######## block 1 ########
<file path="config.mk">
export PLATFORM = sky130hd
export DESIGN_NAME = sys_row_driver
export DESIGN_NICKNAME = d
export VERILOG_FILES = /design/src/rtl/sys_row_driver_pkg.sv /design/src/rtl/sys_row_flush_ctr.sv /design/src/rtl/sys_row_driver.sv
export SDC_FILE = /design/constraint.sdc
export NUM_CORES = 1
export LEC_CHECK = 0
export ABC_CLOCK_PERIOD_IN_PS = 6050
export CAP_MARGIN = 20
export CORE_AREA = 2 2 113 115
export DETAILED_ROUTE_END_ITERATION = 16
export DIE_AREA = 0 0 115 117
export PLACE_DENSITY = 0.9
export SLEW_MARGIN = 10
export SYNTH_ARGS = -nofsm -noshare
export SYNTH_HDL_FRONTEND = slang
export SYNTH_HIERARCHICAL = 1
export SYNTH_SLANG_ARGS = --single-unit
</file>
<file path="constraint.sdc">
create_clock -name clk -period 6.05 [get_ports clk]
set_clock_uncertainty 0.1 [all_clocks]
set_input_delay 1.5125 -clock clk [delete_from_list [all_inputs] [get_ports clk]]
set_output_delay 1.5125 -clock clk [all_outputs]
set_load 0.01 [all_outputs]
</file>
<file path="src/rtl/sys_row_driver_pkg.sv">
// Shared definitions for the systolic row driver.
//   state_t     : sequencer states (3-bit encoding)
//   data_width  : activation / weight byte width
//   sum_width   : partial-sum lane width
package sys_row_driver_pkg;

    localparam int data_width = 8;
    localparam int sum_width  = 16;

    typedef enum logic [2:0] {
        IDLE   = 3'd0,
        LOAD   = 3'd1,
        STREAM = 3'd2,
        DRAIN  = 3'd3,
        FIN    = 3'd4
    } state_t;

endpackage

</file>
<file path="src/rtl/sys_row_flush_ctr.sv">
// Loadable down-counter with a zero flag; times the pipeline flush.
//   clk, rst_n : clock, asynchronous active-low reset
//   load       : load load_val (has priority over dec)
//   load_val   : value to load
//   dec        : decrement by one, saturating at zero
//   zero       : count is zero
module sys_row_flush_ctr #(
    parameter int width = 3
) (
    input  logic             clk,
    input  logic             rst_n,
    input  logic             load,
    input  logic [width-1:0] load_val,
    input  logic             dec,
    output logic             zero
);

    logic [width-1:0] count;

    assign zero = (count == '0);

    always_ff @(posedge clk or negedge rst_n) begin
        if (!rst_n) begin
            count <= '0;
        end else if (load) begin
            count <= load_val;
        end else if (dec && !zero) begin
            count <= count - width'(1);
        end
    end

endmodule

</file>
<file path="src/rtl/sys_row_driver.sv">
// Producer-side sequencer for one systolic row. Loads one weight word into
// every PE with a single-cycle write pulse, streams vec_len activations with
// active framing, then idles the row for row_width cycles so it can flush.
//   clk, rst_n          : clock, asynchronous active-low reset
//   start               : begin a job (sampled only in IDLE)
//   vec_len, sum_init   : job length and partial-sum seed, latched on start
//   w_data/w_valid/w_ready : weight word channel (PE0 in the low byte)
//   a_data/a_valid/a_ready : activation byte channel
//   row_active, row_data, row_w, row_sum, row_wren : registered row drives
//   busy                : not in IDLE
//   done                : one-cycle pulse at job end
module sys_row_driver
    import sys_row_driver_pkg::*;
#(
    parameter int row_width = 4,
    parameter int len_width = 8
) (
    input  logic                           clk,
    input  logic                           rst_n,
    input  logic                           start,
    input  logic [len_width-1:0]           vec_len,
    input  logic [sum_width*row_width-1:0] sum_init,
    input  logic [data_width*row_width-1:0] w_data,
    input  logic                           w_valid,
    output logic                           w_ready,
    input  logic [data_width-1:0]          a_data,
    input  logic                           a_valid,
    output logic                           a_ready,
    output logic                           row_active,
    output logic [data_width-1:0]          row_data,
    output logic [data_width*row_width-1:0] row_w,
    output logic [sum_width*row_width-1:0] row_sum,
    output logic [row_width-1:0]           row_wren,
    output logic                           busy,
    output logic                           done
);

    localparam int flush_width = $clog2(row_width + 1);

    state_t               state, state_nxt;
    logic [len_width-1:0] len_q;
    logic [len_width-1:0] cnt;
    logic                 w_fire, a_fire;
    logic                 flush_load, flush_dec, flush_zero;

    // Handshake readies and status come straight from registered state, so
    // they are glitch-free and never depend combinationally on the valids.
    assign w_ready = (state == LOAD);
    assign a_ready = (state == STREAM) && (cnt < len_q);
    assign busy    = (state != IDLE);
    assign done    = (state == FIN);

    assign w_fire  = w_valid && w_ready;
    assign a_fire  = a_valid && a_ready;

    always_ff @(posedge clk or negedge rst_n) begin
        if (!rst_n) begin
            state <= IDLE;
        end else begin
            // NOTE: registers use non-blocking assignment so every flop samples
            // pre-edge values, independent of statement order.
            state <= state_nxt;
        end
    end

    always_comb begin
        // NOTE: every output of this block gets a default first, so no path
        // leaves a value unassigned and no latch is inferred.
        state_nxt  = state;
        flush_load = 1'b0;
        flush_dec  = 1'b0;
        unique case (state)
            IDLE: begin
                if (start) state_nxt = LOAD;
            end
            LOAD: begin
                if (w_fire) begin
                    if (len_q == '0) begin
                        state_nxt  = DRAIN;
                        flush_load = 1'b1;
                    end else begin
                        state_nxt  = STREAM;
                    end
                end
            end
            STREAM: begin
                // len_q > 0 here and cnt < len_q whenever a_fire, so the
                // increment cannot overflow.
                if (a_fire && ((cnt + len_width'(1)) == len_q)) begin
                    state_nxt  = DRAIN;
                    flush_load = 1'b1;
                end
            end
            DRAIN: begin
                flush_dec = 1'b1;
                if (flush_zero) state_nxt = FIN;
            end
            FIN: begin
                state_nxt = IDLE;
            end
            default: begin
                state_nxt = IDLE;
            end
        endcase
    end

    // The counter holds remaining DRAIN cycles minus one, so the cycle in
    // which it reads zero is the last DRAIN cycle.
    sys_row_flush_ctr #(
        .width (flush_width)
    ) u_flush_ctr (
        .clk      (clk),
        .rst_n    (rst_n),
        .load     (flush_load),
        .load_val (flush_width'(row_width - 1)),
        .dec      (flush_dec),
        .zero     (flush_zero)
    );

    always_ff @(posedge clk or negedge rst_n) begin
        if (!rst_n) begin
            // NOTE: every datapath register is reset, including the wide
            // row_w/row_sum holds, so the row sees all-zero drives after reset.
            len_q      <= '0;
            cnt        <= '0;
            row_active <= 1'b0;
            row_data   <= '0;
            row_w      <= '0;
            row_sum    <= '0;
            row_wren   <= '0;
        end else begin
            // Pulses and the activation lane return to zero unless refreshed.
            row_wren   <= '0;
            row_active <= 1'b0;
            row_data   <= '0;
            unique case (state)
                IDLE: begin
                    if (start) begin
                        len_q   <= vec_len;
                        row_sum <= sum_init;
                        cnt     <= '0;
                    end
                end
                LOAD: begin
                    if (w_fire) begin
                        row_w    <= w_data;
                        row_wren <= '1;
                    end
                end
                STREAM: begin
                    if (a_fire) begin
                        row_active <= 1'b1;
                        row_data   <= a_data;
                        cnt        <= cnt + len_width'(1);
                    end
                end
                default: begin
                end
            endcase
        end
    end

endmodule
</file>
######## block 2 ########
[config.mk]
export PLATFORM = sky130hd
export DESIGN_NAME = child_result_gather_flat
export DESIGN_NICKNAME = d
export VERILOG_FILES = /design/src/rtl/child_result_gather_pkg.sv /design/src/rtl/child_result_gather_if.sv /design/src/rtl/child_result_gather_rr_pick.sv /design/src/rtl/child_result_gather.sv /design/src/flat_wrapper.sv
export SDC_FILE = /design/constraint.sdc
export NUM_CORES = 1
export LEC_CHECK = 0
export CORE_AREA = 2 2 184 186
export DETAILED_ROUTE_END_ITERATION = 10
export DIE_AREA = 0 0 186 188
export SETUP_SLACK_MARGIN = 0.2
export SLEW_MARGIN = 20
export SYNTH_ARGS = -nofsm -noshare
export SYNTH_HDL_FRONTEND = slang
export SYNTH_SLANG_ARGS = --single-unit
[constraint.sdc]
create_clock -name clk -period 4.3 [get_ports clk]
set_input_delay 1.29 -clock clk [delete_from_list [all_inputs] [get_ports clk]]
set_output_delay 1.29 -clock clk [all_outputs]
set_load 0.02 [all_outputs]
[src/rtl/child_result_gather_pkg.sv]
// Shared types and constants for the child result gatherer and its rr_pick arbiter.
package child_gather_pkg;

  typedef enum logic [1:0] {
    IDLE  = 2'd0,
    SCAN  = 2'd1,
    OFFER = 2'd2,
    DONE  = 2'd3
  } gather_state_e;

  localparam int NUM_CHILDREN_DEF = 6;
  localparam int DATA_W_DEF       = 32;

  // Width of a child index; a single child still needs one bit.
  function automatic int idx_w(input int n);
    return (n <= 1) ? 1 : $clog2(n);
  endfunction

endpackage

[src/rtl/child_result_gather_if.sv]
// Result stream from the gatherer (master) to the parent core (slave).
interface child_result_gather_if #(
  parameter int DATA_W = 32,
  parameter int IDX_W  = 3
);
  logic              out_valid;
  logic              out_ready;
  logic [IDX_W-1:0]  out_idx;
  logic [DATA_W-1:0] out_val_1;
  logic [DATA_W-1:0] out_val_2;

  modport master (output out_valid, output out_idx, output out_val_1, output out_val_2,
                  input  out_ready);
  modport slave  (input  out_valid, input  out_idx, input  out_val_1, input  out_val_2,
                  output out_ready);
endinterface

[src/rtl/child_result_gather_rr_pick.sv]
// Combinational round-robin picker: first set req bit at or after ptr, wrapping at N-1.
module rr_pick #(
  parameter int N     = 6,
  parameter int IDX_W = 3
) (
  input  logic [N-1:0]     req,
  input  logic [IDX_W-1:0] ptr,
  output logic             found,
  output logic [IDX_W-1:0] idx
);

  // Walk offsets from farthest to nearest so the nearest hit is the last assignment.
  always_comb begin
    found = 1'b0;
    idx   = '0;
    for (int k = N - 1; k >= 0; k--) begin
      int j;
      j = int'(ptr) + k;
      if (j >= N) j = j - N;
      if (req[j]) begin
        found = 1'b1;
        idx   = IDX_W'(j);
      end
    end
  end

endmodule

[src/rtl/child_result_gather.sv]
// Gathers (val_1, val_2) results from NUM_CHILDREN children into one handshaked stream.
// Optional running minimum on val_1 when CHILD_GATHER_MIN_REDUCE_EN is defined.
module child_result_gather
  import child_gather_pkg::*;
#(
  parameter int NUM_CHILDREN = NUM_CHILDREN_DEF,
  parameter int DATA_W       = DATA_W_DEF,
  parameter int IDX_W        = idx_w(NUM_CHILDREN)
) (
  input  logic                           clk,
  input  logic                           rst,
  input  logic                           start,
  input  logic [NUM_CHILDREN-1:0]        child_flag,
  input  logic [NUM_CHILDREN*DATA_W-1:0] child_val_1,
  input  logic [NUM_CHILDREN*DATA_W-1:0] child_val_2,
  child_result_gather_if.master          out_if,
  output logic [NUM_CHILDREN-1:0]        collected,
  output logic                           busy,
  output logic                           all_done
`ifdef CHILD_GATHER_MIN_REDUCE_EN
  ,
  output logic [DATA_W-1:0]              min_val_1,
  output logic [DATA_W-1:0]              min_val_2,
  output logic [IDX_W-1:0]               min_idx
`endif
);

  gather_state_e state;
  logic [IDX_W-1:0]  rr_ptr;
  logic              out_valid_q;
  logic [IDX_W-1:0]  out_idx_q;
  logic [DATA_W-1:0] out_val_1_q, out_val_2_q;
  logic [NUM_CHILDREN-1:0] collected_q;
  logic              busy_q, all_done_q;

  logic [NUM_CHILDREN-1:0][DATA_W-1:0] val_1_arr, val_2_arr;
  logic [NUM_CHILDREN-1:0] cand, acc_mask, coll_next;
  logic [IDX_W-1:0]  ptr_next, pick_idx;
  logic              pick_found;

  assign val_1_arr = child_val_1;
  assign val_2_arr = child_val_2;

  // Already-accepted children are masked out even if their flag stays high.
  assign cand      = child_flag & ~collected_q;
  assign acc_mask  = NUM_CHILDREN'(1) << out_idx_q;
  assign coll_next = collected_q | acc_mask;
  assign ptr_next  = (out_idx_q == IDX_W'(NUM_CHILDREN - 1)) ? '0 : IDX_W'(out_idx_q + 1'b1);

  rr_pick #(.N(NUM_CHILDREN), .IDX_W(IDX_W)) u_pick (
    .req   (cand),
    .ptr   (rr_ptr),
    .found (pick_found),
    .idx   (pick_idx)
  );

`ifdef CHILD_GATHER_MIN_REDUCE_EN
  logic [DATA_W-1:0] min_val_1_q, min_val_2_q;
  logic [IDX_W-1:0]  min_idx_q;
  logic              take_min;
  // Empty collected set at handshake means this is the first result since start.
  assign take_min  = (collected_q == '0) || (out_val_1_q < min_val_1_q);
  assign min_val_1 = min_val_1_q;
  assign min_val_2 = min_val_2_q;
  assign min_idx   = min_idx_q;
`endif

  always_ff @(posedge clk or posedge rst) begin
    if (rst) begin
      state       <= IDLE;
      rr_ptr      <= '0;
      out_valid_q <= 1'b0;
      out_idx_q   <= '0;
      out_val_1_q <= '0;
      out_val_2_q <= '0;
      collected_q <= '0;
      busy_q      <= 1'b0;
      all_done_q  <= 1'b0;
`ifdef CHILD_GATHER_MIN_REDUCE_EN
      min_val_1_q <= '1;
      min_val_2_q <= '1;
      min_idx_q   <= '0;
`endif
    end else begin
      case (state)
        IDLE, DONE: begin
          if (start) begin
            state       <= SCAN;
            collected_q <= '0;
            all_done_q  <= 1'b0;
            busy_q      <= 1'b1;
`ifdef CHILD_GATHER_MIN_REDUCE_EN
            min_val_1_q <= '1;
            min_val_2_q <= '1;
            min_idx_q   <= '0;
`endif
          end
        end
        SCAN: begin
          if (pick_found) begin
            state       <= OFFER;
            out_valid_q <= 1'b1;
            out_idx_q   <= pick_idx;
            out_val_1_q <= val_1_arr[pick_idx];
            out_val_2_q <= val_2_arr[pick_idx];
          end
        end
        OFFER: begin
          // Captured result stays frozen until the parent takes it.
          if (out_if.out_ready) begin
            collected_q <= coll_next;
            rr_ptr      <= ptr_next;
            out_valid_q <= 1'b0;
`ifdef CHILD_GATHER_MIN_REDUCE_EN
            if (take_min) begin
              min_val_1_q <= out_val_1_q;
              min_val_2_q <= out_val_2_q;
              min_idx_q   <= out_idx_q;
            end
`endif
            if (&coll_next) begin
              state      <= DONE;
              busy_q     <= 1'b0;
              all_done_q <= 1'b1;
            end else begin
              state <= SCAN;
            end
          end
        end
        default: state <= IDLE;
      endcase
    end
  end

  assign out_if.out_valid = out_valid_q;
  assign out_if.out_idx   = out_idx_q;
  assign out_if.out_val_1 = out_val_1_q;
  assign out_if.out_val_2 = out_val_2_q;
  assign collected        = collected_q;
  assign busy             = busy_q;
  assign all_done         = all_done_q;

endmodule

[src/flat_wrapper.sv]
// flat-port wrapper written by rule: the top's interface ports become plain ports
module child_result_gather_flat import child_gather_pkg::*;
#(
  parameter int NUM_CHILDREN = NUM_CHILDREN_DEF,
  parameter int DATA_W       = DATA_W_DEF,
  parameter int IDX_W        = idx_w(NUM_CHILDREN)
)
  (clk, rst, start, child_flag, child_val_1, child_val_2, collected, busy, all_done, out_if_out_valid, out_if_out_idx, out_if_out_val_1, out_if_out_val_2, out_if_out_ready);
  child_result_gather_if #(.DATA_W(DATA_W), .IDX_W(IDX_W)) out_if_i ();
  input  logic clk;
  input  logic rst;
  input  logic start;
  input  logic [NUM_CHILDREN-1:0] child_flag;
  input  logic [NUM_CHILDREN*DATA_W-1:0] child_val_1;
  input  logic [NUM_CHILDREN*DATA_W-1:0] child_val_2;
  output logic [NUM_CHILDREN-1:0] collected;
  output logic busy;
  output logic all_done;
  output wire logic [$bits(out_if_i.out_valid)-1:0] out_if_out_valid;
  output wire logic [$bits(out_if_i.out_idx)-1:0] out_if_out_idx;
  output wire logic [$bits(out_if_i.out_val_1)-1:0] out_if_out_val_1;
  output wire logic [$bits(out_if_i.out_val_2)-1:0] out_if_out_val_2;
  input wire logic [$bits(out_if_i.out_ready)-1:0] out_if_out_ready;
  assign out_if_out_valid = out_if_i.out_valid;
  assign out_if_out_idx = out_if_i.out_idx;
  assign out_if_out_val_1 = out_if_i.out_val_1;
  assign out_if_out_val_2 = out_if_i.out_val_2;
  assign out_if_i.out_ready = out_if_out_ready;
  child_result_gather #(.NUM_CHILDREN(NUM_CHILDREN), .DATA_W(DATA_W), .IDX_W(IDX_W)) u_core (.clk(clk), .rst(rst), .start(start), .child_flag(child_flag), .child_val_1(child_val_1), .child_val_2(child_val_2), .out_if(out_if_i), .collected(collected), .busy(busy), .all_done(all_done));
endmodule
######## block 3 ########
### src/rtl/pc_sequencer_pkg.sv
// Shared processor definitions: branch condition codes, flag bit positions
// and the sequencer state encoding.
package pc_sequencer_pkg;

   localparam logic [2:0] COND_NE = 3'b000;  // Z==0
   localparam logic [2:0] COND_EQ = 3'b001;  // Z==1
   localparam logic [2:0] COND_GT = 3'b010;  // Z==0 & N==0
   localparam logic [2:0] COND_LT = 3'b011;  // N==1
   localparam logic [2:0] COND_GE = 3'b100;  // Z==1 | (Z==0 & N==0)
   localparam logic [2:0] COND_LE = 3'b101;  // N==1 | Z==1
   localparam logic [2:0] COND_VS = 3'b110;  // V==1
   localparam logic [2:0] COND_AL = 3'b111;  // always

   // flags vector layout is {N,Z,V}
   localparam int FLAG_N = 2;
   localparam int FLAG_Z = 1;
   localparam int FLAG_V = 0;

   typedef enum logic {
      ST_RUN  = 1'b0,
      ST_HALT = 1'b1
   } seq_state_t;

endpackage

### src/rtl/pc_sequencer_cond_eval.sv
// Evaluates a 3-bit branch condition code against the {N,Z,V} flags.
// Latency: purely combinational.
// Backpressure: none.
module cond_eval
   import pc_sequencer_pkg::*;
(
   input  logic [2:0] cond,
   input  logic [2:0] flags,
   output logic       cond_true
);

   logic n, z, v;

   assign n = flags[FLAG_N];
   assign z = flags[FLAG_Z];
   assign v = flags[FLAG_V];

   always_comb begin
      cond_true = 1'b1;
      case (cond)
         COND_NE: cond_true = !z;
         COND_EQ: cond_true = z;
         COND_GT: cond_true = !z && !n;
         COND_LT: cond_true = n;
         COND_GE: cond_true = z || (!z && !n);
         COND_LE: cond_true = n || z;
         COND_VS: cond_true = v;
         default: cond_true = 1'b1;
      endcase
   end

endmodule

### src/rtl/pc_sequencer_dff.sv
// Single-bit storage cell with write enable and a per-instance reset value.
// Latency: q follows d one clk edge after en; reset is immediate.
// Backpressure: none; en=0 simply holds the bit.
module pc_sequencer_dff #(
   parameter logic RST_VAL = 1'b0
) (
   input  logic clk,
   input  logic rst,
   input  logic en,
   input  logic d,
   output logic q
);

   always_ff @(posedge clk or posedge rst) begin
      if (rst)
         q <= RST_VAL;
      else if (en)
         q <= d;
   end

endmodule

### src/rtl/pc_sequencer.sv
// Program counter sequencer: sequential fetch, B/BR branches, flags, HLT.
// Latency: pc/flags/halted update one clk edge after the deciding inputs.
// Backpressure: stall freezes pc, flags and state for that cycle.
module pc_sequencer
   import pc_sequencer_pkg::*;
#(
   parameter int                ADDR_W   = 16,
   parameter logic [ADDR_W-1:0] RESET_PC = '0
) (
   input  logic              clk,
   input  logic              rst,
   input  logic              stall,
   input  logic              halt_req,
   input  logic              br_imm,
   input  logic              br_reg,
   input  logic [2:0]        cond,
   input  logic [8:0]        offset,
   input  logic [ADDR_W-1:0] reg_target,
   input  logic [2:0]        flag_wen,
   input  logic [2:0]        flag_in,
   output logic [ADDR_W-1:0] pc,
   output logic [ADDR_W-1:0] pc_plus2,
   output logic              taken,
   output logic              halted,
   output logic [2:0]        flags
);

   seq_state_t        state_q, state_d;
   logic              run;
   logic              advance;
   logic              cond_true;
   logic [ADDR_W-1:0] off_ext;
   logic [ADDR_W-1:0] br_target;
   logic [ADDR_W-1:0] pc_d;
   logic              pc_en;
   logic [2:0]        flag_en;

   cond_eval u_cond_eval (
      .cond      (cond),
      .flags     (flags),
      .cond_true (cond_true)
   );

   // state register
   always_ff @(posedge clk or posedge rst) begin
      if (rst)
         state_q <= ST_RUN;
      else
         state_q <= state_d;
   end

   // next state: only an unstalled HLT leaves RUN; only rst leaves HALT
   always_comb begin
      state_d = state_q;
      if (state_q == ST_RUN && !stall && halt_req)
         state_d = ST_HALT;
   end

   // state-decoded outputs
   always_comb begin
      run    = (state_q == ST_RUN);
      halted = (state_q == ST_HALT);
   end

   assign advance  = run && !stall;
   assign taken    = (br_imm || br_reg) && cond_true && advance && !halt_req;
   assign pc_plus2 = pc + ADDR_W'(2);

   // br_reg wins when both branch kinds are decoded together
   assign off_ext   = {{(ADDR_W-9){offset[8]}}, offset};
   assign br_target = br_reg ? (reg_target & ~ADDR_W'(1))
                             : pc_plus2 + {off_ext[ADDR_W-2:0], 1'b0};

   assign pc_d    = taken ? br_target : pc_plus2;
   assign pc_en   = advance && !halt_req;
   assign flag_en = flag_wen & {3{advance}};

   for (genvar i = 0; i < ADDR_W; i++) begin : g_pc
      pc_sequencer_dff #(.RST_VAL(RESET_PC[i])) u_bit (
         .clk (clk),
         .rst (rst),
         .en  (pc_en),
         .d   (pc_d[i]),
         .q   (pc[i])
      );
   end

   for (genvar i = 0; i < 3; i++) begin : g_flag
      pc_sequencer_dff #(.RST_VAL(1'b0)) u_bit (
         .clk (clk),
         .rst (rst),
         .en  (flag_en[i]),
         .d   (flag_in[i]),
         .q   (flags[i])
      );
   end

endmodule

### config.mk
export PLATFORM = sky130hd
export DESIGN_NAME = pc_sequencer
export DESIGN_NICKNAME = d
export VERILOG_FILES = /design/src/rtl/pc_sequencer_pkg.sv /design/src/rtl/pc_sequencer_cond_eval.sv /design/src/rtl/pc_sequencer_dff.sv /design/src/rtl/pc_sequencer.sv
export SDC_FILE = /design/constraint.sdc
export NUM_CORES = 1
export LEC_CHECK = 0
export CORE_MARGIN = 2
export CORE_UTILIZATION = 40
export CTS_CLUSTER_SIZE = 30
export DETAILED_ROUTE_END_ITERATION = 10
export GPL_TIMING_DRIVEN = 0
export PLACE_DENSITY = 0.74
export SETUP_SLACK_MARGIN = 0.5
export SLEW_MARGIN = 5
export SYNTH_ARGS = -nofsm -noshare
export SYNTH_HDL_FRONTEND = slang
export SYNTH_SLANG_ARGS = --single-unit
### constraint.sdc
create_clock -name clk -period 3.2 [get_ports clk]
set_input_delay 0.32 -clock clk [delete_from_list [all_inputs] [get_ports clk]]
set_output_delay 0.32 -clock clk [all_outputs]
set_load 0.05 [all_outputs]
######## block 4 ########
<file path="src/rtl/pista_pkg.sv">
// Shared definitions for the track transmitter and its checker: default track,
// digit width, 3-bit state encoding and the fault-injection digit rule.
package pista_pkg;

  localparam logic [23:0] PISTA_PADRAO   = 24'h590060;
  localparam int          LARGURA_DIGITO = 4;

  typedef enum logic [2:0] {
    OCIOSO    = 3'd0,
    EMITE     = 3'd1,
    ESPERA    = 3'd2,
    CONCLUIDO = 3'd3
  } estado_t;

  // (d+1) mod 10; a non-BCD nibble collapses to 0 so the output stays valid BCD.
  function automatic logic [LARGURA_DIGITO-1:0] digito_corrompido(
    input logic [LARGURA_DIGITO-1:0] d
  );
    if (d >= 4'd9) return '0;
    return d + 4'd1;
  endfunction

endpackage

</file>
<file path="src/rtl/emissor_pista_if.sv">
// Digit-stream bus between a start/fault controller (master) and the track
// transmitter (slave).
interface emissor_pista_if;

  logic                                 iniciar;
  logic                                 injeta_erro;
  logic [2:0]                           pos_erro;
  logic [pista_pkg::LARGURA_DIGITO-1:0] numero;
  logic                                 insere;
  logic                                 ocupado;
  logic                                 concluido;

  modport master (
    output iniciar, injeta_erro, pos_erro,
    input  numero, insere, ocupado, concluido
  );

  modport slave (
    input  iniciar, injeta_erro, pos_erro,
    output numero, insere, ocupado, concluido
  );

endinterface

</file>
<file path="src/rtl/temporizador_intervalo.sv">
// Loadable down-counter that paces the gap between strobes: loaded with
// INTERVALO-1 on carrega, fim marks the final gap cycle.
module temporizador_intervalo #(
  parameter int INTERVALO = 4
) (
  input  logic clk,
  input  logic reset,
  input  logic carrega,
  output logic fim
);

  localparam int W = $clog2(INTERVALO) + 1;

  logic [W-1:0] cont_q, cont_d;

  always_comb begin
    // NOTE: default assignment first so every path drives cont_d and no latch is inferred.
    cont_d = cont_q;
    if (carrega) begin
      cont_d = W'(INTERVALO - 1);
    end else if (cont_q != '0) begin
      cont_d = cont_q - W'(1);
    end
  end

  // NOTE: state registers use non-blocking assignments; reset is synchronous, sampled on the clock edge.
  always_ff @(posedge clk) begin
    if (reset) begin
      cont_q <= '0;
    end else begin
      cont_q <= cont_d;
    end
  end

  assign fim = (cont_q == W'(1));

endmodule

</file>
<file path="src/rtl/emissor_pista.sv">
// Track-sequence transmitter: plays PISTA one digit per insere strobe, spaced
// INTERVALO cycles, with optional corruption of one chosen digit.
module emissor_pista
  import pista_pkg::*;
#(
  parameter int                                     NUM_DIGITOS = 6,
  parameter logic [LARGURA_DIGITO*NUM_DIGITOS-1:0]  PISTA       = PISTA_PADRAO,
  parameter int                                     INTERVALO   = 4
) (
  input  logic                 clk,
  input  logic                 reset,
  emissor_pista_if.slave       bus
);

  estado_t                   estado_q, estado_d;
  logic [2:0]                pos_q, pos_d;
  logic                      injeta_q, injeta_d;
  logic [2:0]                pos_erro_q, pos_erro_d;
  logic [LARGURA_DIGITO-1:0] numero_q, numero_d;
  logic                      insere_q, insere_d;
  logic                      ocupado_q, ocupado_d;
  logic                      concluido_q, concluido_d;

  logic                      carrega;
  logic                      fim_espera;
  logic                      ultimo;
  logic                      corrompe;
  logic [LARGURA_DIGITO-1:0] digito_atual;
  logic [LARGURA_DIGITO-1:0] digitos [8];

  // Slot 0 is the most-significant nibble; unused slots read as 0.
  for (genvar i = 0; i < 8; i++) begin : g_dig
    if (i < NUM_DIGITOS) begin : g_val
      assign digitos[i] = PISTA[LARGURA_DIGITO*(NUM_DIGITOS-1-i) +: LARGURA_DIGITO];
    end else begin : g_zero
      assign digitos[i] = '0;
    end
  end

  temporizador_intervalo #(
    .INTERVALO (INTERVALO)
  ) u_temporizador (
    .clk     (clk),
    .reset   (reset),
    .carrega (carrega),
    .fim     (fim_espera)
  );

  assign ultimo       = (pos_q == 3'(NUM_DIGITOS - 1));
  assign corrompe     = injeta_q && (pos_q == pos_erro_q);
  assign digito_atual = corrompe ? digito_corrompido(digitos[pos_q]) : digitos[pos_q];

  always_comb begin
    estado_d   = estado_q;
    pos_d      = pos_q;
    injeta_d   = injeta_q;
    pos_erro_d = pos_erro_q;
    carrega    = 1'b0;

    unique case (estado_q)
      OCIOSO, CONCLUIDO: begin
        if (bus.iniciar) begin
          estado_d   = EMITE;
          pos_d      = '0;
          injeta_d   = bus.injeta_erro;
          pos_erro_d = bus.pos_erro;
        end
      end
      EMITE: begin
        carrega = 1'b1;
        if (ultimo) begin
          estado_d = CONCLUIDO;
        end else begin
          pos_d    = pos_q + 3'd1;
          estado_d = (INTERVALO > 1) ? ESPERA : EMITE;
        end
      end
      ESPERA: begin
        if (fim_espera) estado_d = EMITE;
      end
      default: estado_d = OCIOSO;
    endcase
  end

  // Outputs are registered from the current state, so they trail it by one cycle.
  always_comb begin
    insere_d    = (estado_q == EMITE);
    numero_d    = insere_d ? digito_atual : numero_q;
    ocupado_d   = (estado_q == EMITE) || (estado_q == ESPERA);
    concluido_d = (estado_q == CONCLUIDO);
  end

  always_ff @(posedge clk) begin
    if (reset) begin
      estado_q    <= OCIOSO;
      pos_q       <= '0;
      injeta_q    <= 1'b0;
      pos_erro_q  <= '0;
      numero_q    <= '0;
      insere_q    <= 1'b0;
      ocupado_q   <= 1'b0;
      concluido_q <= 1'b0;
    end else begin
      estado_q    <= estado_d;
      pos_q       <= pos_d;
      injeta_q    <= injeta_d;
      pos_erro_q  <= pos_erro_d;
      numero_q    <= numero_d;
      insere_q    <= insere_d;
      ocupado_q   <= ocupado_d;
      concluido_q <= concluido_d;
    end
  end

  assign bus.numero    = numero_q;
  assign bus.insere    = insere_q;
  assign bus.ocupado   = ocupado_q;
  assign bus.concluido = concluido_q;

endmodule

</file>
<file path="src/flat_wrapper.sv">
// flat-port wrapper written by rule: the top's interface ports become plain ports
module emissor_pista_flat import pista_pkg::*;
#(
  parameter int                                     NUM_DIGITOS = 6,
  parameter logic [LARGURA_DIGITO*NUM_DIGITOS-1:0]  PISTA       = PISTA_PADRAO,
  parameter int                                     INTERVALO   = 4
)
  (clk, reset, bus_iniciar, bus_injeta_erro, bus_pos_erro, bus_numero, bus_insere, bus_ocupado, bus_concluido);
  emissor_pista_if bus_i ();
  input  logic clk;
  input  logic reset;
  input wire logic [$bits(bus_i.iniciar)-1:0] bus_iniciar;
  input wire logic [$bits(bus_i.injeta_erro)-1:0] bus_injeta_erro;
  input wire logic [$bits(bus_i.pos_erro)-1:0] bus_pos_erro;
  output wire logic [$bits(bus_i.numero)-1:0] bus_numero;
  output wire logic [$bits(bus_i.insere)-1:0] bus_insere;
  output wire logic [$bits(bus_i.ocupado)-1:0] bus_ocupado;
  output wire logic [$bits(bus_i.concluido)-1:0] bus_concluido;
  assign bus_i.iniciar = bus_iniciar;
  assign bus_i.injeta_erro = bus_injeta_erro;
  assign bus_i.pos_erro = bus_pos_erro;
  assign bus_numero = bus_i.numero;
  assign bus_insere = bus_i.insere;
  assign bus_ocupado = bus_i.ocupado;
  assign bus_concluido = bus_i.concluido;
  emissor_pista #(.NUM_DIGITOS(NUM_DIGITOS), .PISTA(PISTA), .INTERVALO(INTERVALO)) u_core (.clk(clk), .reset(reset), .bus(bus_i));
endmodule
</file>
<file path="config.mk">
export PLATFORM = sky130hd
export DESIGN_NAME = emissor_pista_flat
export DESIGN_NICKNAME = d
export VERILOG_FILES = /design/src/rtl/pista_pkg.sv /design/src/rtl/emissor_pista_if.sv /design/src/rtl/temporizador_intervalo.sv /design/src/rtl/emissor_pista.sv /design/src/flat_wrapper.sv
export SDC_FILE = /design/constraint.sdc
export NUM_CORES = 1
export LEC_CHECK = 0
export CORE_ASPECT_RATIO = 1.25
export CORE_MARGIN = 4
export CORE_UTILIZATION = 41
export DETAILED_ROUTE_END_ITERATION = 10
export REMOVE_ABC_BUFFERS = 1
export SLEW_MARGIN = 20
export SYNTH_ARGS = -nofsm -noshare
export SYNTH_HDL_FRONTEND = slang
export SYNTH_HIERARCHICAL = 1
export SYNTH_SLANG_ARGS = --single-unit
</file>
<file path="constraint.sdc">
create_clock -name clk -period 1.7 [get_ports clk]
set_clock_uncertainty 0.1 [all_clocks]
set_input_delay 0.34 -clock clk [delete_from_list [all_inputs] [get_ports clk]]
set_output_delay 0.34 -clock clk [all_outputs]
set_load 0.03 [all_outputs]
</file>

==> notes/layouts.md <==
Pictures saved along the way, in no particular order.

Metal layers overlaid.
picture 1
Drawn at 6 px/um.
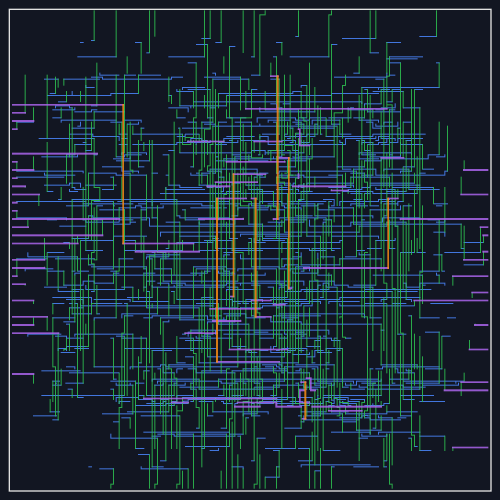
picture 2
Drawn at 2 px/um.
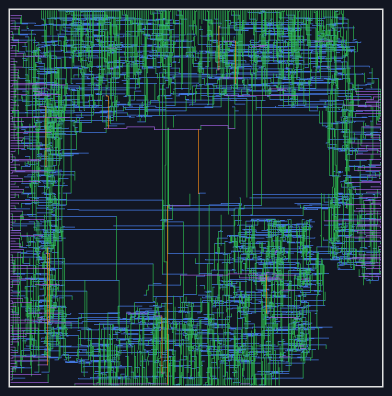
picture 3
Drawn at 8 px/um.
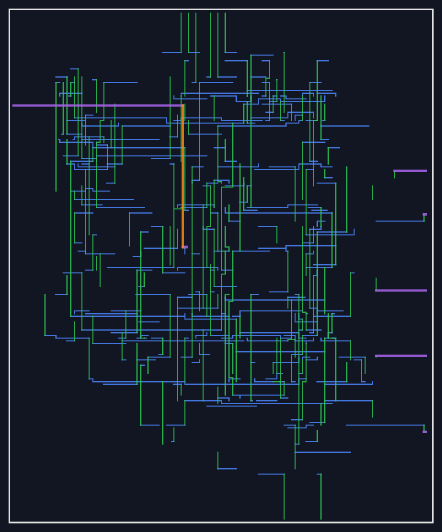
picture 4
Drawn at 4 px/um.
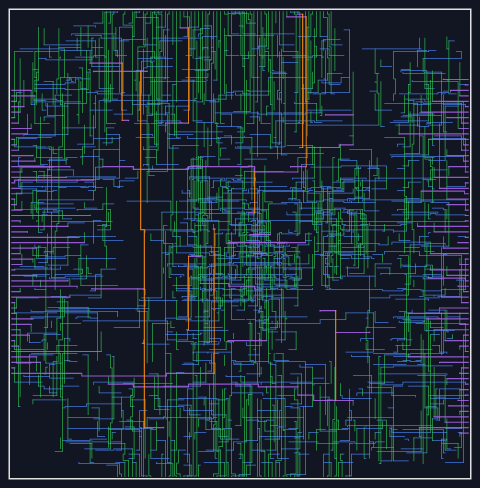
picture 2: block 2
picture 4: block 1
picture 3: block 4
picture 1: block 3

Key to picture 3:
Orange stands for met4, wire length 17.7 um. Green stands for met2, wire length 954 um. Purple stands for met3, wire length 38.2 um. Blue stands for met1, wire length 820 um.

Block 4, power grid:
Drawn at 6 px/um. Pins as bars on the die edge.
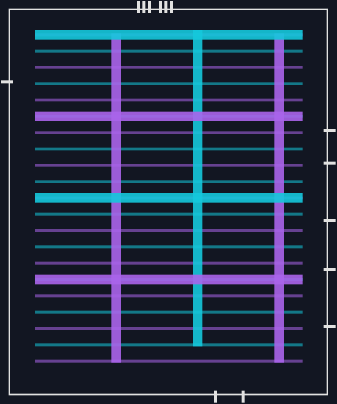
Purple stands for VSS. Cyan stands for VDD.
3 straps on met4. 14 signal pins sit on the boundary.

Block 4, logic cells by family:
Drawn at 4 px/um.
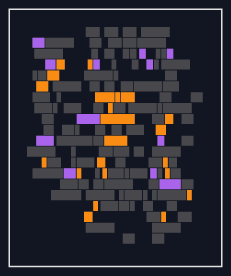
Purple stands for inverting AOI/OAI gates, cells 12, most used a21oi_1. Orange stands for NOR gates, cells 22, most used nor2_1.

==> results.cfg, block 4 <==
; yosys + openroad results
[outcome]
run_status = finished clean

[timing]
period_used_pct = 95.48
timing.final.crit_period_ns = 1.623

[yosys]
post_synth_fa_ha_maj_area_fraction_pct = 12.18
yosys_warnings = 6
seq_area_frac_synth_pct = 37.03
synth-edff-count = 0
xor_xnor_share_of_the_synthesized_area_pct = 3.410

[setup_path]
worst_setup_path_startpoint = u_core/estado_q[1]
crit_type = reg -> reg
number_of_cells_on_the_worst_reg_to_reg_path = 6
regToRegStartpoint = u_core/estado_q[1]
crit_required_ns = 1.83
critical_path_arrival_ns = 1.76
critPathMaxFanout = 4
setup.worst_path.end = u_core/pos_q[1]

[power]
share_comb_of_total_power_pct = 51.7
total_switching_power_uw = 688.6
power.density_nw_per_um2 = 1352
powerSeq_uw = 627

[final_layout]
inverters = 9
combGateArea_um2 = 608.1
layout-drive-gt1-share_pct = 21.97
filler_cell_count = 250
signal_buffers = 25
area_share_clock_buf_inv_pct = 2.015
seq_cells = 19
comb_area_share_pct = 46.64

[route]
detail_route.wl_per_cell_um = 11.08

[global_routing]
globalRouteOverflowTotal = 0
globalRouteTotalUtil_pct = 12.20

[clocking]
cts_sinks = 19
cts_buffers = 3
clock.latency.late_pin_ns = 0.29

[hold_path]
cells_on_worst_hold_path = 2
## block 4: repair_timing
action | CTS | global route
pin swaps | 0 | 1
resized | 9 | 3
endpoints found under the setup margin | 9 | 3
setup buffers | 0 | 0
## block 4: cell usage after synthesis (2+ instances only)
cell,count,area share (%)
sky130_fd_sc_hd__nor2_1,11,4.0
sky130_fd_sc_hd__nor3_2,2,1.9
sky130_fd_sc_hd__nor4b_1,2,1.7
sky130_fd_sc_hd__a21oi_1,5,2.4
sky130_fd_sc_hd__inv_1,8,2.9
sky130_fd_sc_hd__nand2_1,9,3.3
sky130_fd_sc_hd__a311oi_1,2,1.7
sky130_fd_sc_hd__nor2b_1,3,1.8
sky130_fd_sc_hd__nand3_1,4,1.9
sky130_fd_sc_hd__ha_1,10,12
sky130_fd_sc_hd__nand2b_1,2,1.2
sky130_fd_sc_hd__mux2i_1,3,2.9
sky130_fd_sc_hd__dfxtp_1,19,37
sky130_fd_sc_hd__xnor2_1,4,3.4
sky130_fd_sc_hd__buf_6,2,2.2
## block 4: routing by layer
metal	wire, um	track usage (%)
met5	0	0
met2	953	21.27
met1	819	13.46
met3	38	2.098
met4	17	6.709
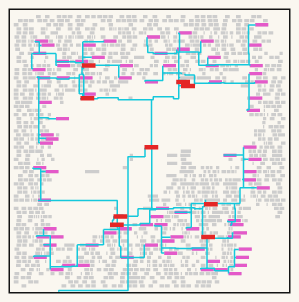
Block 2: clock network drawn from the DEF
Drawn at 1.5 px/um.
Magenta stands for flip-flops, count 81. Cyan stands for clock wires, length 1600 um. Red stands for cells driving clock nets, count 9.
There are 10 routed clock nets.

Block 2, power grid:
Drawn at 2 px/um. Pins as bars on the die edge.
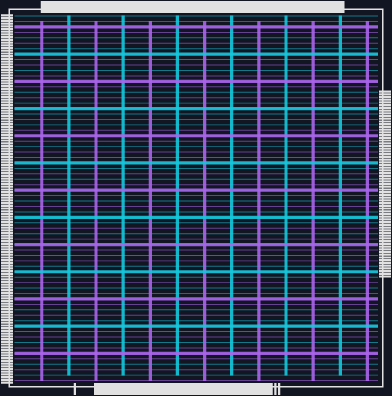
Cyan stands for VDD. Purple stands for VSS.
68 met1 rails follow the rows. 13 straps on met4. 470 signal pins sit on the boundary. 13 straps on met5.

==> results.cfg, block 2 <==
; yosys + openroad results
[flow_run]
max_cap_violations = 0

[timing]
period_used_pct = 94.23
timing.final.crit_period_ns = 4.052
fin_ws_ns = 0.2483
hold_viol = 0

[yosys]
synth_largest_type_area_fraction_pct = 28.49
area_leaders = sky130_fd_sc_hd__dfrtp_1, sky130_fd_sc_hd__mux2i_1, sky130_fd_sc_hd__a211o_1
synth_compound_gate_area_share_pct = 29.63
dominant_synthesized_flop_cell = sky130_fd_sc_hd__dfrtp_1
synth_cells = 792
post_synth_instance_area_um2 = 7116

[outcome]
run_status = finished clean

[place]
portBuffers = 469
pre_cts_worst_setup_slack_ns = -0.6625
detailed_place.area_um2 = 13200

[power]
p_seq_share_pct = 8.8
clock_net_power_uw = 914
power_switching_share_pct = 46.54
total_switching_power_mw = 7.818
ir_worst_vdd_uv = 620.5

[global_routing]
globalRouteOverflowTotal = 0

[final_layout]
fin_cells = 1793
layout-drive-gt1-share_pct = 17.19

[setup_path]
number_of_cells_on_the_worst_reg_to_reg_path = 17
crit_path_start_kind = primary input
crit_type = in -> reg

[route]
post-route-drc-count = 0
first_pass_iters = 5
block 2: state kept, by name (all words and copies together) (netlist names):
register / count
u_core.rr_ptr: 3
u_core.busy: 1
u_core.out_if.out_idx: 3
u_core.state: 2
u_core.collected: 6
u_core.out_if.out_val_1: 32
u_core.out_if.out_valid: 1
u_core.out_if.out_val_2: 32
u_core.all_done: 1
block 2: layer usage:
layer / vias to the layer above / wire [um] / track usage (%)
met3: 20 / 1872 / 3.205
met5: - / 0 / 0
met4: 0 / 351 / 4.179
met2: 298 / 17730 / 33.39
li1: 4156 / - / -
met1: 4116 / 13860 / 22.33
block 2: repair_timing:
item | 4_1_cts | 5_1_grt
setup buffers | 6 | 5
endpoints found under the setup margin | 62 | 64
resized | 26 | 85
pin swaps | 3 | 9
hold buffers | 0 | 0
cloned | 3 | 1
block 2: layout make-up:
class                           instances  area (um2)  area share [%]
Timing Repair Buffer                  610        6038           42.97
Antenna cell                            1       2.502         0.01781
Clock buffer                           11       252.7           1.799
Tap cell                              448       560.5           3.989
Multi-Input combinational cell        623        5029           35.79
Clock inverter                          5       85.08          0.6055
Inverter                               14       53.80          0.3829
Sequential cell                        81        2029           14.44
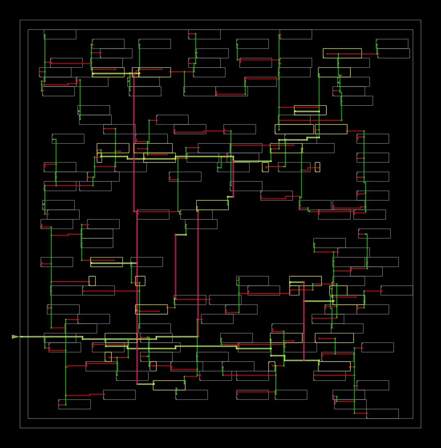
Block 1: clock nets
number of clock buffers inserted by TritonCTS: 17
TritonCTS Sinks: 128

==> results.cfg, block 1 <==
; yosys + openroad results
[floorplanning]
fp.dieH_um = 117

[yosys]
dominant_synthesized_flop_cell = sky130_fd_sc_hd__dfrtp_1
yosys_register_bits = 128
cell_types_with_the_highest_counts_after_synthesis = sky130_fd_sc_hd__dfrtp_1, sky130_fd_sc_hd__mux2_2, sky130_fd_sc_hd__nand2_1, sky130_fd_sc_hd__inv_1, sky130_fd_sc_hd__buf_4
synth_area_leader_cell = sky130_fd_sc_hd__dfrtp_1
area_leaders = sky130_fd_sc_hd__dfrtp_1, sky130_fd_sc_hd__mux2_2, sky130_fd_sc_hd__ha_1

[setup_path]
crit_required_ns = 4.44
regToRegStartpoint = cnt[6]

[power]
p_seq_share_pct = 34.0
clkPwrFrac_pct = 23.1
p_total_mw = 4.593
power.density_nw_per_um2 = 541.2

[timing]
max_freq_mhz = 237.6
final-max-slew-violation-count = 0
slew_headroom_pct = 29.94

[route]
detail_route.wl_per_cell_um = 16.91
drt-initial-drc-count = 173

[global_routing]
grt_first_pass_wirelength_um = 20810

[flow_run]
max_cap_violations = 0
stage_log_warnings = 26

[place]
place_inst = 761

[outcome]
run_status = finished clean
block 1: cells by family (layout without fill, tap and decap cells):
| group | count (synthesis) | after routing | share of synthesized area, % |
|---|---|---|---|
| simple gates | 78 | 78 | 8.844 |
| compound gates | 35 | 35 | 4.456 |
| fa+ha+maj | 11 | 11 | 2.514 |
| other cells | 2 | 3 | 0.1372 |
| buf+inv | 35 | 278 | 3.382 |
| flops | 128 | 128 | 58.50 |
| mux | 101 | 101 | 20.73 |
| xor+xnor | 9 | 9 | 1.440 |
block 1: worst min path at each step:
stage,start,to,slack (ns),cells after the start
3_5_place_dp,row_w[28],row_w[28],0.39,1
3_3_place_gp,row_w[28],row_w[28],0.39,1
6_report,row_w[12],row_w[12],0.40,1
5_1_grt,row_w[28],row_w[28],0.42,1
4_1_cts,row_w[28],row_w[28],0.41,1
2_1_floorplan,state[2],state[1],0.37,1
block 1: cell type report:
cell class	count	area, um2	area share, %
Multi-Input combinational cell	237	2106	24.82
Tap cell	150	187.7	2.212
Inverter	14	52.55	0.6193
Sequential cell	128	3203	37.75
Clock inverter	12	165.2	1.946
Timing Repair Buffer	232	2325	27.40
Clock buffer	20	446.7	5.264
Block 3, clock network drawn from the DEF:
Drawn at 3 px/um.
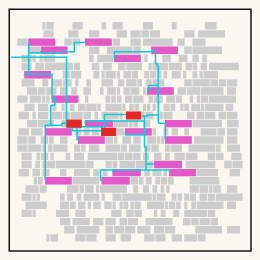
Red stands for cells driving clock nets, count 3. Magenta stands for flip-flops, count 19. Cyan stands for clock wires, length 322 um.
There are 4 routed clock nets.

==> results.cfg, block 3 <==
; yosys + openroad results
[clocking]
htreeDepth = 1
clock.latency.late_pin_ns = 0.27

[floorplanning]
top_level_ports = 77
die_area_um2 = 6408
die_w_um = 80.05

[route]
viasPerCell = 5.572
detail_route.wl_per_cell_um = 15.97
wl_um = 7460
ant_nets = 0
met3_layer_wire_length_in_the_routed_design_um = 452
via_total_after_detailed_routing = 2602

[yosys]
synthMostInstantiatedCell = sky130_fd_sc_hd__nand2_1
ys_chip_area_um2 = 2313

[power]
ir_worst_vdd_uv = 408.1

[final_layout]
finalInstanceArea_um2 = 3940
antennaDiodeCount = 0

[global_routing]
globalRouteOverflowTotal = 0

[place]
detailed_place.area_um2 = 3455

[setup_path]
critical_path_arrival_ns = 3.07

[timing]
timing.final.crit_period_ns = 2.926
slew_headroom_pct = 45.87

[outcome]
run_status = finished clean
## block 3: cell families (layout without fill, tap and decap cells)
logic type                 after synthesis  in the layout  share of synthesized area [%]
buffers and inverters                   40            148                          10.55
and+or+nand+nor                        100            100                          22.39
DFF                                     19             19                          20.55
AOI/OAI and AO/OA                       79             79                          23.96
adders and majority gates               19             19                          10.60
xor gates and xnor gates                22             22                          8.977
muxes                                    6              6                          2.812
other                                    1              2                         0.1621
## block 3: timing repair
action | in CTS | in global routing
endpoints found under the setup margin | 16 | 14
setup buffers | 11 | 20
hold buffers | 0 | 0
pin swaps | 10 | 22
gates resized | 28 | 36
gates cloned | 0 | 0
hold endpoints to repair | 0 | 0
## block 3: power by group through the flow
stage | logic, mW | registers [mW] | clock network, mW
2_1_floorplan | 0.987 | 0.359 | 0
3_3_place_gp | 1.32 | 0.378 | 0
3_5_place_dp | 1.33 | 0.380 | 0
4_1_cts | 1.41 | 0.374 | 0.181
5_1_grt | 1.60 | 0.384 | 0.195
6_report | 1.52 | 0.372 | 0.181
## block 3: flip-flops by register name (all words and copies together) (netlist names)
| name | count |
|---|---|
| g_flag.u_bit.q | 3 |
| g_pc.u_bit.q | 15 |
| halted | 1 |

######## block 5 ########
<file path="config.mk">
export PLATFORM = sky130hd
export DESIGN_NAME = branch_resolver
export DESIGN_NICKNAME = d
export VERILOG_FILES = /design/src/rtl/bpu_pkg.sv /design/src/rtl/pred_queue.sv /design/src/rtl/branch_resolver.sv
export SDC_FILE = /design/constraint.sdc
export NUM_CORES = 1
export LEC_CHECK = 0
export CELL_PAD_IN_SITES_DETAIL_PLACEMENT = 0
export CELL_PAD_IN_SITES_GLOBAL_PLACEMENT = 1
export CORE_ASPECT_RATIO = 0.75
export CORE_MARGIN = 2
export CORE_UTILIZATION = 41
export CTS_CLUSTER_DIAMETER = 40
export DETAILED_ROUTE_END_ITERATION = 16
export PLACE_DENSITY = 0.78
export SLEW_MARGIN = 20
export SYNTH_ARGS = -nofsm -noshare
export SYNTH_HDL_FRONTEND = slang
export SYNTH_SLANG_ARGS = --single-unit
</file>
<file path="constraint.sdc">
create_clock -name clock -period 3.2 [get_ports clock]
set_input_delay 0.32 -clock clock [delete_from_list [all_inputs] [get_ports clock]]
set_output_delay 0.32 -clock clock [all_outputs]
set_load 0.005 [all_outputs]
</file>
<file path="src/rtl/bpu_pkg.sv">
// Shared types for the branch resolver: queued prediction entries, resolver
// FSM states, predictor update record and the mispredict rule.
package bpu_pkg;

  localparam logic [31:0] PC_STEP = 32'd4;

  typedef struct packed {
    logic [31:0] pc;
    logic [31:0] predict;
    logic        predicted;
  } pred_entry_t;

  typedef enum logic {
    IDLE,
    FLUSH
  } resolver_state_t;

  typedef struct packed {
    logic [31:0] pc;
    logic [31:0] target;
    logic        taken;
    logic        hit;
  } upd_rec_t;

  function automatic logic is_mispredict(input logic        predicted,
                                         input logic [31:0] predict,
                                         input logic        is_branch,
                                         input logic        taken,
                                         input logic [31:0] target);
    return (predicted && !(is_branch && taken && (target == predict))) ||
           (!predicted && is_branch && taken);
  endfunction

endpackage

</file>
<file path="src/rtl/pred_queue.sv">
// In-flight prediction FIFO. A push on a full queue is accepted only when a
// pop happens in the same cycle; clear wins over both.
module pred_queue
  import bpu_pkg::*;
#(
  parameter int DEPTH = 4
) (
  input  logic        clock,
  input  logic        reset_n,
  input  logic        push,
  input  logic        pop,
  input  logic        clear,
  input  pred_entry_t push_data,
  output pred_entry_t head,
  output logic        full,
  output logic        empty
);

  localparam int AW = $clog2(DEPTH);

  pred_entry_t    mem_q [DEPTH];
  pred_entry_t    mem_d [DEPTH];
  logic [AW-1:0]  rd_ptr_q, rd_ptr_d;
  logic [AW-1:0]  wr_ptr_q, wr_ptr_d;
  logic [AW:0]    count_q, count_d;
  logic           do_push, do_pop;

  assign full  = (count_q == (AW+1)'(DEPTH));
  assign empty = (count_q == '0);
  assign head  = mem_q[rd_ptr_q];

  always_comb begin
    mem_d    = mem_q;
    rd_ptr_d = rd_ptr_q;
    wr_ptr_d = wr_ptr_q;
    count_d  = count_q;
    do_pop   = pop && !empty;
    do_push  = push && (!full || do_pop);
    if (clear) begin
      rd_ptr_d = '0;
      wr_ptr_d = '0;
      count_d  = '0;
    end else begin
      if (do_push) begin
        mem_d[wr_ptr_q] = push_data;
        wr_ptr_d        = wr_ptr_q + AW'(1);
      end
      if (do_pop) begin
        rd_ptr_d = rd_ptr_q + AW'(1);
      end
      case ({do_push, do_pop})
        2'b10:   count_d = count_q + (AW+1)'(1);
        2'b01:   count_d = count_q - (AW+1)'(1);
        default: count_d = count_q;
      endcase
    end
  end

  always_ff @(posedge clock or negedge reset_n) begin
    if (!reset_n) begin
      for (int i = 0; i < DEPTH; i++) mem_q[i] <= '0;
      rd_ptr_q <= '0;
      wr_ptr_q <= '0;
      count_q  <= '0;
    end else begin
      mem_q    <= mem_d;
      rd_ptr_q <= rd_ptr_d;
      wr_ptr_q <= wr_ptr_d;
      count_q  <= count_d;
    end
  end

endmodule

</file>
<file path="src/rtl/branch_resolver.sv">
// Branch resolver: matches EX outcomes against queued IF predictions and
// issues redirect/flush plus predictor updates. Optional: BRANCH_STATS_EN.
//
//   state | meaning
//   IDLE  | accepting pushes/pops, resolving at each pop
//   FLUSH | flush held after a mispredict, queue frozen
module branch_resolver
  import bpu_pkg::*;
#(
  parameter int DEPTH        = 4,
  parameter int FLUSH_CYCLES = 2,
  parameter int CNT_W        = 32
) (
  input  logic        clock,
  input  logic        reset_n,
  input  logic        if_valid,
  input  logic [31:0] if_pc,
  input  logic [31:0] if_predict,
  input  logic        if_predicted,
  input  logic        stall,
  input  logic        ex_valid,
  input  logic [31:0] ex_pc,
  input  logic        ex_is_branch,
  input  logic        ex_taken,
  input  logic [31:0] ex_target,
  output logic        redirect,
  output logic [31:0] redirect_pc,
  output logic        flush,
  output logic        upd_valid,
  output logic [31:0] upd_pc,
  output logic [31:0] upd_target,
  output logic        upd_taken,
  output logic        upd_hit,
  output logic        q_full,
  output logic        q_empty,
  output logic        err_order,
`ifdef BRANCH_STATS_EN
  output logic        err_overflow,
  output logic [CNT_W-1:0] stat_branches,
  output logic [CNT_W-1:0] stat_mispredicts
`else
  output logic        err_overflow
`endif
);

  localparam int FW = (FLUSH_CYCLES > 1) ? $clog2(FLUSH_CYCLES) : 1;

  if (CNT_W < 1) begin : g_bad_cnt_w
    $error("CNT_W must be at least 1");
  end
  if ((DEPTH < 2) || ((DEPTH & (DEPTH - 1)) != 0)) begin : g_bad_depth
    $error("DEPTH must be a power of two >= 2");
  end

  resolver_state_t state_q, state_d;
  logic [FW-1:0]   cnt_q, cnt_d;
  logic            flush_q, flush_d;
  logic            redirect_q, redirect_d;
  logic [31:0]     redirect_pc_q, redirect_pc_d;
  logic            upd_valid_q, upd_valid_d;
  upd_rec_t        upd_q, upd_d;
  logic            err_order_q, err_order_d;
  logic            err_overflow_q, err_overflow_d;

  logic            push_req, pop_req, mispredict;
  pred_entry_t     head, res_entry, push_entry;
  logic [31:0]     correct_pc;

  assign push_req   = if_valid && !stall && (state_q == IDLE);
  assign pop_req    = ex_valid && !stall && (state_q == IDLE);
  assign push_entry = '{pc: if_pc, predict: if_predict, predicted: if_predicted};
  // An empty-queue pop resolves as if nothing had been predicted.
  assign res_entry  = q_empty ? '0 : head;
  assign mispredict = pop_req && is_mispredict(res_entry.predicted, res_entry.predict,
                                               ex_is_branch, ex_taken, ex_target);
  assign correct_pc = ex_taken ? ex_target : (ex_pc + PC_STEP);

  pred_queue #(.DEPTH(DEPTH)) u_queue (
    .clock     (clock),
    .reset_n   (reset_n),
    .push      (push_req),
    .pop       (pop_req),
    .clear     (mispredict),
    .push_data (push_entry),
    .head      (head),
    .full      (q_full),
    .empty     (q_empty)
  );

  always_comb begin
    state_d        = state_q;
    cnt_d          = cnt_q;
    flush_d        = flush_q;
    redirect_d     = 1'b0;
    redirect_pc_d  = redirect_pc_q;
    upd_valid_d    = pop_req && (ex_is_branch || res_entry.predicted);
    upd_d          = upd_q;
    err_order_d    = err_order_q ||
                     (pop_req && (q_empty || (head.pc != ex_pc)));
    err_overflow_d = err_overflow_q || (push_req && q_full && !pop_req);
    if (upd_valid_d) begin
      upd_d = '{pc: ex_pc, target: (ex_taken ? ex_target : 32'd0),
                taken: ex_taken, hit: !mispredict};
    end
    case (state_q)
      IDLE: begin
        if (mispredict) begin
          redirect_d    = 1'b1;
          redirect_pc_d = correct_pc;
          flush_d       = 1'b1;
          cnt_d         = FW'(FLUSH_CYCLES - 1);
          state_d       = FLUSH;
        end
      end
      FLUSH: begin
        if (cnt_q == '0) begin
          flush_d = 1'b0;
          state_d = IDLE;
        end else begin
          cnt_d = cnt_q - FW'(1);
        end
      end
      default: state_d = IDLE;
    endcase
  end

  always_ff @(posedge clock or negedge reset_n) begin
    if (!reset_n) begin
      state_q        <= IDLE;
      cnt_q          <= '0;
      flush_q        <= 1'b0;
      redirect_q     <= 1'b0;
      redirect_pc_q  <= '0;
      upd_valid_q    <= 1'b0;
      upd_q          <= '0;
      err_order_q    <= 1'b0;
      err_overflow_q <= 1'b0;
    end else begin
      state_q        <= state_d;
      cnt_q          <= cnt_d;
      flush_q        <= flush_d;
      redirect_q     <= redirect_d;
      redirect_pc_q  <= redirect_pc_d;
      upd_valid_q    <= upd_valid_d;
      upd_q          <= upd_d;
      err_order_q    <= err_order_d;
      err_overflow_q <= err_overflow_d;
    end
  end

  assign redirect     = redirect_q;
  assign redirect_pc  = redirect_pc_q;
  assign flush        = flush_q;
  assign upd_valid    = upd_valid_q;
  assign upd_pc       = upd_q.pc;
  assign upd_target   = upd_q.target;
  assign upd_taken    = upd_q.taken;
  assign upd_hit      = upd_q.hit;
  assign err_order    = err_order_q;
  assign err_overflow = err_overflow_q;

`ifdef BRANCH_STATS_EN
  logic [CNT_W-1:0] stat_br_q, stat_br_d;
  logic [CNT_W-1:0] stat_mp_q, stat_mp_d;

  // Counters stick at all-ones instead of wrapping.
  always_comb begin
    stat_br_d = stat_br_q;
    stat_mp_d = stat_mp_q;
    if (pop_req && ex_is_branch && (stat_br_q != '1)) stat_br_d = stat_br_q + CNT_W'(1);
    if (mispredict && (stat_mp_q != '1))              stat_mp_d = stat_mp_q + CNT_W'(1);
  end

  always_ff @(posedge clock or negedge reset_n) begin
    if (!reset_n) begin
      stat_br_q <= '0;
      stat_mp_q <= '0;
    end else begin
      stat_br_q <= stat_br_d;
      stat_mp_q <= stat_mp_d;
    end
  end

  assign stat_branches    = stat_br_q;
  assign stat_mispredicts = stat_mp_q;
`endif

endmodule
</file>
######## block 6 ########
File: src/rtl/counter_ctrl_pkg.sv
// Shared types and constants for the counter controller.
package counter_ctrl_pkg;

  localparam int unsigned COUNT_WIDTH = 8;

  typedef enum logic [1:0] {
    ST_IDLE = 2'd0,
    ST_RUN  = 2'd1,
    ST_HOLD = 2'd2
  } state_t;

  function automatic logic is_active(input state_t s);
    return (s == ST_RUN) || (s == ST_HOLD);
  endfunction

endpackage

File: src/rtl/counter_ctrl_if.sv
// Control/status bundle between a host and counter_ctrl.
interface counter_ctrl_if
  import counter_ctrl_pkg::*;
#(
  parameter int unsigned WIDTH = COUNT_WIDTH
);
  logic             start;
  logic             stop;
  logic             pause;
  logic             periodic;
  logic [WIDTH-1:0] limit;
  logic [WIDTH-1:0] value;
  logic             tick;
  logic             busy;
  logic             err;

  modport master (
    output start, stop, pause, periodic, limit,
    input  value, tick, busy, err
  );

  modport slave (
    input  start, stop, pause, periodic, limit,
    output value, tick, busy, err
  );
endinterface

File: src/rtl/counter_ctrl_count_core.sv
// Registered counter datapath: clear has priority over increment.
module count_core
  import counter_ctrl_pkg::*;
#(
  parameter int unsigned WIDTH = COUNT_WIDTH
) (
  input  logic             clk,
  input  logic             rst,
  input  logic             clr,
  input  logic             en,
  output logic [WIDTH-1:0] value
);

  always_ff @(posedge clk) begin
    if (rst || clr) begin
      value <= '0;
    end else if (en) begin
      value <= value + WIDTH'(1);
    end
  end

endmodule

File: src/rtl/counter_ctrl.sv
// Start/stop/pause controller around a single count_core instance.
module counter_ctrl
  import counter_ctrl_pkg::*;
#(
  parameter int unsigned WIDTH = COUNT_WIDTH
) (
  input  logic            clk,
  input  logic            rst,
  counter_ctrl_if.slave   bus
);

  state_t           state, state_n;
  logic [WIDTH-1:0] limit_q;
  logic             periodic_q;
  logic [WIDTH-1:0] value;
  logic             tick_q, err_q, busy_q;
  logic             clr, en, load, tick_n, err_n;

  count_core #(.WIDTH(WIDTH)) u_core (
    .clk   (clk),
    .rst   (rst),
    .clr   (clr),
    .en    (en),
    .value (value)
  );

  // A paused-then-released HOLD counts on the release edge, same as RUN.
  always_comb begin
    state_n = state;
    clr     = 1'b0;
    en      = 1'b0;
    load    = 1'b0;
    tick_n  = 1'b0;
    err_n   = 1'b0;
    unique case (state)
      ST_IDLE: begin
        if (bus.start && !bus.stop) begin
          if (bus.limit != '0) begin
            state_n = ST_RUN;
            clr     = 1'b1;
            load    = 1'b1;
          end else begin
            err_n = 1'b1;
          end
        end
      end
      ST_RUN, ST_HOLD: begin
        if (bus.stop) begin
          state_n = ST_IDLE;
          clr     = 1'b1;
        end else if (bus.pause) begin
          state_n = ST_HOLD;
        end else if (value == limit_q) begin
          clr     = 1'b1;
          tick_n  = 1'b1;
          state_n = periodic_q ? ST_RUN : ST_IDLE;
        end else begin
          en      = 1'b1;
          state_n = ST_RUN;
        end
      end
      default: begin
        state_n = ST_IDLE;
        clr     = 1'b1;
      end
    endcase
  end

  always_ff @(posedge clk) begin
    if (rst) begin
      state      <= ST_IDLE;
      limit_q    <= '0;
      periodic_q <= 1'b0;
      tick_q     <= 1'b0;
      err_q      <= 1'b0;
      busy_q     <= 1'b0;
    end else begin
      state  <= state_n;
      tick_q <= tick_n;
      err_q  <= err_n;
      busy_q <= is_active(state_n);
      if (load) begin
        limit_q    <= bus.limit;
        periodic_q <= bus.periodic;
      end
    end
  end

  assign bus.value = value;
  assign bus.tick  = tick_q;
  assign bus.err   = err_q;
  assign bus.busy  = busy_q;

endmodule

File: src/flat_wrapper.sv
// flat-port wrapper written by rule: the top's interface ports become plain ports
module counter_ctrl_flat import counter_ctrl_pkg::*;
#(
  parameter int unsigned WIDTH = COUNT_WIDTH
)
  (clk, rst, bus_start, bus_stop, bus_pause, bus_periodic, bus_limit, bus_value, bus_tick, bus_busy, bus_err);
  counter_ctrl_if #(.WIDTH(WIDTH)) bus_i ();
  input  logic clk;
  input  logic rst;
  input wire logic [$bits(bus_i.start)-1:0] bus_start;
  input wire logic [$bits(bus_i.stop)-1:0] bus_stop;
  input wire logic [$bits(bus_i.pause)-1:0] bus_pause;
  input wire logic [$bits(bus_i.periodic)-1:0] bus_periodic;
  input wire logic [$bits(bus_i.limit)-1:0] bus_limit;
  output wire logic [$bits(bus_i.value)-1:0] bus_value;
  output wire logic [$bits(bus_i.tick)-1:0] bus_tick;
  output wire logic [$bits(bus_i.busy)-1:0] bus_busy;
  output wire logic [$bits(bus_i.err)-1:0] bus_err;
  assign bus_i.start = bus_start;
  assign bus_i.stop = bus_stop;
  assign bus_i.pause = bus_pause;
  assign bus_i.periodic = bus_periodic;
  assign bus_i.limit = bus_limit;
  assign bus_value = bus_i.value;
  assign bus_tick = bus_i.tick;
  assign bus_busy = bus_i.busy;
  assign bus_err = bus_i.err;
  counter_ctrl #(.WIDTH(WIDTH)) u_core (.clk(clk), .rst(rst), .bus(bus_i));
endmodule
File: config.mk
export PLATFORM = sky130hd
export DESIGN_NAME = counter_ctrl_flat
export DESIGN_NICKNAME = d
export VERILOG_FILES = /design/src/rtl/counter_ctrl_pkg.sv /design/src/rtl/counter_ctrl_if.sv /design/src/rtl/counter_ctrl_count_core.sv /design/src/rtl/counter_ctrl.sv /design/src/flat_wrapper.sv
export SDC_FILE = /design/constraint.sdc
export NUM_CORES = 1
export LEC_CHECK = 0
export ABC_AREA = 0
export CAP_MARGIN = 0
export CELL_PAD_IN_SITES_DETAIL_PLACEMENT = 2
export CELL_PAD_IN_SITES_GLOBAL_PLACEMENT = 2
export CORE_ASPECT_RATIO = 1.25
export CORE_MARGIN = 2
export CORE_UTILIZATION = 27
export CTS_CLUSTER_SIZE = 20
export DETAILED_ROUTE_END_ITERATION = 10
export PLACE_DENSITY = 0.72
export SETUP_SLACK_MARGIN = 0.15
export SLEW_MARGIN = 30
export SYNTH_ARGS = -nofsm -noshare
export SYNTH_HDL_FRONTEND = slang
export SYNTH_SLANG_ARGS = --single-unit
File: constraint.sdc
create_clock -name clk -period 2.34 [get_ports clk]
set_clock_uncertainty 0.2 [all_clocks]
set_input_delay 0.468 -clock clk [delete_from_list [all_inputs] [get_ports clk]]
set_output_delay 0.468 -clock clk [all_outputs]
set_load 0.005 [all_outputs]
######## block 7 ########
$ cat src/rtl/axi_burst_pkg.sv
// Shared widths and FSM state type for the AXI-style burst master.
package axi_burst_pkg;

  localparam int unsigned ADDR_W = 32;
  localparam int unsigned LEN_W  = 8;
  localparam int unsigned ID_W   = 4;
  localparam int unsigned DATA_W = 32;
  localparam int unsigned STRB_W = 4;
  localparam int unsigned WAIT_W = 11;

  typedef enum logic [2:0] {
    StIdle,
    StWaddr,
    StWdata,
    StRaddr,
    StRdata
  } state_e;

endpackage

$ cat src/rtl/axi_burst_master.sv
// Single-outstanding burst master: one address phase, then LEN+1 data beats passed
// straight between the user streams and the slave, with sticky protocol error flags.
module axi_burst_master
  import axi_burst_pkg::*;
#(
  parameter int unsigned TIMEOUT = 1024
) (
  input  logic              clk,
  input  logic              rst,
  input  logic              cmd_valid,
  output logic              cmd_ready,
  input  logic              cmd_wr,
  input  logic [ADDR_W-1:0] cmd_addr,
  input  logic [LEN_W-1:0]  cmd_len,
  input  logic [ID_W-1:0]   cmd_id,
  input  logic [DATA_W-1:0] wdata_in,
  input  logic [STRB_W-1:0] wstrb_in,
  input  logic              wdata_in_valid,
  output logic              wdata_in_ready,
  output logic [DATA_W-1:0] rdata_out,
  output logic [ID_W-1:0]   rdata_out_id,
  output logic              rdata_out_last,
  output logic              rdata_out_valid,
  input  logic              rdata_out_ready,
  output logic              done,
  output logic [ID_W-1:0]   done_id,
  output logic              err_id,
  output logic              err_last,
  output logic              err_timeout,
  input  logic              err_clr,
  output logic [ADDR_W-1:0] WR_ADDR,
  output logic [LEN_W-1:0]  WR_LEN,
  output logic [ID_W-1:0]   WR_ID,
  output logic              WR_ADDR_VALID,
  input  logic              WR_ADDR_READY,
  output logic [DATA_W-1:0] WR_DATA,
  output logic [STRB_W-1:0] WR_STRB,
  output logic              WR_DATA_VALID,
  output logic              WR_DATA_LAST,
  input  logic              WR_DATA_READY,
  input  logic [ID_W-1:0]   WR_BACK_ID,
  output logic [ADDR_W-1:0] RD_ADDR,
  output logic [LEN_W-1:0]  RD_LEN,
  output logic [ID_W-1:0]   RD_ID,
  output logic              RD_ADDR_VALID,
  input  logic              RD_ADDR_READY,
  input  logic [DATA_W-1:0] RD_DATA,
  input  logic [ID_W-1:0]   RD_BACK_ID,
  input  logic              RD_DATA_LAST,
  input  logic              RD_DATA_VALID,
  output logic              RD_DATA_READY
);

  state_e              state_q;
  logic [ADDR_W-1:0]   addr_q;
  logic [LEN_W-1:0]    len_q, beat_cnt_q;
  logic [ID_W-1:0]     id_q, done_id_q;
  logic [WAIT_W-1:0]   wait_cnt_q, wait_inc;
  logic ready_q, addr_valid_q, done_q, err_id_q, err_last_q, err_timeout_q;
  logic in_waddr, in_raddr, in_wdata, in_rdata, last_beat;
  logic a_hs, w_hs, r_hs, progress, set_id, set_last, set_timeout;

  assign in_waddr  = (state_q == StWaddr);
  assign in_raddr  = (state_q == StRaddr);
  assign in_wdata  = (state_q == StWdata);
  assign in_rdata  = (state_q == StRdata);
  assign last_beat = (beat_cnt_q == len_q);

  assign a_hs     = addr_valid_q && ((in_waddr && WR_ADDR_READY) || (in_raddr && RD_ADDR_READY));
  assign w_hs     = in_wdata && wdata_in_valid && WR_DATA_READY;
  assign r_hs     = in_rdata && RD_DATA_VALID && rdata_out_ready;
  assign progress = a_hs || w_hs || r_hs;

  // Saturating stall count; compared against TIMEOUT as the value it is about to take.
  assign wait_inc    = (wait_cnt_q == '1) ? wait_cnt_q : wait_cnt_q + 1'b1;
  assign set_timeout = (TIMEOUT != 0) && (state_q != StIdle) && !progress &&
                       (32'(wait_inc) >= TIMEOUT);
  assign set_id      = (w_hs && last_beat && (WR_BACK_ID != id_q)) ||
                       (r_hs && (RD_BACK_ID != id_q));
  assign set_last    = r_hs && (RD_DATA_LAST != last_beat);

  always_ff @(posedge clk or negedge rst) begin
    if (!rst) begin
      state_q       <= StIdle;
      addr_q        <= '0;
      len_q         <= '0;
      id_q          <= '0;
      beat_cnt_q    <= '0;
      wait_cnt_q    <= '0;
      ready_q       <= 1'b0;
      addr_valid_q  <= 1'b0;
      done_q        <= 1'b0;
      done_id_q     <= '0;
      err_id_q      <= 1'b0;
      err_last_q    <= 1'b0;
      err_timeout_q <= 1'b0;
    end else begin
      done_q <= 1'b0;
      if (state_q == StIdle || progress) wait_cnt_q <= '0;
      else                               wait_cnt_q <= wait_inc;

      case (state_q)
        StIdle: begin
          if (cmd_valid && ready_q) begin
            addr_q       <= cmd_addr;
            len_q        <= cmd_len;
            id_q         <= cmd_id;
            beat_cnt_q   <= '0;
            addr_valid_q <= 1'b1;
            ready_q      <= 1'b0;
            state_q      <= cmd_wr ? StWaddr : StRaddr;
          end else begin
            ready_q <= 1'b1;
          end
        end
        StWaddr, StRaddr: begin
          if (a_hs) begin
            addr_valid_q <= 1'b0;
            state_q      <= in_waddr ? StWdata : StRdata;
          end
        end
        StWdata, StRdata: begin
          // Burst length is set by the command, not by the slave's LAST.
          if (w_hs || r_hs) begin
            if (last_beat) begin
              done_q     <= 1'b1;
              done_id_q  <= id_q;
              beat_cnt_q <= '0;
              ready_q    <= 1'b1;
              state_q    <= StIdle;
            end else begin
              beat_cnt_q <= beat_cnt_q + 1'b1;
            end
          end
        end
        default: state_q <= StIdle;
      endcase

      err_id_q      <= set_id      || (err_id_q      && !err_clr);
      err_last_q    <= set_last    || (err_last_q    && !err_clr);
      err_timeout_q <= set_timeout || (err_timeout_q && !err_clr);
    end
  end

  assign cmd_ready     = ready_q;
  assign WR_ADDR_VALID = in_waddr && addr_valid_q;
  assign WR_ADDR       = in_waddr ? addr_q : '0;
  assign WR_LEN        = in_waddr ? len_q  : '0;
  assign WR_ID         = in_waddr ? id_q   : '0;
  assign RD_ADDR_VALID = in_raddr && addr_valid_q;
  assign RD_ADDR       = in_raddr ? addr_q : '0;
  assign RD_LEN        = in_raddr ? len_q  : '0;
  assign RD_ID         = in_raddr ? id_q   : '0;

  assign WR_DATA_VALID  = in_wdata && wdata_in_valid;
  assign wdata_in_ready = in_wdata && WR_DATA_READY;
  assign WR_DATA        = in_wdata ? wdata_in : '0;
  assign WR_STRB        = in_wdata ? wstrb_in : '0;
  assign WR_DATA_LAST   = in_wdata && last_beat;

  assign RD_DATA_READY   = in_rdata && rdata_out_ready;
  assign rdata_out_valid = in_rdata && RD_DATA_VALID;
  assign rdata_out       = in_rdata ? RD_DATA    : '0;
  assign rdata_out_id    = in_rdata ? RD_BACK_ID : '0;
  assign rdata_out_last  = in_rdata && RD_DATA_LAST;

  assign done        = done_q;
  assign done_id     = done_id_q;
  assign err_id      = err_id_q;
  assign err_last    = err_last_q;
  assign err_timeout = err_timeout_q;

endmodule

$ cat config.mk
export PLATFORM = sky130hd
export DESIGN_NAME = axi_burst_master
export DESIGN_NICKNAME = d
export VERILOG_FILES = /design/src/rtl/axi_burst_pkg.sv /design/src/rtl/axi_burst_master.sv
export SDC_FILE = /design/constraint.sdc
export NUM_CORES = 1
export LEC_CHECK = 0
export CAP_MARGIN = 20
export CORE_MARGIN = 4
export CORE_UTILIZATION = 33
export DETAILED_ROUTE_END_ITERATION = 8
export GPL_TIMING_DRIVEN = 0
export PLACE_DENSITY_LB_ADDON = 0.2
export SLEW_MARGIN = 0
export SYNTH_ARGS = -nofsm -noshare
export SYNTH_HDL_FRONTEND = slang
export SYNTH_SLANG_ARGS = --single-unit
$ cat constraint.sdc
create_clock -name clk -period 1.69 [get_ports clk]
set_input_delay 0.338 -clock clk [delete_from_list [all_inputs] [get_ports clk]]
set_output_delay 0.338 -clock clk [all_outputs]
set_load 0.02 [all_outputs]
Block 5, metal layers overlaid:
Drawn at 2 px/um.
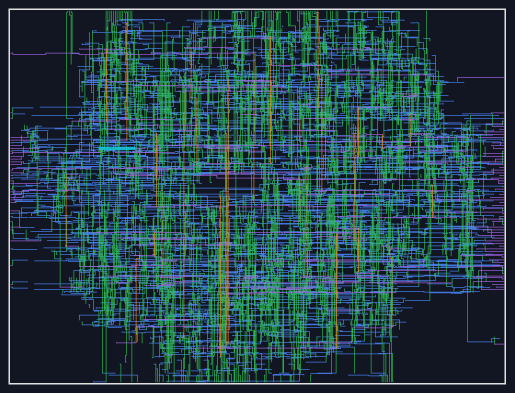
Blue stands for met1, wire length 26.6 mm. Cyan stands for met5, wire length 16.6 um. Green stands for met2, wire length 24.9 mm. Purple stands for met3, wire length 4110 um. Orange stands for met4, wire length 1400 um.

Block 5, clock nets:
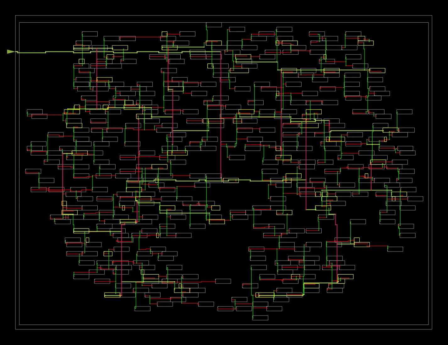
number of clock buffers in the layout: 59
worst clock skew on the final layout: 0.01951 ns
Seq cells: 372
latest clock arrival within the worst-skew pair: 0.56 ns
Power Clock: 5.19 mW

==> results.cfg, block 5 <==
; yosys + openroad results
[yosys]
dominant_synthesized_flop_cell = sky130_fd_sc_hd__dfrtp_1
cell_types_with_the_highest_counts_after_synthesis = sky130_fd_sc_hd__dfrtp_1, sky130_fd_sc_hd__nand2_1, sky130_fd_sc_hd__mux2_4, sky130_fd_sc_hd__mux2_2, sky130_fd_sc_hd__mux2_1
yosys_register_bits = 372
synth_area_leader_cell = sky130_fd_sc_hd__dfrtp_1
post_synth_fa_ha_maj_area_fraction_pct = 0.4538

[route]
first_pass_iters = 5
routedLengthMet1_um = 26580

[timing]
hold_viol = 0
fin_ws_ns = -0.3218
setup_viol = 298

[power]
power.density_nw_per_um2 = 968.5
share_comb_of_total_power_pct = 42.6
p_seq_share_pct = 35.4
ir_worst_vdd_uv = 445.9

[clocking]
cts_sinks = 372
clk_path_buf_depth = 3

[setup_path]
setup.worst_path.end_class = register
critical_path_depth = 12
cp_slowest_stage_delay_ns = 0.51
number_of_cells_on_the_worst_reg_to_reg_path = 12
regToRegStartpoint = u_queue.rd_ptr_q[0]
critPathMaxFanout = 16

[final_layout]
design.final.nets = 1857
layout.area.seq_um2 = 9316
antennaDiodeCount = 0
layout_top_cells = sky130_fd_sc_hd__dfrtp_1, sky130_fd_sc_hd__clkdlybuf4s50_1, sky130_fd_sc_hd__nand2_1, sky130_fd_sc_hd__mux2_4, sky130_fd_sc_hd__buf_4

[outcome]
run_status = finished, violations left
failing_checks = setup timing

[floorplanning]
die_area_um2 = 46100

[hold_path]
timing.hold.worst.class = in -> async
-- block 5: kinds of logic after synthesis --
group           count (synthesis)
fa+ha+maj                       6
flops                         372
simple gates                  293
xor+xnor                       73
compound gates                122
mux                           372
buf+inv                       100
-- block 5: metrics by stage --
| stage | hold slack (ns) | TNS [ns] |
|---|---|---|
| 6_report | 0.3851 | -71.90 |
| 2_1_floorplan | 0.02441 | 0 |
| 3_3_place_gp | 0.4048 | -83.02 |
| 5_1_grt | 0.4260 | -90.60 |
| 4_1_cts | 0.3951 | -55.97 |
| 3_5_place_dp | 0.4146 | -94.25 |
-- block 5: flip-flops by register name, indices dropped and copies added, names as in the netlist, 2 cells and up --
signal / flops
redirect_pc: 32
u_queue.count_q: 3
u_queue.wr_ptr_q: 2
u_queue.rd_ptr_q: 2
upd_target: 32
u_queue.mem_q: 260
upd_pc: 32
-- block 5: area by class of cell --
type | count | share of cell area, %
clock buffer | 59 | 5.215
clock inverter | 25 | 0.9804
inverter | 22 | 0.3696
multi-input combinational | 866 | 34.19
sequential | 372 | 38.22
tap | 578 | 2.967
timing repair buffer | 407 | 18.05
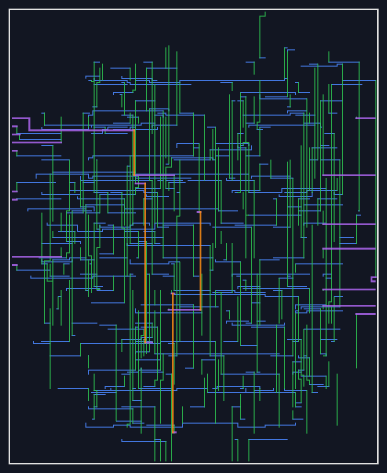
Block 6: metal layers overlaid
Drawn at 6 px/um.
Purple stands for met3, wire length 109 um. Orange stands for met4, wire length 73.4 um. Blue stands for met1, wire length 1390 um. Green stands for met2, wire length 1960 um.

Block 6, clock network drawn from the DEF:
Drawn at 4 px/um.
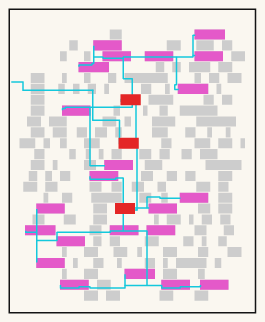
Magenta stands for flip-flops, count 22. Cyan stands for clock wires, length 324 um. Red stands for cells driving clock nets, count 3.
There are 4 routed clock nets. Position of the flops: spread over the die.

==> results.cfg, block 6 <==
; yosys + openroad results
[place]
detailed_place_hpwl_um = 2614
gpl.final_weighted_congestion = 0.8007

[yosys]
dominant_synthesized_flop_cell = sky130_fd_sc_hd__dfxtp_1
post_synth_fa_ha_maj_area_fraction_pct = 3.401
synth_area_leader_cell = sky130_fd_sc_hd__dfxtp_1
xor_xnor_share_of_the_synthesized_area_pct = 8.730
synth-edff-count = 0
seq_area_frac_synth_pct = 39.91

[floorplanning]
std_cell_rows = 26
die_w_um = 61.18

[setup_path]
setup.worst_path.end_class = register
bufs_and_invs_on_worst_path = 1
crit_slowest_cell = sky130_fd_sc_hd__clkdlybuf4s50_1
critPathTopFamily = buffers and inverters
crit_path_start_kind = primary input
critical_path.cell_chain = clkdlybuf4s50_1, nor4_4, a21oi_2, a221oi_4, nand2_4, mux2_4
number_of_cells_on_the_worst_reg_to_reg_path = 7
critPathMaxFanout = 3

[outcome]
run_status = finished clean

[flow_run]
max_cap_violations = 0

[global_routing]
first_global_vias = 1194
globalRouteOverflowTotal = 0
grt_first_pass_wirelength_um = 5630

[route]
via_total_after_detailed_routing = 1044
ant_nets = 0
detail_route.wl_per_cell_um = 16.13

[clocking]
cts_sinks = 22
worst_setup_hold_path_clk_slew_ns = 0.09
clk_path_buf_depth = 2
htreeDepth = 1
cts_post_setup_buffers_inserted = 2

[final_layout]
comb_area_share_pct = 41.16
signal_buffers = 47
layout.area.seq_um2 = 446.7
layout-drive-gt1-share_pct = 29.45
layout.clock_buffers = 3
seq_cells = 22
combGateArea_um2 = 713.2

[hold_path]
timing.hold.worst.class = reg -> reg
-- block 6: metal layers --
metal	vias up	track usage [%]	routed length (um)
met3	8	2.377	109
met5	-	0	0
met2	23	32.15	1956
met4	0	4.348	73
li1	502	-	-
met1	511	18.28	1393
-- block 6: power by group --
part	switching (mW)	internal (mW)	total (mW)
Clock	0.136	0.229	0.364
Combinational	0.0919	0.105	0.197
Sequential	0.00929	0.389	0.398
-- block 6: flip-flops by register name, summed over array words and instances, names as in the netlist --
register and flops:
u_core.limit_q 8, u_core.u_core.value 8, u_core.state 2, u_core.bus.busy 1
u_core.bus.err 1, u_core.bus.tick 1, u_core.periodic_q 1
-- block 6: how the worst max path moves through the flow --
stage	endpoint	startpoint	slack, ns	cells after the start
final	u_core.bus.busy	bus_limit[4]	0.22	6
after global routing	u_core.bus.busy	bus_limit[4]	0.13	6
after CTS	u_core.u_core.value[4]	u_core.state[1]	0.16	7
after detailed placement	u_core.bus.busy	bus_limit[4]	-0.15	6
after global placement	u_core.bus.busy	bus_limit[4]	-0.11	6
after floorplan	u_core.u_core.value[7]	u_core.state[0]	0.18	6
Block 7, clock nets:
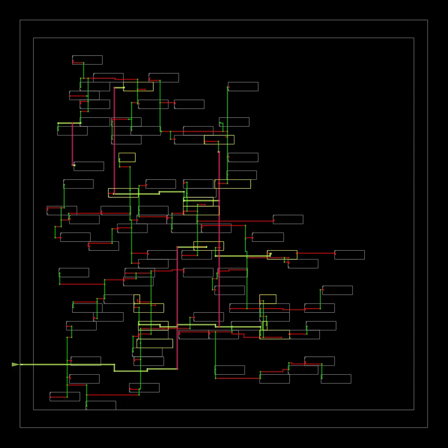
Seq cells: 76
TritonCTS Sinks: 76

==> results.cfg, block 7 <==
; yosys + openroad results
[yosys]
dominant_synthesized_flop_cell = sky130_fd_sc_hd__dfrtp_1
synth-edff-count = 0
yosys_cells = 551
synth_cells = 551

[power]
combinationalPower_mw = 10.6
clock_net_power_mw = 2.32
share_comb_of_total_power_pct = 65.3
p_seq_share_pct = 20.3
power_switching_share_pct = 39.48

[timing]
tightestPinTransition_ns = 0.4232
setup_viol = 243
fin_ws_ns = -0.4177
timing.final.crit_period_ns = 2.108
period_used_pct = 124.7
final-max-slew-violation-count = 0

[final_layout]
highest_count_logic_cell_in_the_final_layout = sky130_fd_sc_hd__buf_6
antennaDiodeCount = 1
layout-drive-gt1-share_pct = 49.95
largest_cell_class = buffers
num-multi-input-gates = 434
layout_top_cells = sky130_fd_sc_hd__buf_6, sky130_fd_sc_hd__clkdlybuf4s50_1, sky130_fd_sc_hd__nand2_1, sky130_fd_sc_hd__and2_4, sky130_fd_sc_hd__dfrtp_1
post-route-util_pct = 77.32
layout.clock_buffers = 12
final-nonclk-buf-share_pct = 45.25

[outcome]
run_status = finished, violations left
failing_checks = setup timing

[clocking]
cts_buffers = 9
clk_path_buf_depth = 2
post_cts_hold_buffer_count = 1

[route]
top_signal_layer_used = met4
viasPerCell = 5.026
via_total_after_detailed_routing = 5689
first_pass_iters = 5

[setup_path]
crit_required_ns = 1.96
setup.worst_path.end = wait_cnt_q[8]
timing.critical_path.mode_cell = sky130_fd_sc_hd__buf_6
critPathTopFamily = buffers and inverters
critical_path_depth = 9

[place]
place_inst = 1036

[global_routing]
global_route_track_usage_on_met3_pct = 7.591

[floorplanning]
die_area_um2 = 15670
==> block 7: flip-flops by register name (all words and copies together), names as in the netlist <==
register and count:
cmd_ready 1, len_q 8, err_id 1, addr_valid_q 1, addr_q 32, done 1, done_id 4, state_q 3
wait_cnt_q 11, id_q 4, err_last 1, beat_cnt_q 8, err_timeout 1
==> block 7: Yosys cell counts (5+ instances only) <==
cell type,n,area [um2]
sky130_fd_sc_hd__and3_1,52,325.3
sky130_fd_sc_hd__clkbuf_1,31,116.4
sky130_fd_sc_hd__nand2_1,145,544.3
sky130_fd_sc_hd__xnor2_1,20,175.2
sky130_fd_sc_hd__nor2_1,14,52.55
sky130_fd_sc_hd__o21ai_0,10,50.05
sky130_fd_sc_hd__dfrtp_1,76,1902
sky130_fd_sc_hd__inv_1,7,26.28
sky130_fd_sc_hd__nand3_1,10,50.05
sky130_fd_sc_hd__a21oi_1,7,35.03
sky130_fd_sc_hd__and2_1,125,782.0
sky130_fd_sc_hd__a22o_1,6,52.55
sky130_fd_sc_hd__xor2_1,5,43.79

## Gallery

Power grid.
shot_01.png
Drawn at 1.5 px/um. Pins as bars on the die edge.
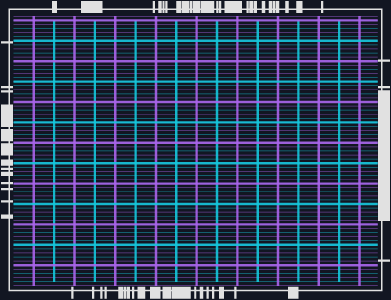
shot_02.png
Drawn at 3 px/um. Pins as bars on the die edge.
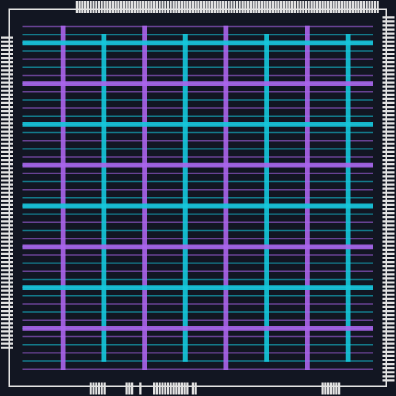
shot_03.png
Drawn at 4 px/um. Pins as bars on the die edge.
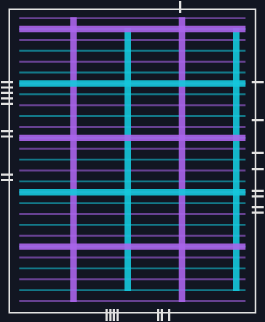
Block 7 is shot_02.png.
Block 5 is shot_01.png.
Block 6 is shot_03.png.
Of these, fewest pins: shot_03.png
Of these, smallest die: shot_03.png

Key to shot_03.png:
Purple stands for VSS. Cyan stands for VDD.
27 met1 rails follow the rows. 25 signal pins sit on the boundary. 5 straps on met5. The core has 26 rows.


######## block 8 ########
$ cat config.mk
export PLATFORM = sky130hd
export DESIGN_NAME = boot_loader
export DESIGN_NICKNAME = d
export VERILOG_FILES = /design/src/rtl/boot_loader.sv
export SDC_FILE = /design/constraint.sdc
export NUM_CORES = 1
export LEC_CHECK = 0
export ABC_CLOCK_PERIOD_IN_PS = 2400
export CORE_UTILIZATION = 54
export CTS_CLUSTER_DIAMETER = 100
export DETAILED_ROUTE_END_ITERATION = 10
export PLACE_DENSITY = 0.85
export SLEW_MARGIN = 20
export SYNTH_ARGS = -nofsm -noshare
export SYNTH_HDL_FRONTEND = slang
export SYNTH_SLANG_ARGS = --single-unit
$ cat constraint.sdc
create_clock -name clock -period 2.4 [get_ports clock]
set_clock_uncertainty 0.2 [all_clocks]
set_input_delay 0.72 -clock clock [delete_from_list [all_inputs] [get_ports clock]]
set_output_delay 0.72 -clock clock [all_outputs]
set_load 0.1 [all_outputs]
$ cat src/rtl/boot_loader.sv
// Purpose : receives a program as a byte stream, writes it into Memoria as 32-bit
//           words and releases the CPU from reset after a good XOR checksum.
// Latency : a word is written the cycle after its 4th byte is accepted; the CPU is
//           released on the edge that accepts the checksum byte.
// Backpressure: in_ready drops during each write cycle and after RUN/ERROR;
//           in_valid gaps stall the loader with no state change.
// Ports:
//   clock, reset      rising-edge clock, asynchronous active-low reset
//   in_valid/in_data  byte stream input; in_ready accepts on valid & ready
//   mem_addr/mem_wdata/mem_write  Memoria write port (one-cycle write pulse)
//   cpu_reset         held high until a load completes with a good checksum
//   done / error      terminal load result flags
module boot_loader #(
  parameter logic [31:0] BASE_ADDR = 32'h0000_0000,
  parameter int          MAX_WORDS = 64
) (
  input  logic        clock,
  input  logic        reset,
  input  logic        in_valid,
  input  logic [7:0]  in_data,
  output logic        in_ready,
  output logic [31:0] mem_addr,
  output logic [31:0] mem_wdata,
  output logic        mem_write,
  output logic        cpu_reset,
  output logic        done,
  output logic        error
);

  localparam logic [15:0] MAX_CNT = 16'(MAX_WORDS);

  typedef enum logic [2:0] {
    S_HDR_HI,
    S_HDR_LO,
    S_DATA,
    S_CSUM,
    S_RUN,
    S_ERROR
  } state_t;

  state_t      state;
  state_t      state_nxt;
  logic [15:0] cnt;
  logic [15:0] idx;
  logic [1:0]  bcnt;
  logic [7:0]  csum;
  logic [31:0] word;

  logic        loading;
  logic        accept;
  logic [15:0] count_full;
  logic        last_write;

  assign loading  = (state == S_HDR_HI) || (state == S_HDR_LO) ||
                    (state == S_DATA)   || (state == S_CSUM);
  // Including the reset pin keeps in_ready low the moment reset is asserted,
  // before the asynchronous clear has propagated through the state register.
  assign in_ready = loading & ~mem_write & reset;
  assign accept   = in_valid & in_ready;

  // The range check must see the high byte already captured plus the byte
  // arriving now, since cnt[7:0] is only registered on this same edge.
  assign count_full = {cnt[15:8], in_data};
  assign last_write = (idx == (cnt - 16'd1));

  // State register
  always_ff @(posedge clock or negedge reset) begin
    if (!reset) begin
      state <= S_HDR_HI;
    end else begin
      state <= state_nxt;
    end
  end

  // Next state and result outputs
  always_comb begin
    state_nxt = state;
    cpu_reset = 1'b1;
    done      = 1'b0;
    error     = 1'b0;
    case (state)
      S_HDR_HI: begin
        if (accept) state_nxt = S_HDR_LO;
      end
      S_HDR_LO: begin
        if (accept) begin
          if (count_full > MAX_CNT)      state_nxt = S_ERROR;
          else if (count_full == 16'd0)  state_nxt = S_CSUM;
          else                           state_nxt = S_DATA;
        end
      end
      S_DATA: begin
        // Leave only once the final word's write pulse has been issued.
        if (mem_write && last_write) state_nxt = S_CSUM;
      end
      S_CSUM: begin
        if (accept) state_nxt = (in_data == csum) ? S_RUN : S_ERROR;
      end
      S_RUN: begin
        cpu_reset = 1'b0;
        done      = 1'b1;
      end
      S_ERROR: begin
        error = 1'b1;
      end
      default: begin
        state_nxt = S_ERROR;
      end
    endcase
  end

  // Datapath: header capture, word assembly, running checksum, write port
  always_ff @(posedge clock or negedge reset) begin
    if (!reset) begin
      cnt       <= 16'd0;
      idx       <= 16'd0;
      bcnt      <= 2'd0;
      csum      <= 8'd0;
      word      <= 32'd0;
      mem_write <= 1'b0;
      mem_addr  <= BASE_ADDR;
      mem_wdata <= 32'd0;
    end else begin
      mem_write <= 1'b0;
      if (state == S_HDR_HI && accept) cnt[15:8] <= in_data;
      if (state == S_HDR_LO && accept) cnt[7:0]  <= in_data;
      if (state == S_DATA && accept) begin
        word <= {word[23:0], in_data};
        csum <= csum ^ in_data;
        bcnt <= bcnt + 2'd1;
        if (bcnt == 2'd3) begin
          mem_write <= 1'b1;
          mem_addr  <= BASE_ADDR + {14'd0, idx, 2'b00};
          mem_wdata <= {word[23:0], in_data};
        end
      end
      // Advance the word index during the write cycle so the next word's
      // address is ready well before its 4th byte can arrive.
      if (mem_write) idx <= idx + 16'd1;
    end
  end

endmodule

######## block 9 ########
--- src/rtl/keypad_pkg.sv ---
//==============================================================================
// Package  : keypad_pkg
// Brief    : Shared types, key map and LFSR taps for the keypad emulator.
// Revision : 1.0 - initial release
//==============================================================================
`default_nettype none

package keypad_pkg;

    typedef enum logic [2:0] {
        ST_IDLE       = 3'd0,
        ST_BOUNCE_IN  = 3'd1,
        ST_HELD       = 3'd2,
        ST_BOUNCE_OUT = 3'd3,
        ST_GAP        = 3'd4
    } state_e;

    // x^8 + x^6 + x^5 + x^4 + 1 -> state bits 7, 5, 4, 3
    localparam logic [7:0] LFSR_TAPS = 8'hB8;

    // Returns {row[1:0], col[1:0]} of a hex key on the physical 4x4 matrix.
    function automatic logic [3:0] key_pos(input logic [3:0] key);
        logic [3:0] pos;
        pos = 4'b0000;
        case (key)
            4'h1: pos = 4'b00_00;
            4'h2: pos = 4'b00_01;
            4'h3: pos = 4'b00_10;
            4'hA: pos = 4'b00_11;
            4'h4: pos = 4'b01_00;
            4'h5: pos = 4'b01_01;
            4'h6: pos = 4'b01_10;
            4'hB: pos = 4'b01_11;
            4'h7: pos = 4'b10_00;
            4'h8: pos = 4'b10_01;
            4'h9: pos = 4'b10_10;
            4'hC: pos = 4'b10_11;
            4'hE: pos = 4'b11_00;
            4'h0: pos = 4'b11_01;
            4'hF: pos = 4'b11_10;
            4'hD: pos = 4'b11_11;
        endcase
        return pos;
    endfunction

endpackage

`default_nettype wire

--- src/rtl/lfsr8.sv ---
//==============================================================================
// Module   : lfsr8
// Brief    : Free-running seeded 8-bit Fibonacci LFSR used for bounce counts.
// Revision : 1.0 - initial release
//==============================================================================
`default_nettype none

module lfsr8
    import keypad_pkg::*;
#(
    parameter logic [7:0] SEED = 8'hA5
) (
    input  logic       clk,
    input  logic       rst_n,
    output logic [7:0] state
);

    logic [7:0] state_q;
    logic [7:0] state_d;

    always_comb begin
        state_d = {state_q[6:0], ^(state_q & LFSR_TAPS)};
    end

    always_ff @(posedge clk or negedge rst_n) begin
        if (!rst_n) begin
            state_q <= SEED;
        end else begin
            state_q <= state_d;
        end
    end

    assign state = state_q;

endmodule

`default_nettype wire

--- src/rtl/keypad_emulator.sv ---
//==============================================================================
// Module   : keypad_emulator
// Brief    : 4x4 matrix keypad model; presses commanded over valid/ready.
// Revision : 1.0 - initial release
//==============================================================================
`default_nettype none

module keypad_emulator
    import keypad_pkg::*;
#(
    parameter int         BOUNCE_PERIOD = 16,
    parameter int         GAP_CYCLES    = 64,
    parameter logic [7:0] LFSR_SEED     = 8'hA5
) (
    input  logic        clk,
    input  logic        reset,
    input  logic        cmd_valid,
    output logic        cmd_ready,
    input  logic [3:0]  cmd_key,
    input  logic [15:0] cmd_hold,
    input  logic        cmd_bounce,
    input  logic [3:0]  col,
    output logic [3:0]  row,
    output logic        busy,
    output logic        done
);

    localparam int CNT_MAX = (BOUNCE_PERIOD > GAP_CYCLES) ? BOUNCE_PERIOD : GAP_CYCLES;
    localparam int CNT_W   = (CNT_MAX > 1) ? $clog2(CNT_MAX) : 1;
    localparam logic [CNT_W-1:0] BP_LOAD  = CNT_W'(BOUNCE_PERIOD - 1);
    localparam logic [CNT_W-1:0] GAP_LOAD = CNT_W'(GAP_CYCLES - 1);

    state_e            state_q, state_d;
    logic [CNT_W-1:0]  cnt_q, cnt_d;
    logic [15:0]       hold_cnt_q, hold_cnt_d;
    logic [1:0]        pulses_q, pulses_d;
    logic              phase_q, phase_d;
    logic [3:0]        key_q, key_d;
    logic              bounce_q, bounce_d;
    logic              contact_q, contact_d;
    logic              done_q, done_d;

    logic [7:0]        lfsr_state;
    logic [1:0]        n_in;
    logic [1:0]        n_out;
    logic [3:0]        pos;
    logic              unused_lfsr;

    lfsr8 #(
        .SEED (LFSR_SEED)
    ) u_lfsr (
        .clk   (clk),
        .rst_n (reset),
        .state (lfsr_state)
    );

    assign unused_lfsr = ^lfsr_state[7:2];

    always_comb begin
        state_d    = state_q;
        cnt_d      = cnt_q;
        hold_cnt_d = hold_cnt_q;
        pulses_d   = pulses_q;
        phase_d    = phase_q;
        key_d      = key_q;
        bounce_d   = bounce_q;
        contact_d  = contact_q;
        done_d     = 1'b0;
        n_in       = cmd_bounce ? lfsr_state[1:0] : 2'd0;
        n_out      = bounce_q   ? lfsr_state[1:0] : 2'd0;

        case (state_q)
            ST_IDLE: begin
                contact_d = 1'b0;
                if (cmd_valid) begin
                    key_d      = cmd_key;
                    bounce_d   = cmd_bounce;
                    // Loaded now, only counted down in HELD; a zero hold still gives one cycle.
                    hold_cnt_d = (cmd_hold == 16'd0) ? 16'd0 : cmd_hold - 16'd1;
                    contact_d  = 1'b1;
                    if (n_in != 2'd0) begin
                        state_d  = ST_BOUNCE_IN;
                        pulses_d = n_in;
                        phase_d  = 1'b0;
                        cnt_d    = BP_LOAD;
                    end else begin
                        state_d  = ST_HELD;
                    end
                end
            end
            ST_BOUNCE_IN: begin
                if (cnt_q != '0) begin
                    cnt_d = cnt_q - 1'b1;
                end else if (!phase_q) begin
                    phase_d   = 1'b1;
                    cnt_d     = BP_LOAD;
                    contact_d = 1'b0;
                end else if (pulses_q == 2'd1) begin
                    state_d   = ST_HELD;
                    contact_d = 1'b1;
                end else begin
                    pulses_d  = pulses_q - 2'd1;
                    phase_d   = 1'b0;
                    cnt_d     = BP_LOAD;
                    contact_d = 1'b1;
                end
            end
            ST_HELD: begin
                if (hold_cnt_q != 16'd0) begin
                    hold_cnt_d = hold_cnt_q - 16'd1;
                end else begin
                    contact_d = 1'b0;
                    if (n_out != 2'd0) begin
                        state_d  = ST_BOUNCE_OUT;
                        pulses_d = n_out;
                        phase_d  = 1'b0;
                        cnt_d    = BP_LOAD;
                    end else begin
                        state_d  = ST_GAP;
                        cnt_d    = GAP_LOAD;
                    end
                end
            end
            ST_BOUNCE_OUT: begin
                if (cnt_q != '0) begin
                    cnt_d = cnt_q - 1'b1;
                end else if (!phase_q) begin
                    phase_d   = 1'b1;
                    cnt_d     = BP_LOAD;
                    contact_d = 1'b1;
                end else if (pulses_q == 2'd1) begin
                    state_d   = ST_GAP;
                    cnt_d     = GAP_LOAD;
                    contact_d = 1'b0;
                end else begin
                    pulses_d  = pulses_q - 2'd1;
                    phase_d   = 1'b0;
                    cnt_d     = BP_LOAD;
                    contact_d = 1'b0;
                end
            end
            ST_GAP: begin
                contact_d = 1'b0;
                if (cnt_q != '0) begin
                    cnt_d = cnt_q - 1'b1;
                end else begin
                    state_d = ST_IDLE;
                    done_d  = 1'b1;
                end
            end
            default: begin
                state_d   = ST_IDLE;
                contact_d = 1'b0;
            end
        endcase
    end

    always_ff @(posedge clk or negedge reset) begin
        if (!reset) begin
            state_q    <= ST_IDLE;
            cnt_q      <= '0;
            hold_cnt_q <= 16'd0;
            pulses_q   <= 2'd0;
            phase_q    <= 1'b0;
            key_q      <= 4'h0;
            bounce_q   <= 1'b0;
            contact_q  <= 1'b0;
            done_q     <= 1'b0;
        end else begin
            state_q    <= state_d;
            cnt_q      <= cnt_d;
            hold_cnt_q <= hold_cnt_d;
            pulses_q   <= pulses_d;
            phase_q    <= phase_d;
            key_q      <= key_d;
            bounce_q   <= bounce_d;
            contact_q  <= contact_d;
            done_q     <= done_d;
        end
    end

    // Combinational from col, like a real switch closing a row to a column.
    always_comb begin
        pos = key_pos(key_q);
        row = 4'hF;
        if (contact_q && !col[pos[1:0]]) begin
            row[pos[3:2]] = 1'b0;
        end
    end

    assign cmd_ready = (state_q == ST_IDLE);
    assign busy      = ~cmd_ready;
    assign done      = done_q;

endmodule

`default_nettype wire

--- config.mk ---
export PLATFORM = sky130hd
export DESIGN_NAME = keypad_emulator
export DESIGN_NICKNAME = d
export VERILOG_FILES = /design/src/rtl/keypad_pkg.sv /design/src/rtl/lfsr8.sv /design/src/rtl/keypad_emulator.sv
export SDC_FILE = /design/constraint.sdc
export NUM_CORES = 1
export LEC_CHECK = 0
export ABC_AREA = 1
export CORE_UTILIZATION = 50
export CTS_CLUSTER_SIZE = 30
export DETAILED_ROUTE_END_ITERATION = 10
export PLACE_DENSITY = 0.83
export SYNTH_ARGS = -nofsm -noshare
export SYNTH_HDL_FRONTEND = slang
export SYNTH_SLANG_ARGS = --single-unit
--- constraint.sdc ---
create_clock -name clk -period 2.26 [get_ports clk]
set_clock_uncertainty 0.15 [all_clocks]
set_input_delay 0.452 -clock clk [delete_from_list [all_inputs] [get_ports clk]]
set_output_delay 0.452 -clock clk [all_outputs]
set_load 0.02 [all_outputs]
######## block 10 ########
[config.mk]
export PLATFORM = sky130hd
export DESIGN_NAME = uart_cmd_sequencer
export DESIGN_NICKNAME = d
export VERILOG_FILES = /design/src/rtl/uart_cmd_sequencer.sv
export SDC_FILE = /design/constraint.sdc
export NUM_CORES = 1
export LEC_CHECK = 0
export ABC_AREA = 1
export CAP_MARGIN = 10
export CORE_MARGIN = 2
export CORE_UTILIZATION = 60
export CTS_BUF_LIST = sky130_fd_sc_hd__clkbuf_2 sky130_fd_sc_hd__clkbuf_4 sky130_fd_sc_hd__clkbuf_8
export DETAILED_ROUTE_END_ITERATION = 8
export PLACE_DENSITY = 0.94
export SLEW_MARGIN = 20
export SYNTH_ARGS = -nofsm -noshare
export SYNTH_HDL_FRONTEND = slang
export SYNTH_SLANG_ARGS = --single-unit
[constraint.sdc]
create_clock -name clk -period 2 [get_ports clk]
set_input_delay 0.4 -clock clk [delete_from_list [all_inputs] [get_ports clk]]
set_output_delay 0.4 -clock clk [all_outputs]
set_load 0.1 [all_outputs]
[src/rtl/uart_cmd_sequencer.sv]
// uart_cmd_sequencer
//   Drains the UART receive FIFO and assembles 5-byte host move packets
//   (SYNC, PIECE, POS, ORIENT, CHK) into one validated Blokus move command.
//   Checks the XOR checksum first, then the piece, coordinate and orientation
//   ranges. A validated command is held with cmd_valid until the consumer
//   takes it. No bytes are popped while a command is held, so the FIFO
//   buffers the host's next packet in the meantime.
//
// Ports
//   clk        system clock
//   reset_pin  asynchronous active-low reset
//   rx_empty   FIFO empty flag
//   r_data     FIFO head byte, valid while rx_empty=0
//   rd_rx_pin  active-low registered pop strobe, one cycle wide
//   cmd_valid  command available; held until cmd_ready
//   cmd_ready  consumer accepts command (ignored while cmd_valid=0)
//   cmd_piece  piece id
//   cmd_x      column
//   cmd_y      row
//   cmd_orient orientation/flip code
//   err_pulse  one-cycle error strobe
//   err_code   01 timeout, 10 checksum, 11 range; held until the next error
//   busy       high whenever the sequencer is not hunting for SYNC
//
// Optional build macro CMD_SEQ_STATS_EN adds these statistics outputs:
//   cmd_count[15:0] counts accepted commands and wraps.
//   err_count[7:0]  counts error pulses and saturates at 8'hFF.

module uart_cmd_sequencer #(
  parameter logic [7:0] SYNC_BYTE      = 8'hA5,
  parameter int         TIMEOUT_CYCLES = 200000,
  parameter int         BOARD_MAX      = 13,
  parameter int         PIECE_MAX      = 20
) (
  input  logic       clk,
  input  logic       reset_pin,
  input  logic       rx_empty,
  input  logic [7:0] r_data,
  output logic       rd_rx_pin,
  output logic       cmd_valid,
  input  logic       cmd_ready,
  output logic [4:0] cmd_piece,
  output logic [3:0] cmd_x,
  output logic [3:0] cmd_y,
  output logic [2:0] cmd_orient,
  output logic       err_pulse,
  output logic [1:0] err_code,
  output logic       busy
`ifdef CMD_SEQ_STATS_EN
  ,
  output logic [15:0] cmd_count,
  output logic [7:0]  err_count
`endif
);

  localparam int            TW         = (TIMEOUT_CYCLES > 1) ? $clog2(TIMEOUT_CYCLES) : 1;
  localparam logic [TW-1:0] TO_LAST    = TW'(TIMEOUT_CYCLES - 1);
  localparam logic [7:0]    PIECE_LIM  = 8'(PIECE_MAX);
  localparam logic [3:0]    BOARD_LIM  = 4'(BOARD_MAX);

  localparam logic [2:0] ST_HUNT     = 3'd0;
  localparam logic [2:0] ST_B_PIECE  = 3'd1;
  localparam logic [2:0] ST_B_POS    = 3'd2;
  localparam logic [2:0] ST_B_ORIENT = 3'd3;
  localparam logic [2:0] ST_B_CHK    = 3'd4;
  localparam logic [2:0] ST_CHECK    = 3'd5;
  localparam logic [2:0] ST_HOLD     = 3'd6;

  localparam logic [1:0] ERR_TIMEOUT = 2'b01;
  localparam logic [1:0] ERR_CHKSUM  = 2'b10;
  localparam logic [1:0] ERR_RANGE   = 2'b11;

  typedef struct packed {
    logic [4:0] piece;
    logic [3:0] x;
    logic [3:0] y;
    logic [2:0] orient;
  } move_t;

  logic [2:0]    state;
  logic [TW-1:0] to_cnt;
  logic [7:0]    acc;
  logic [7:0]    piece_b;
  logic [7:0]    pos_b;
  logic [7:0]    orient_b;
  logic [7:0]    chk_b;
  move_t         cmd_q;

  logic in_pkt;
  logic byte_take;
  logic to_hit;
  logic pop_req;
  logic chk_bad;
  logic rng_bad;

  // The strobe is registered: a request made in one cycle drives rd_rx_pin
  // low in the next cycle. The byte is taken at the end of that low cycle,
  // while the FIFO still shows it on r_data. A request requires rd_rx_pin=1,
  // so there is always an idle cycle between pops for the FIFO flags to settle.
  assign in_pkt    = (state == ST_B_PIECE) || (state == ST_B_POS) ||
                     (state == ST_B_ORIENT) || (state == ST_B_CHK);
  assign byte_take = ~rd_rx_pin;
  assign to_hit    = in_pkt && !byte_take && (to_cnt == TO_LAST);
  // No new pop is requested on the timeout cycle, so an abandoned packet
  // does not leave a pop in flight.
  assign pop_req   = ((state == ST_HUNT) || in_pkt) && !rx_empty && rd_rx_pin && !to_hit;

  assign chk_bad = (acc != chk_b);
  assign rng_bad = (piece_b > PIECE_LIM) || (pos_b[7:4] > BOARD_LIM) ||
                   (pos_b[3:0] > BOARD_LIM) || (orient_b[7:3] != 5'd0);

  assign busy       = (state != ST_HUNT);
  assign cmd_piece  = cmd_q.piece;
  assign cmd_x      = cmd_q.x;
  assign cmd_y      = cmd_q.y;
  assign cmd_orient = cmd_q.orient;

  always_ff @(posedge clk or negedge reset_pin) begin
    if (!reset_pin) begin
      state     <= ST_HUNT;
      rd_rx_pin <= 1'b1;
      to_cnt    <= '0;
      acc       <= '0;
      piece_b   <= '0;
      pos_b     <= '0;
      orient_b  <= '0;
      chk_b     <= '0;
      cmd_q     <= '0;
      cmd_valid <= 1'b0;
      err_pulse <= 1'b0;
      err_code  <= 2'b00;
    end else begin
      rd_rx_pin <= ~pop_req;
      err_pulse <= 1'b0;

      case (state)
        ST_HUNT: begin
          // Bytes other than SYNC are dropped here without raising an error.
          if (byte_take && (r_data == SYNC_BYTE)) begin
            acc    <= '0;
            to_cnt <= '0;
            state  <= ST_B_PIECE;
          end
        end

        ST_B_PIECE, ST_B_POS, ST_B_ORIENT, ST_B_CHK: begin
          if (byte_take) begin
            to_cnt <= '0;
            case (state)
              ST_B_PIECE: begin
                piece_b <= r_data;
                acc     <= acc ^ r_data;
                state   <= ST_B_POS;
              end
              ST_B_POS: begin
                pos_b <= r_data;
                acc   <= acc ^ r_data;
                state <= ST_B_ORIENT;
              end
              ST_B_ORIENT: begin
                orient_b <= r_data;
                acc      <= acc ^ r_data;
                state    <= ST_B_CHK;
              end
              default: begin
                // CHK is stored separately and is never folded into acc.
                chk_b <= r_data;
                state <= ST_CHECK;
              end
            endcase
          end else if (to_hit) begin
            to_cnt    <= '0;
            err_pulse <= 1'b1;
            err_code  <= ERR_TIMEOUT;
            state     <= ST_HUNT;
          end else begin
            to_cnt <= to_cnt + 1'b1;
          end
        end

        ST_CHECK: begin
          // A checksum failure is reported in preference to a range failure.
          if (chk_bad) begin
            err_pulse <= 1'b1;
            err_code  <= ERR_CHKSUM;
            state     <= ST_HUNT;
          end else if (rng_bad) begin
            err_pulse <= 1'b1;
            err_code  <= ERR_RANGE;
            state     <= ST_HUNT;
          end else begin
            cmd_q.piece  <= piece_b[4:0];
            cmd_q.x      <= pos_b[7:4];
            cmd_q.y      <= pos_b[3:0];
            cmd_q.orient <= orient_b[2:0];
            cmd_valid    <= 1'b1;
            state        <= ST_HOLD;
          end
        end

        ST_HOLD: begin
          if (cmd_valid && cmd_ready) begin
            cmd_valid <= 1'b0;
            state     <= ST_HUNT;
          end
        end

        default: state <= ST_HUNT;
      endcase
    end
  end

`ifdef CMD_SEQ_STATS_EN
  always_ff @(posedge clk or negedge reset_pin) begin
    if (!reset_pin) begin
      cmd_count <= '0;
      err_count <= '0;
    end else begin
      if (cmd_valid && cmd_ready)
        cmd_count <= cmd_count + 16'd1;
      if (err_pulse && (err_count != 8'hFF))
        err_count <= err_count + 8'd1;
    end
  end
`endif

endmodule


==> notes/layouts.md <==
Pictures saved along the way, in no particular order.

Clock network drawn from the DEF.
Drawn at 3 px/um.
(a)
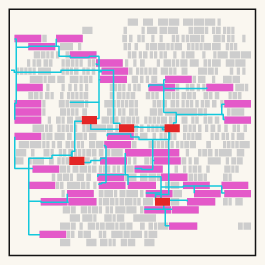
(b)
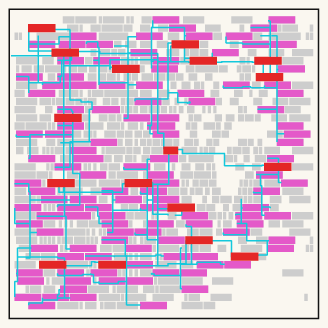
(c)
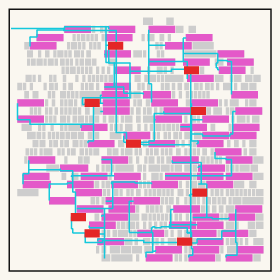
block 10 -> (c)
block 9 -> (a)
block 8 -> (b)
Of these, largest die: (b)

Key to (b):
Red stands for cells driving clock nets, count 17. Magenta stands for flip-flops, count 118. Cyan stands for clock wires, length 1500 um.
Position of the flops: spread over the die. There are 18 routed clock nets.

Block 8, clock nets:
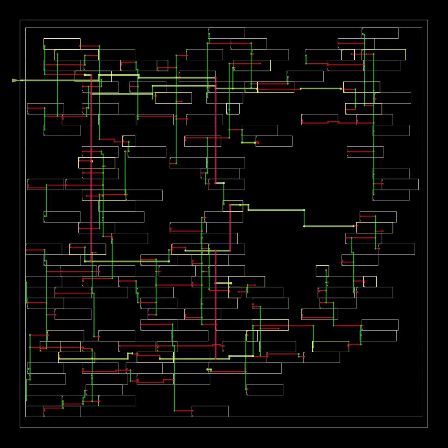
Power Clock: 2.63 mW
latest clock arrival within the worst-skew pair: 0.53 ns

==> results.cfg, block 8 <==
; yosys + openroad results
[route]
first_pass_iters = 4
drt-initial-drc-count = 146

[global_routing]
groute.layer.met1.usage_pct = 32.54
grt_antenna_before_repair = 0

[setup_path]
crit_type = reg -> out
regToRegStartpoint = cnt[1]
bufs_and_invs_on_worst_path = 2
crit_required_ns = 1.48
critical_path_depth = 3
critical_path_arrival_ns = 1.54

[timing]
fin_ws_ns = -0.06191
fin_worst_hold_slack_ns = 0.1400
period_used_pct = 102.6
tightestPinTransition_ns = 0.5581
setup_viol = 1
max_freq_mhz = 406.2
final.setup.tns_ns = -0.06191
grt_setup_unrepaired = yes

[power]
leakage_nw = 3.723
share_comb_of_total_power_pct = 21.6

[floorplanning]
top_level_ports = 80

[final_layout]
seq_share_pct = 38.56
largest_cell_class = registers
area_share_clock_buf_inv_pct = 8.097
fin_cells = 723

[clocking]
clk_path_buf_depth = 2
htreeDepth = 4

[flow_run]
stage_log_warnings = 31

[outcome]
failing_checks = setup timing
run_status = finished, violations left

[hold_path]
timing.hold.worst.class = in -> async

[place]
pre_cts_worst_setup_slack_ns = -0.4271

[yosys]
synth.lib_cells_used.distinct = 53
## block 8: kinds of logic (layout without fill, tap and decap cells)
family / count (synthesis) / in the layout / synth area share [%]
AOI/OAI and AO/OA: 33 / 33 / 4.145
xor gates and xnor gates: 49 / 49 / 7.854
adders and majority gates: 3 / 3 / 0.6870
buffers and inverters: 50 / 150 / 5.083
DFF: 118 / 118 / 54.04
muxes: 64 / 64 / 13.79
other: 1 / 16 / 0.06863
and+or+nand+nor: 157 / 157 / 14.33
## block 8: cells in the final DEF, fill, tap and decap left out, drive strengths merged, types with 2 or more instances in the layout
cell           Yosys  routed
nor4               8       8
nor2b              2       2
o21ai              7       7
and3               4       4
clkdlybuf4s50      0       9
nand3             14      14
xor2              23      23
bufinv             0       3
xnor2             26      26
clkinvlp           0       3
nor3b              2       2
inv               11      14
nand2             87      87
or3                2       2
nand4b             3       3
clkbuf            11      20
buf               28      97
nand4              5       5
conb               1      16
and2               2       2
a21oi              8       8
nor2              14      14
a211oi             4       4
ha                 3       3
o2111a             2       2
clkinv             0       3
dfrtp            118     118
or4                3       3
o2111ai            2       2
nor3               6       6
mux2              63      63
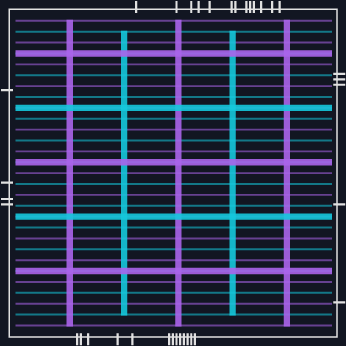
Block 9: power grid
Drawn at 4 px/um. Pins as bars on the die edge.
Purple stands for VSS. Cyan stands for VDD.
35 signal pins sit on the boundary. 29 met1 rails follow the rows.

Block 9, clock nets:
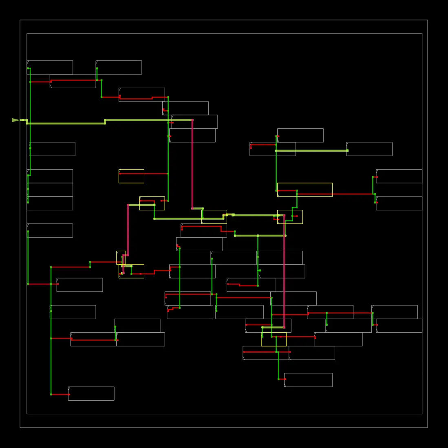
number of clock buffers inserted by TritonCTS: 5
number of clock buffers in the layout: 6

==> results.cfg, block 9 <==
; yosys + openroad results
[yosys]
postSynthAreaPerCell_um2 = 6.385
synth-edff-count = 0
xor_xnor_share_of_the_synthesized_area_pct = 3.319
post_synth_fa_ha_maj_area_fraction_pct = 2.371
synthMuxAreaShare_pct = 0
yosys_warnings = 0

[route]
viasPerCell = 5.456
first_pass_iters = 6
via_total_after_detailed_routing = 3481
drt-initial-drc-count = 327

[setup_path]
crit_required_ns = 1.66
regToRegStartpoint = hold_cnt_q[0]
worst-r2r-setup-slack_ns = 0.16
critPathMaxFanout = 4
number_of_cells_on_the_worst_reg_to_reg_path = 10
crit-reg2reg-capture = hold_cnt_q[10]

[timing]
setup_viol = 4
fin_ws_ns = -0.1090
slew_headroom_pct = 63.80
grt_setup_unrepaired = yes
tightestPinTransition_ns = 0.5429
max_freq_mhz = 422.1

[final_layout]
fin_cells = 638
area_growth_pct = 25.48
largest_cell_class = combinational gates
filler_cell_count = 511
seq_cells = 43
post-route-util_pct = 65.95

[power]
total_switching_power_mw = 2.336
power.density_nw_per_um2 = 1204

[global_routing]
pin_count_of_the_biggest_net_entering_global_routing = 44
globalRouteOverflowTotal = 0
globalRouteMet2Util_pct = 46.42

[clocking]
tritoncts_clock_tree = built
clock.latency.late_pin_ns = 0.30

[flow_run]
stage_log_warnings = 30

[outcome]
failing_checks = setup timing
run_status = finished, violations left

[place]
pre_cts_worst_setup_slack_ns = -0.3544
==> block 9: power by group through the flow <==
stage	clock network, mW	registers [mW]	logic [mW]
finish	0.629	1.33	2.83
global route	0.669	1.35	3.15
CTS	0.637	1.30	2.53
detailed placement	0	1.31	2.52
global placement	0	1.29	2.42
floorplan	0	1.24	1.81
==> block 9: registers in the layout, indices dropped and copies added (netlist names) <==
register / cells
done: 1
cnt_q: 6
contact_q: 1
state_q: 3
pulses_q: 2
bounce_q: 1
hold_cnt_q: 16
u_lfsr.state: 8
key_q: 4
phase_q: 1
==> block 9: worst max-delay path, stage by stage (launching register included) <==
cell	delay [ns]
sky130_fd_sc_hd__dfrtp_1	0.45
sky130_fd_sc_hd__buf_6	0.16
sky130_fd_sc_hd__nand2_4	0.08
sky130_fd_sc_hd__nand2_1	0.07
sky130_fd_sc_hd__o21ai_2	0.22
sky130_fd_sc_hd__nand2_1	0.10
sky130_fd_sc_hd__inv_1	0.08
sky130_fd_sc_hd__nand4_1	0.14
sky130_fd_sc_hd__buf_6	0.17
Block 10, logic cells by family:
Drawn at 3 px/um.
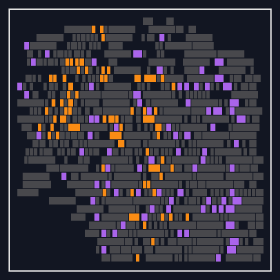
Purple stands for inverting AOI/OAI gates, cells 78, most used o21ai_0. Orange stands for NOR gates, cells 66, most used nor2_1.

Block 10, power grid:
Drawn at 4 px/um. Pins as bars on the die edge.
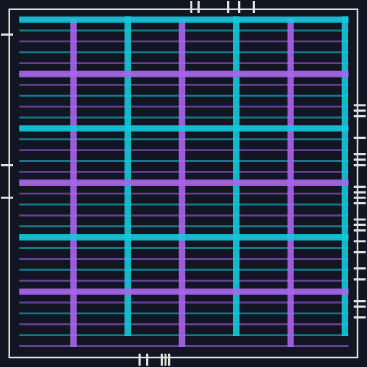
Purple stands for VSS. Cyan stands for VDD.
31 met1 rails follow the rows. 6 straps on met5. 6 straps on met4. The core has 30 rows.

==> results.cfg, block 10 <==
; yosys + openroad results
[place]
detailed_place.area_um2 = 4566

[clocking]
post_cts_hold_buffer_count = 1
worst_setup_hold_path_clk_slew_ns = 0.09
clk_path_buf_depth = 2

[floorplanning]
core_util_floorplan_pct = 61.10
top_level_ports = 34
num_tap_cells = 80
die_area_um2 = 7519

[power]
clock_net_power_mw = 1.22

[route]
via_total_after_detailed_routing = 3727
first_pass_iters = 5

[final_layout]
area_growth_pct = 16.76
layout.clock_buffers = 9
design.final.nets = 588
final-nonclk-buf-share_pct = 9.397
num-multi-input-gates = 352
layout.area.seq_um2 = 2056

[outcome]
run_status = finished clean

[yosys]
synth-edff-count = 0
yosys_warnings = 0
post_synth_instance_area_um2 = 4105
postSynthAreaPerCell_um2 = 7.805
synthMostInstantiatedCell = sky130_fd_sc_hd__nand2_1

[global_routing]
pin_count_of_the_biggest_net_entering_global_routing = 47
globalRouteOverflowTotal = 0

[setup_path]
setup.worst_path.end_class = output port
crit_path_start_kind = register

[timing]
grt_setup_unrepaired = no
setup_viol = 0
## block 10: layer usage
metal,wire length [um],up-vias,track usage (%)
met5,0,-,0
met4,381,0,14.91
met3,704,41,7.238
met2,4955,176,49.51
met1,3889,1759,33.35
li1,-,1751,-
## block 10: cell families (layout without fill, tap and decap cells)
| kind of cell | after synthesis | count (layout) | synth area share (%) |
|---|---|---|---|
| compound gates | 78 | 78 | 10.82 |
| xor+xnor | 6 | 6 | 1.280 |
| fa+ha+maj | 1 | 1 | 0.3047 |
| buf+inv | 92 | 146 | 9.265 |
| flops | 82 | 82 | 50.02 |
| simple gates | 267 | 267 | 28.31 |
## block 10: through the flow
| step | TNS (ns) | power [mW] |
|---|---|---|
| floorplan | 0 | 4.269 |
| global placement | 0 | 4.796 |
| detailed placement | -0.4767 | 4.971 |
| CTS | 0 | 6.225 |
| global route | 0 | 6.665 |
| finish | 0 | 6.286 |
## block 10: flip-flops by register name, indices dropped and copies added (netlist names)
register / count
pos_b: 8
cmd_orient: 3
chk_b: 8
cmd_piece: 5
err_pulse: 1
acc: 8
state: 3
cmd_y: 4
to_cnt: 18
err_code: 2
cmd_valid: 1
rd_rx_pin: 1
cmd_x: 4
orient_b: 8
piece_b: 8


## Gallery

Clock nets.
Plate I
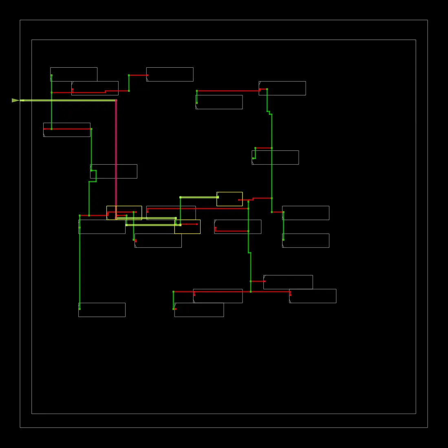
Plate II
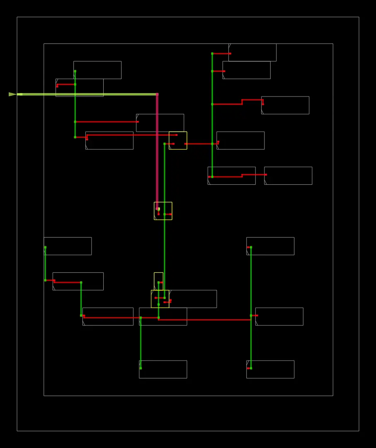
Plate III
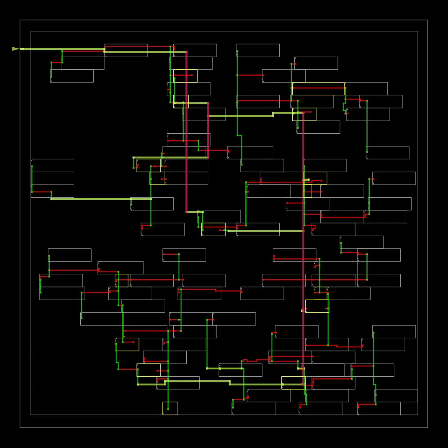
Plate IV
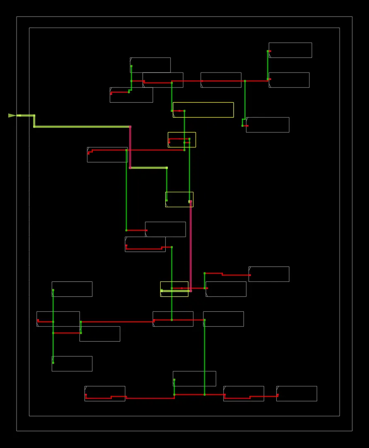
Plate V
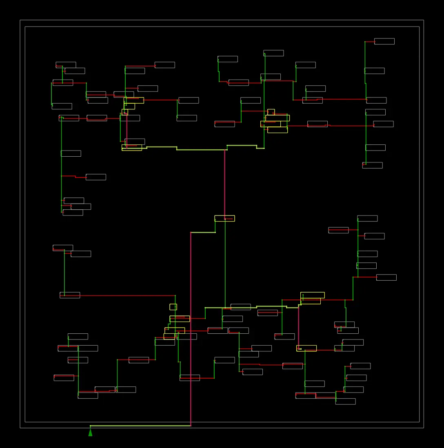
block 2: Plate V
block 6: Plate IV
block 4: Plate II
block 3: Plate I
block 10: Plate III


==> notes/layouts.md <==
Pictures saved along the way, in no particular order.

Logic cells by family.
image #1
Drawn at 2 px/um.
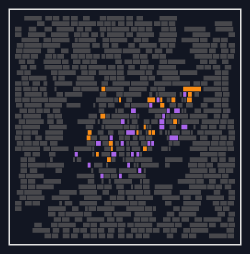
image #2
Drawn at 4 px/um.
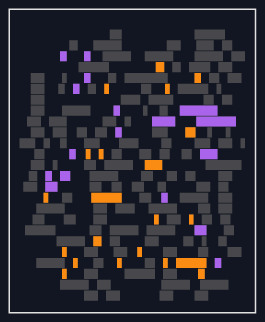
image #3
Drawn at 3 px/um.
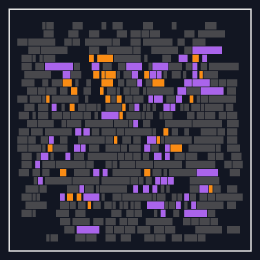
image #4
Drawn at 1.5 px/um.
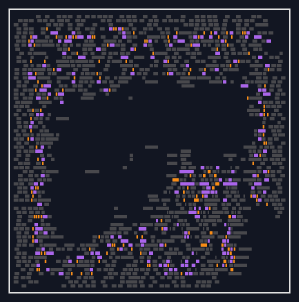
image #5
Drawn at 3 px/um.
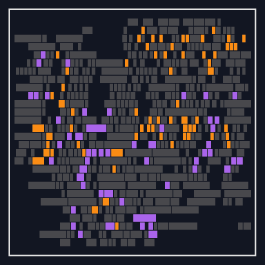
image #6
Drawn at 3 px/um.
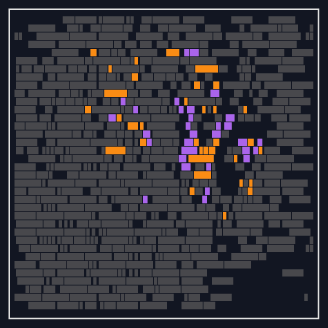
Image #4 is block 2.
Image #1 is block 1.
Image #3 is block 3.
Image #2 is block 6.
Image #5 is block 9.
Image #6 is block 8.
- most cells: image #4
- smallest die: image #2

Key to image #5:
Orange stands for NOR gates, cells 66, most used nor2_1. Purple stands for inverting AOI/OAI gates, cells 52, most used o21ai_0.

Power figures rest on the tool's default switching activity, not on a simulated workload.
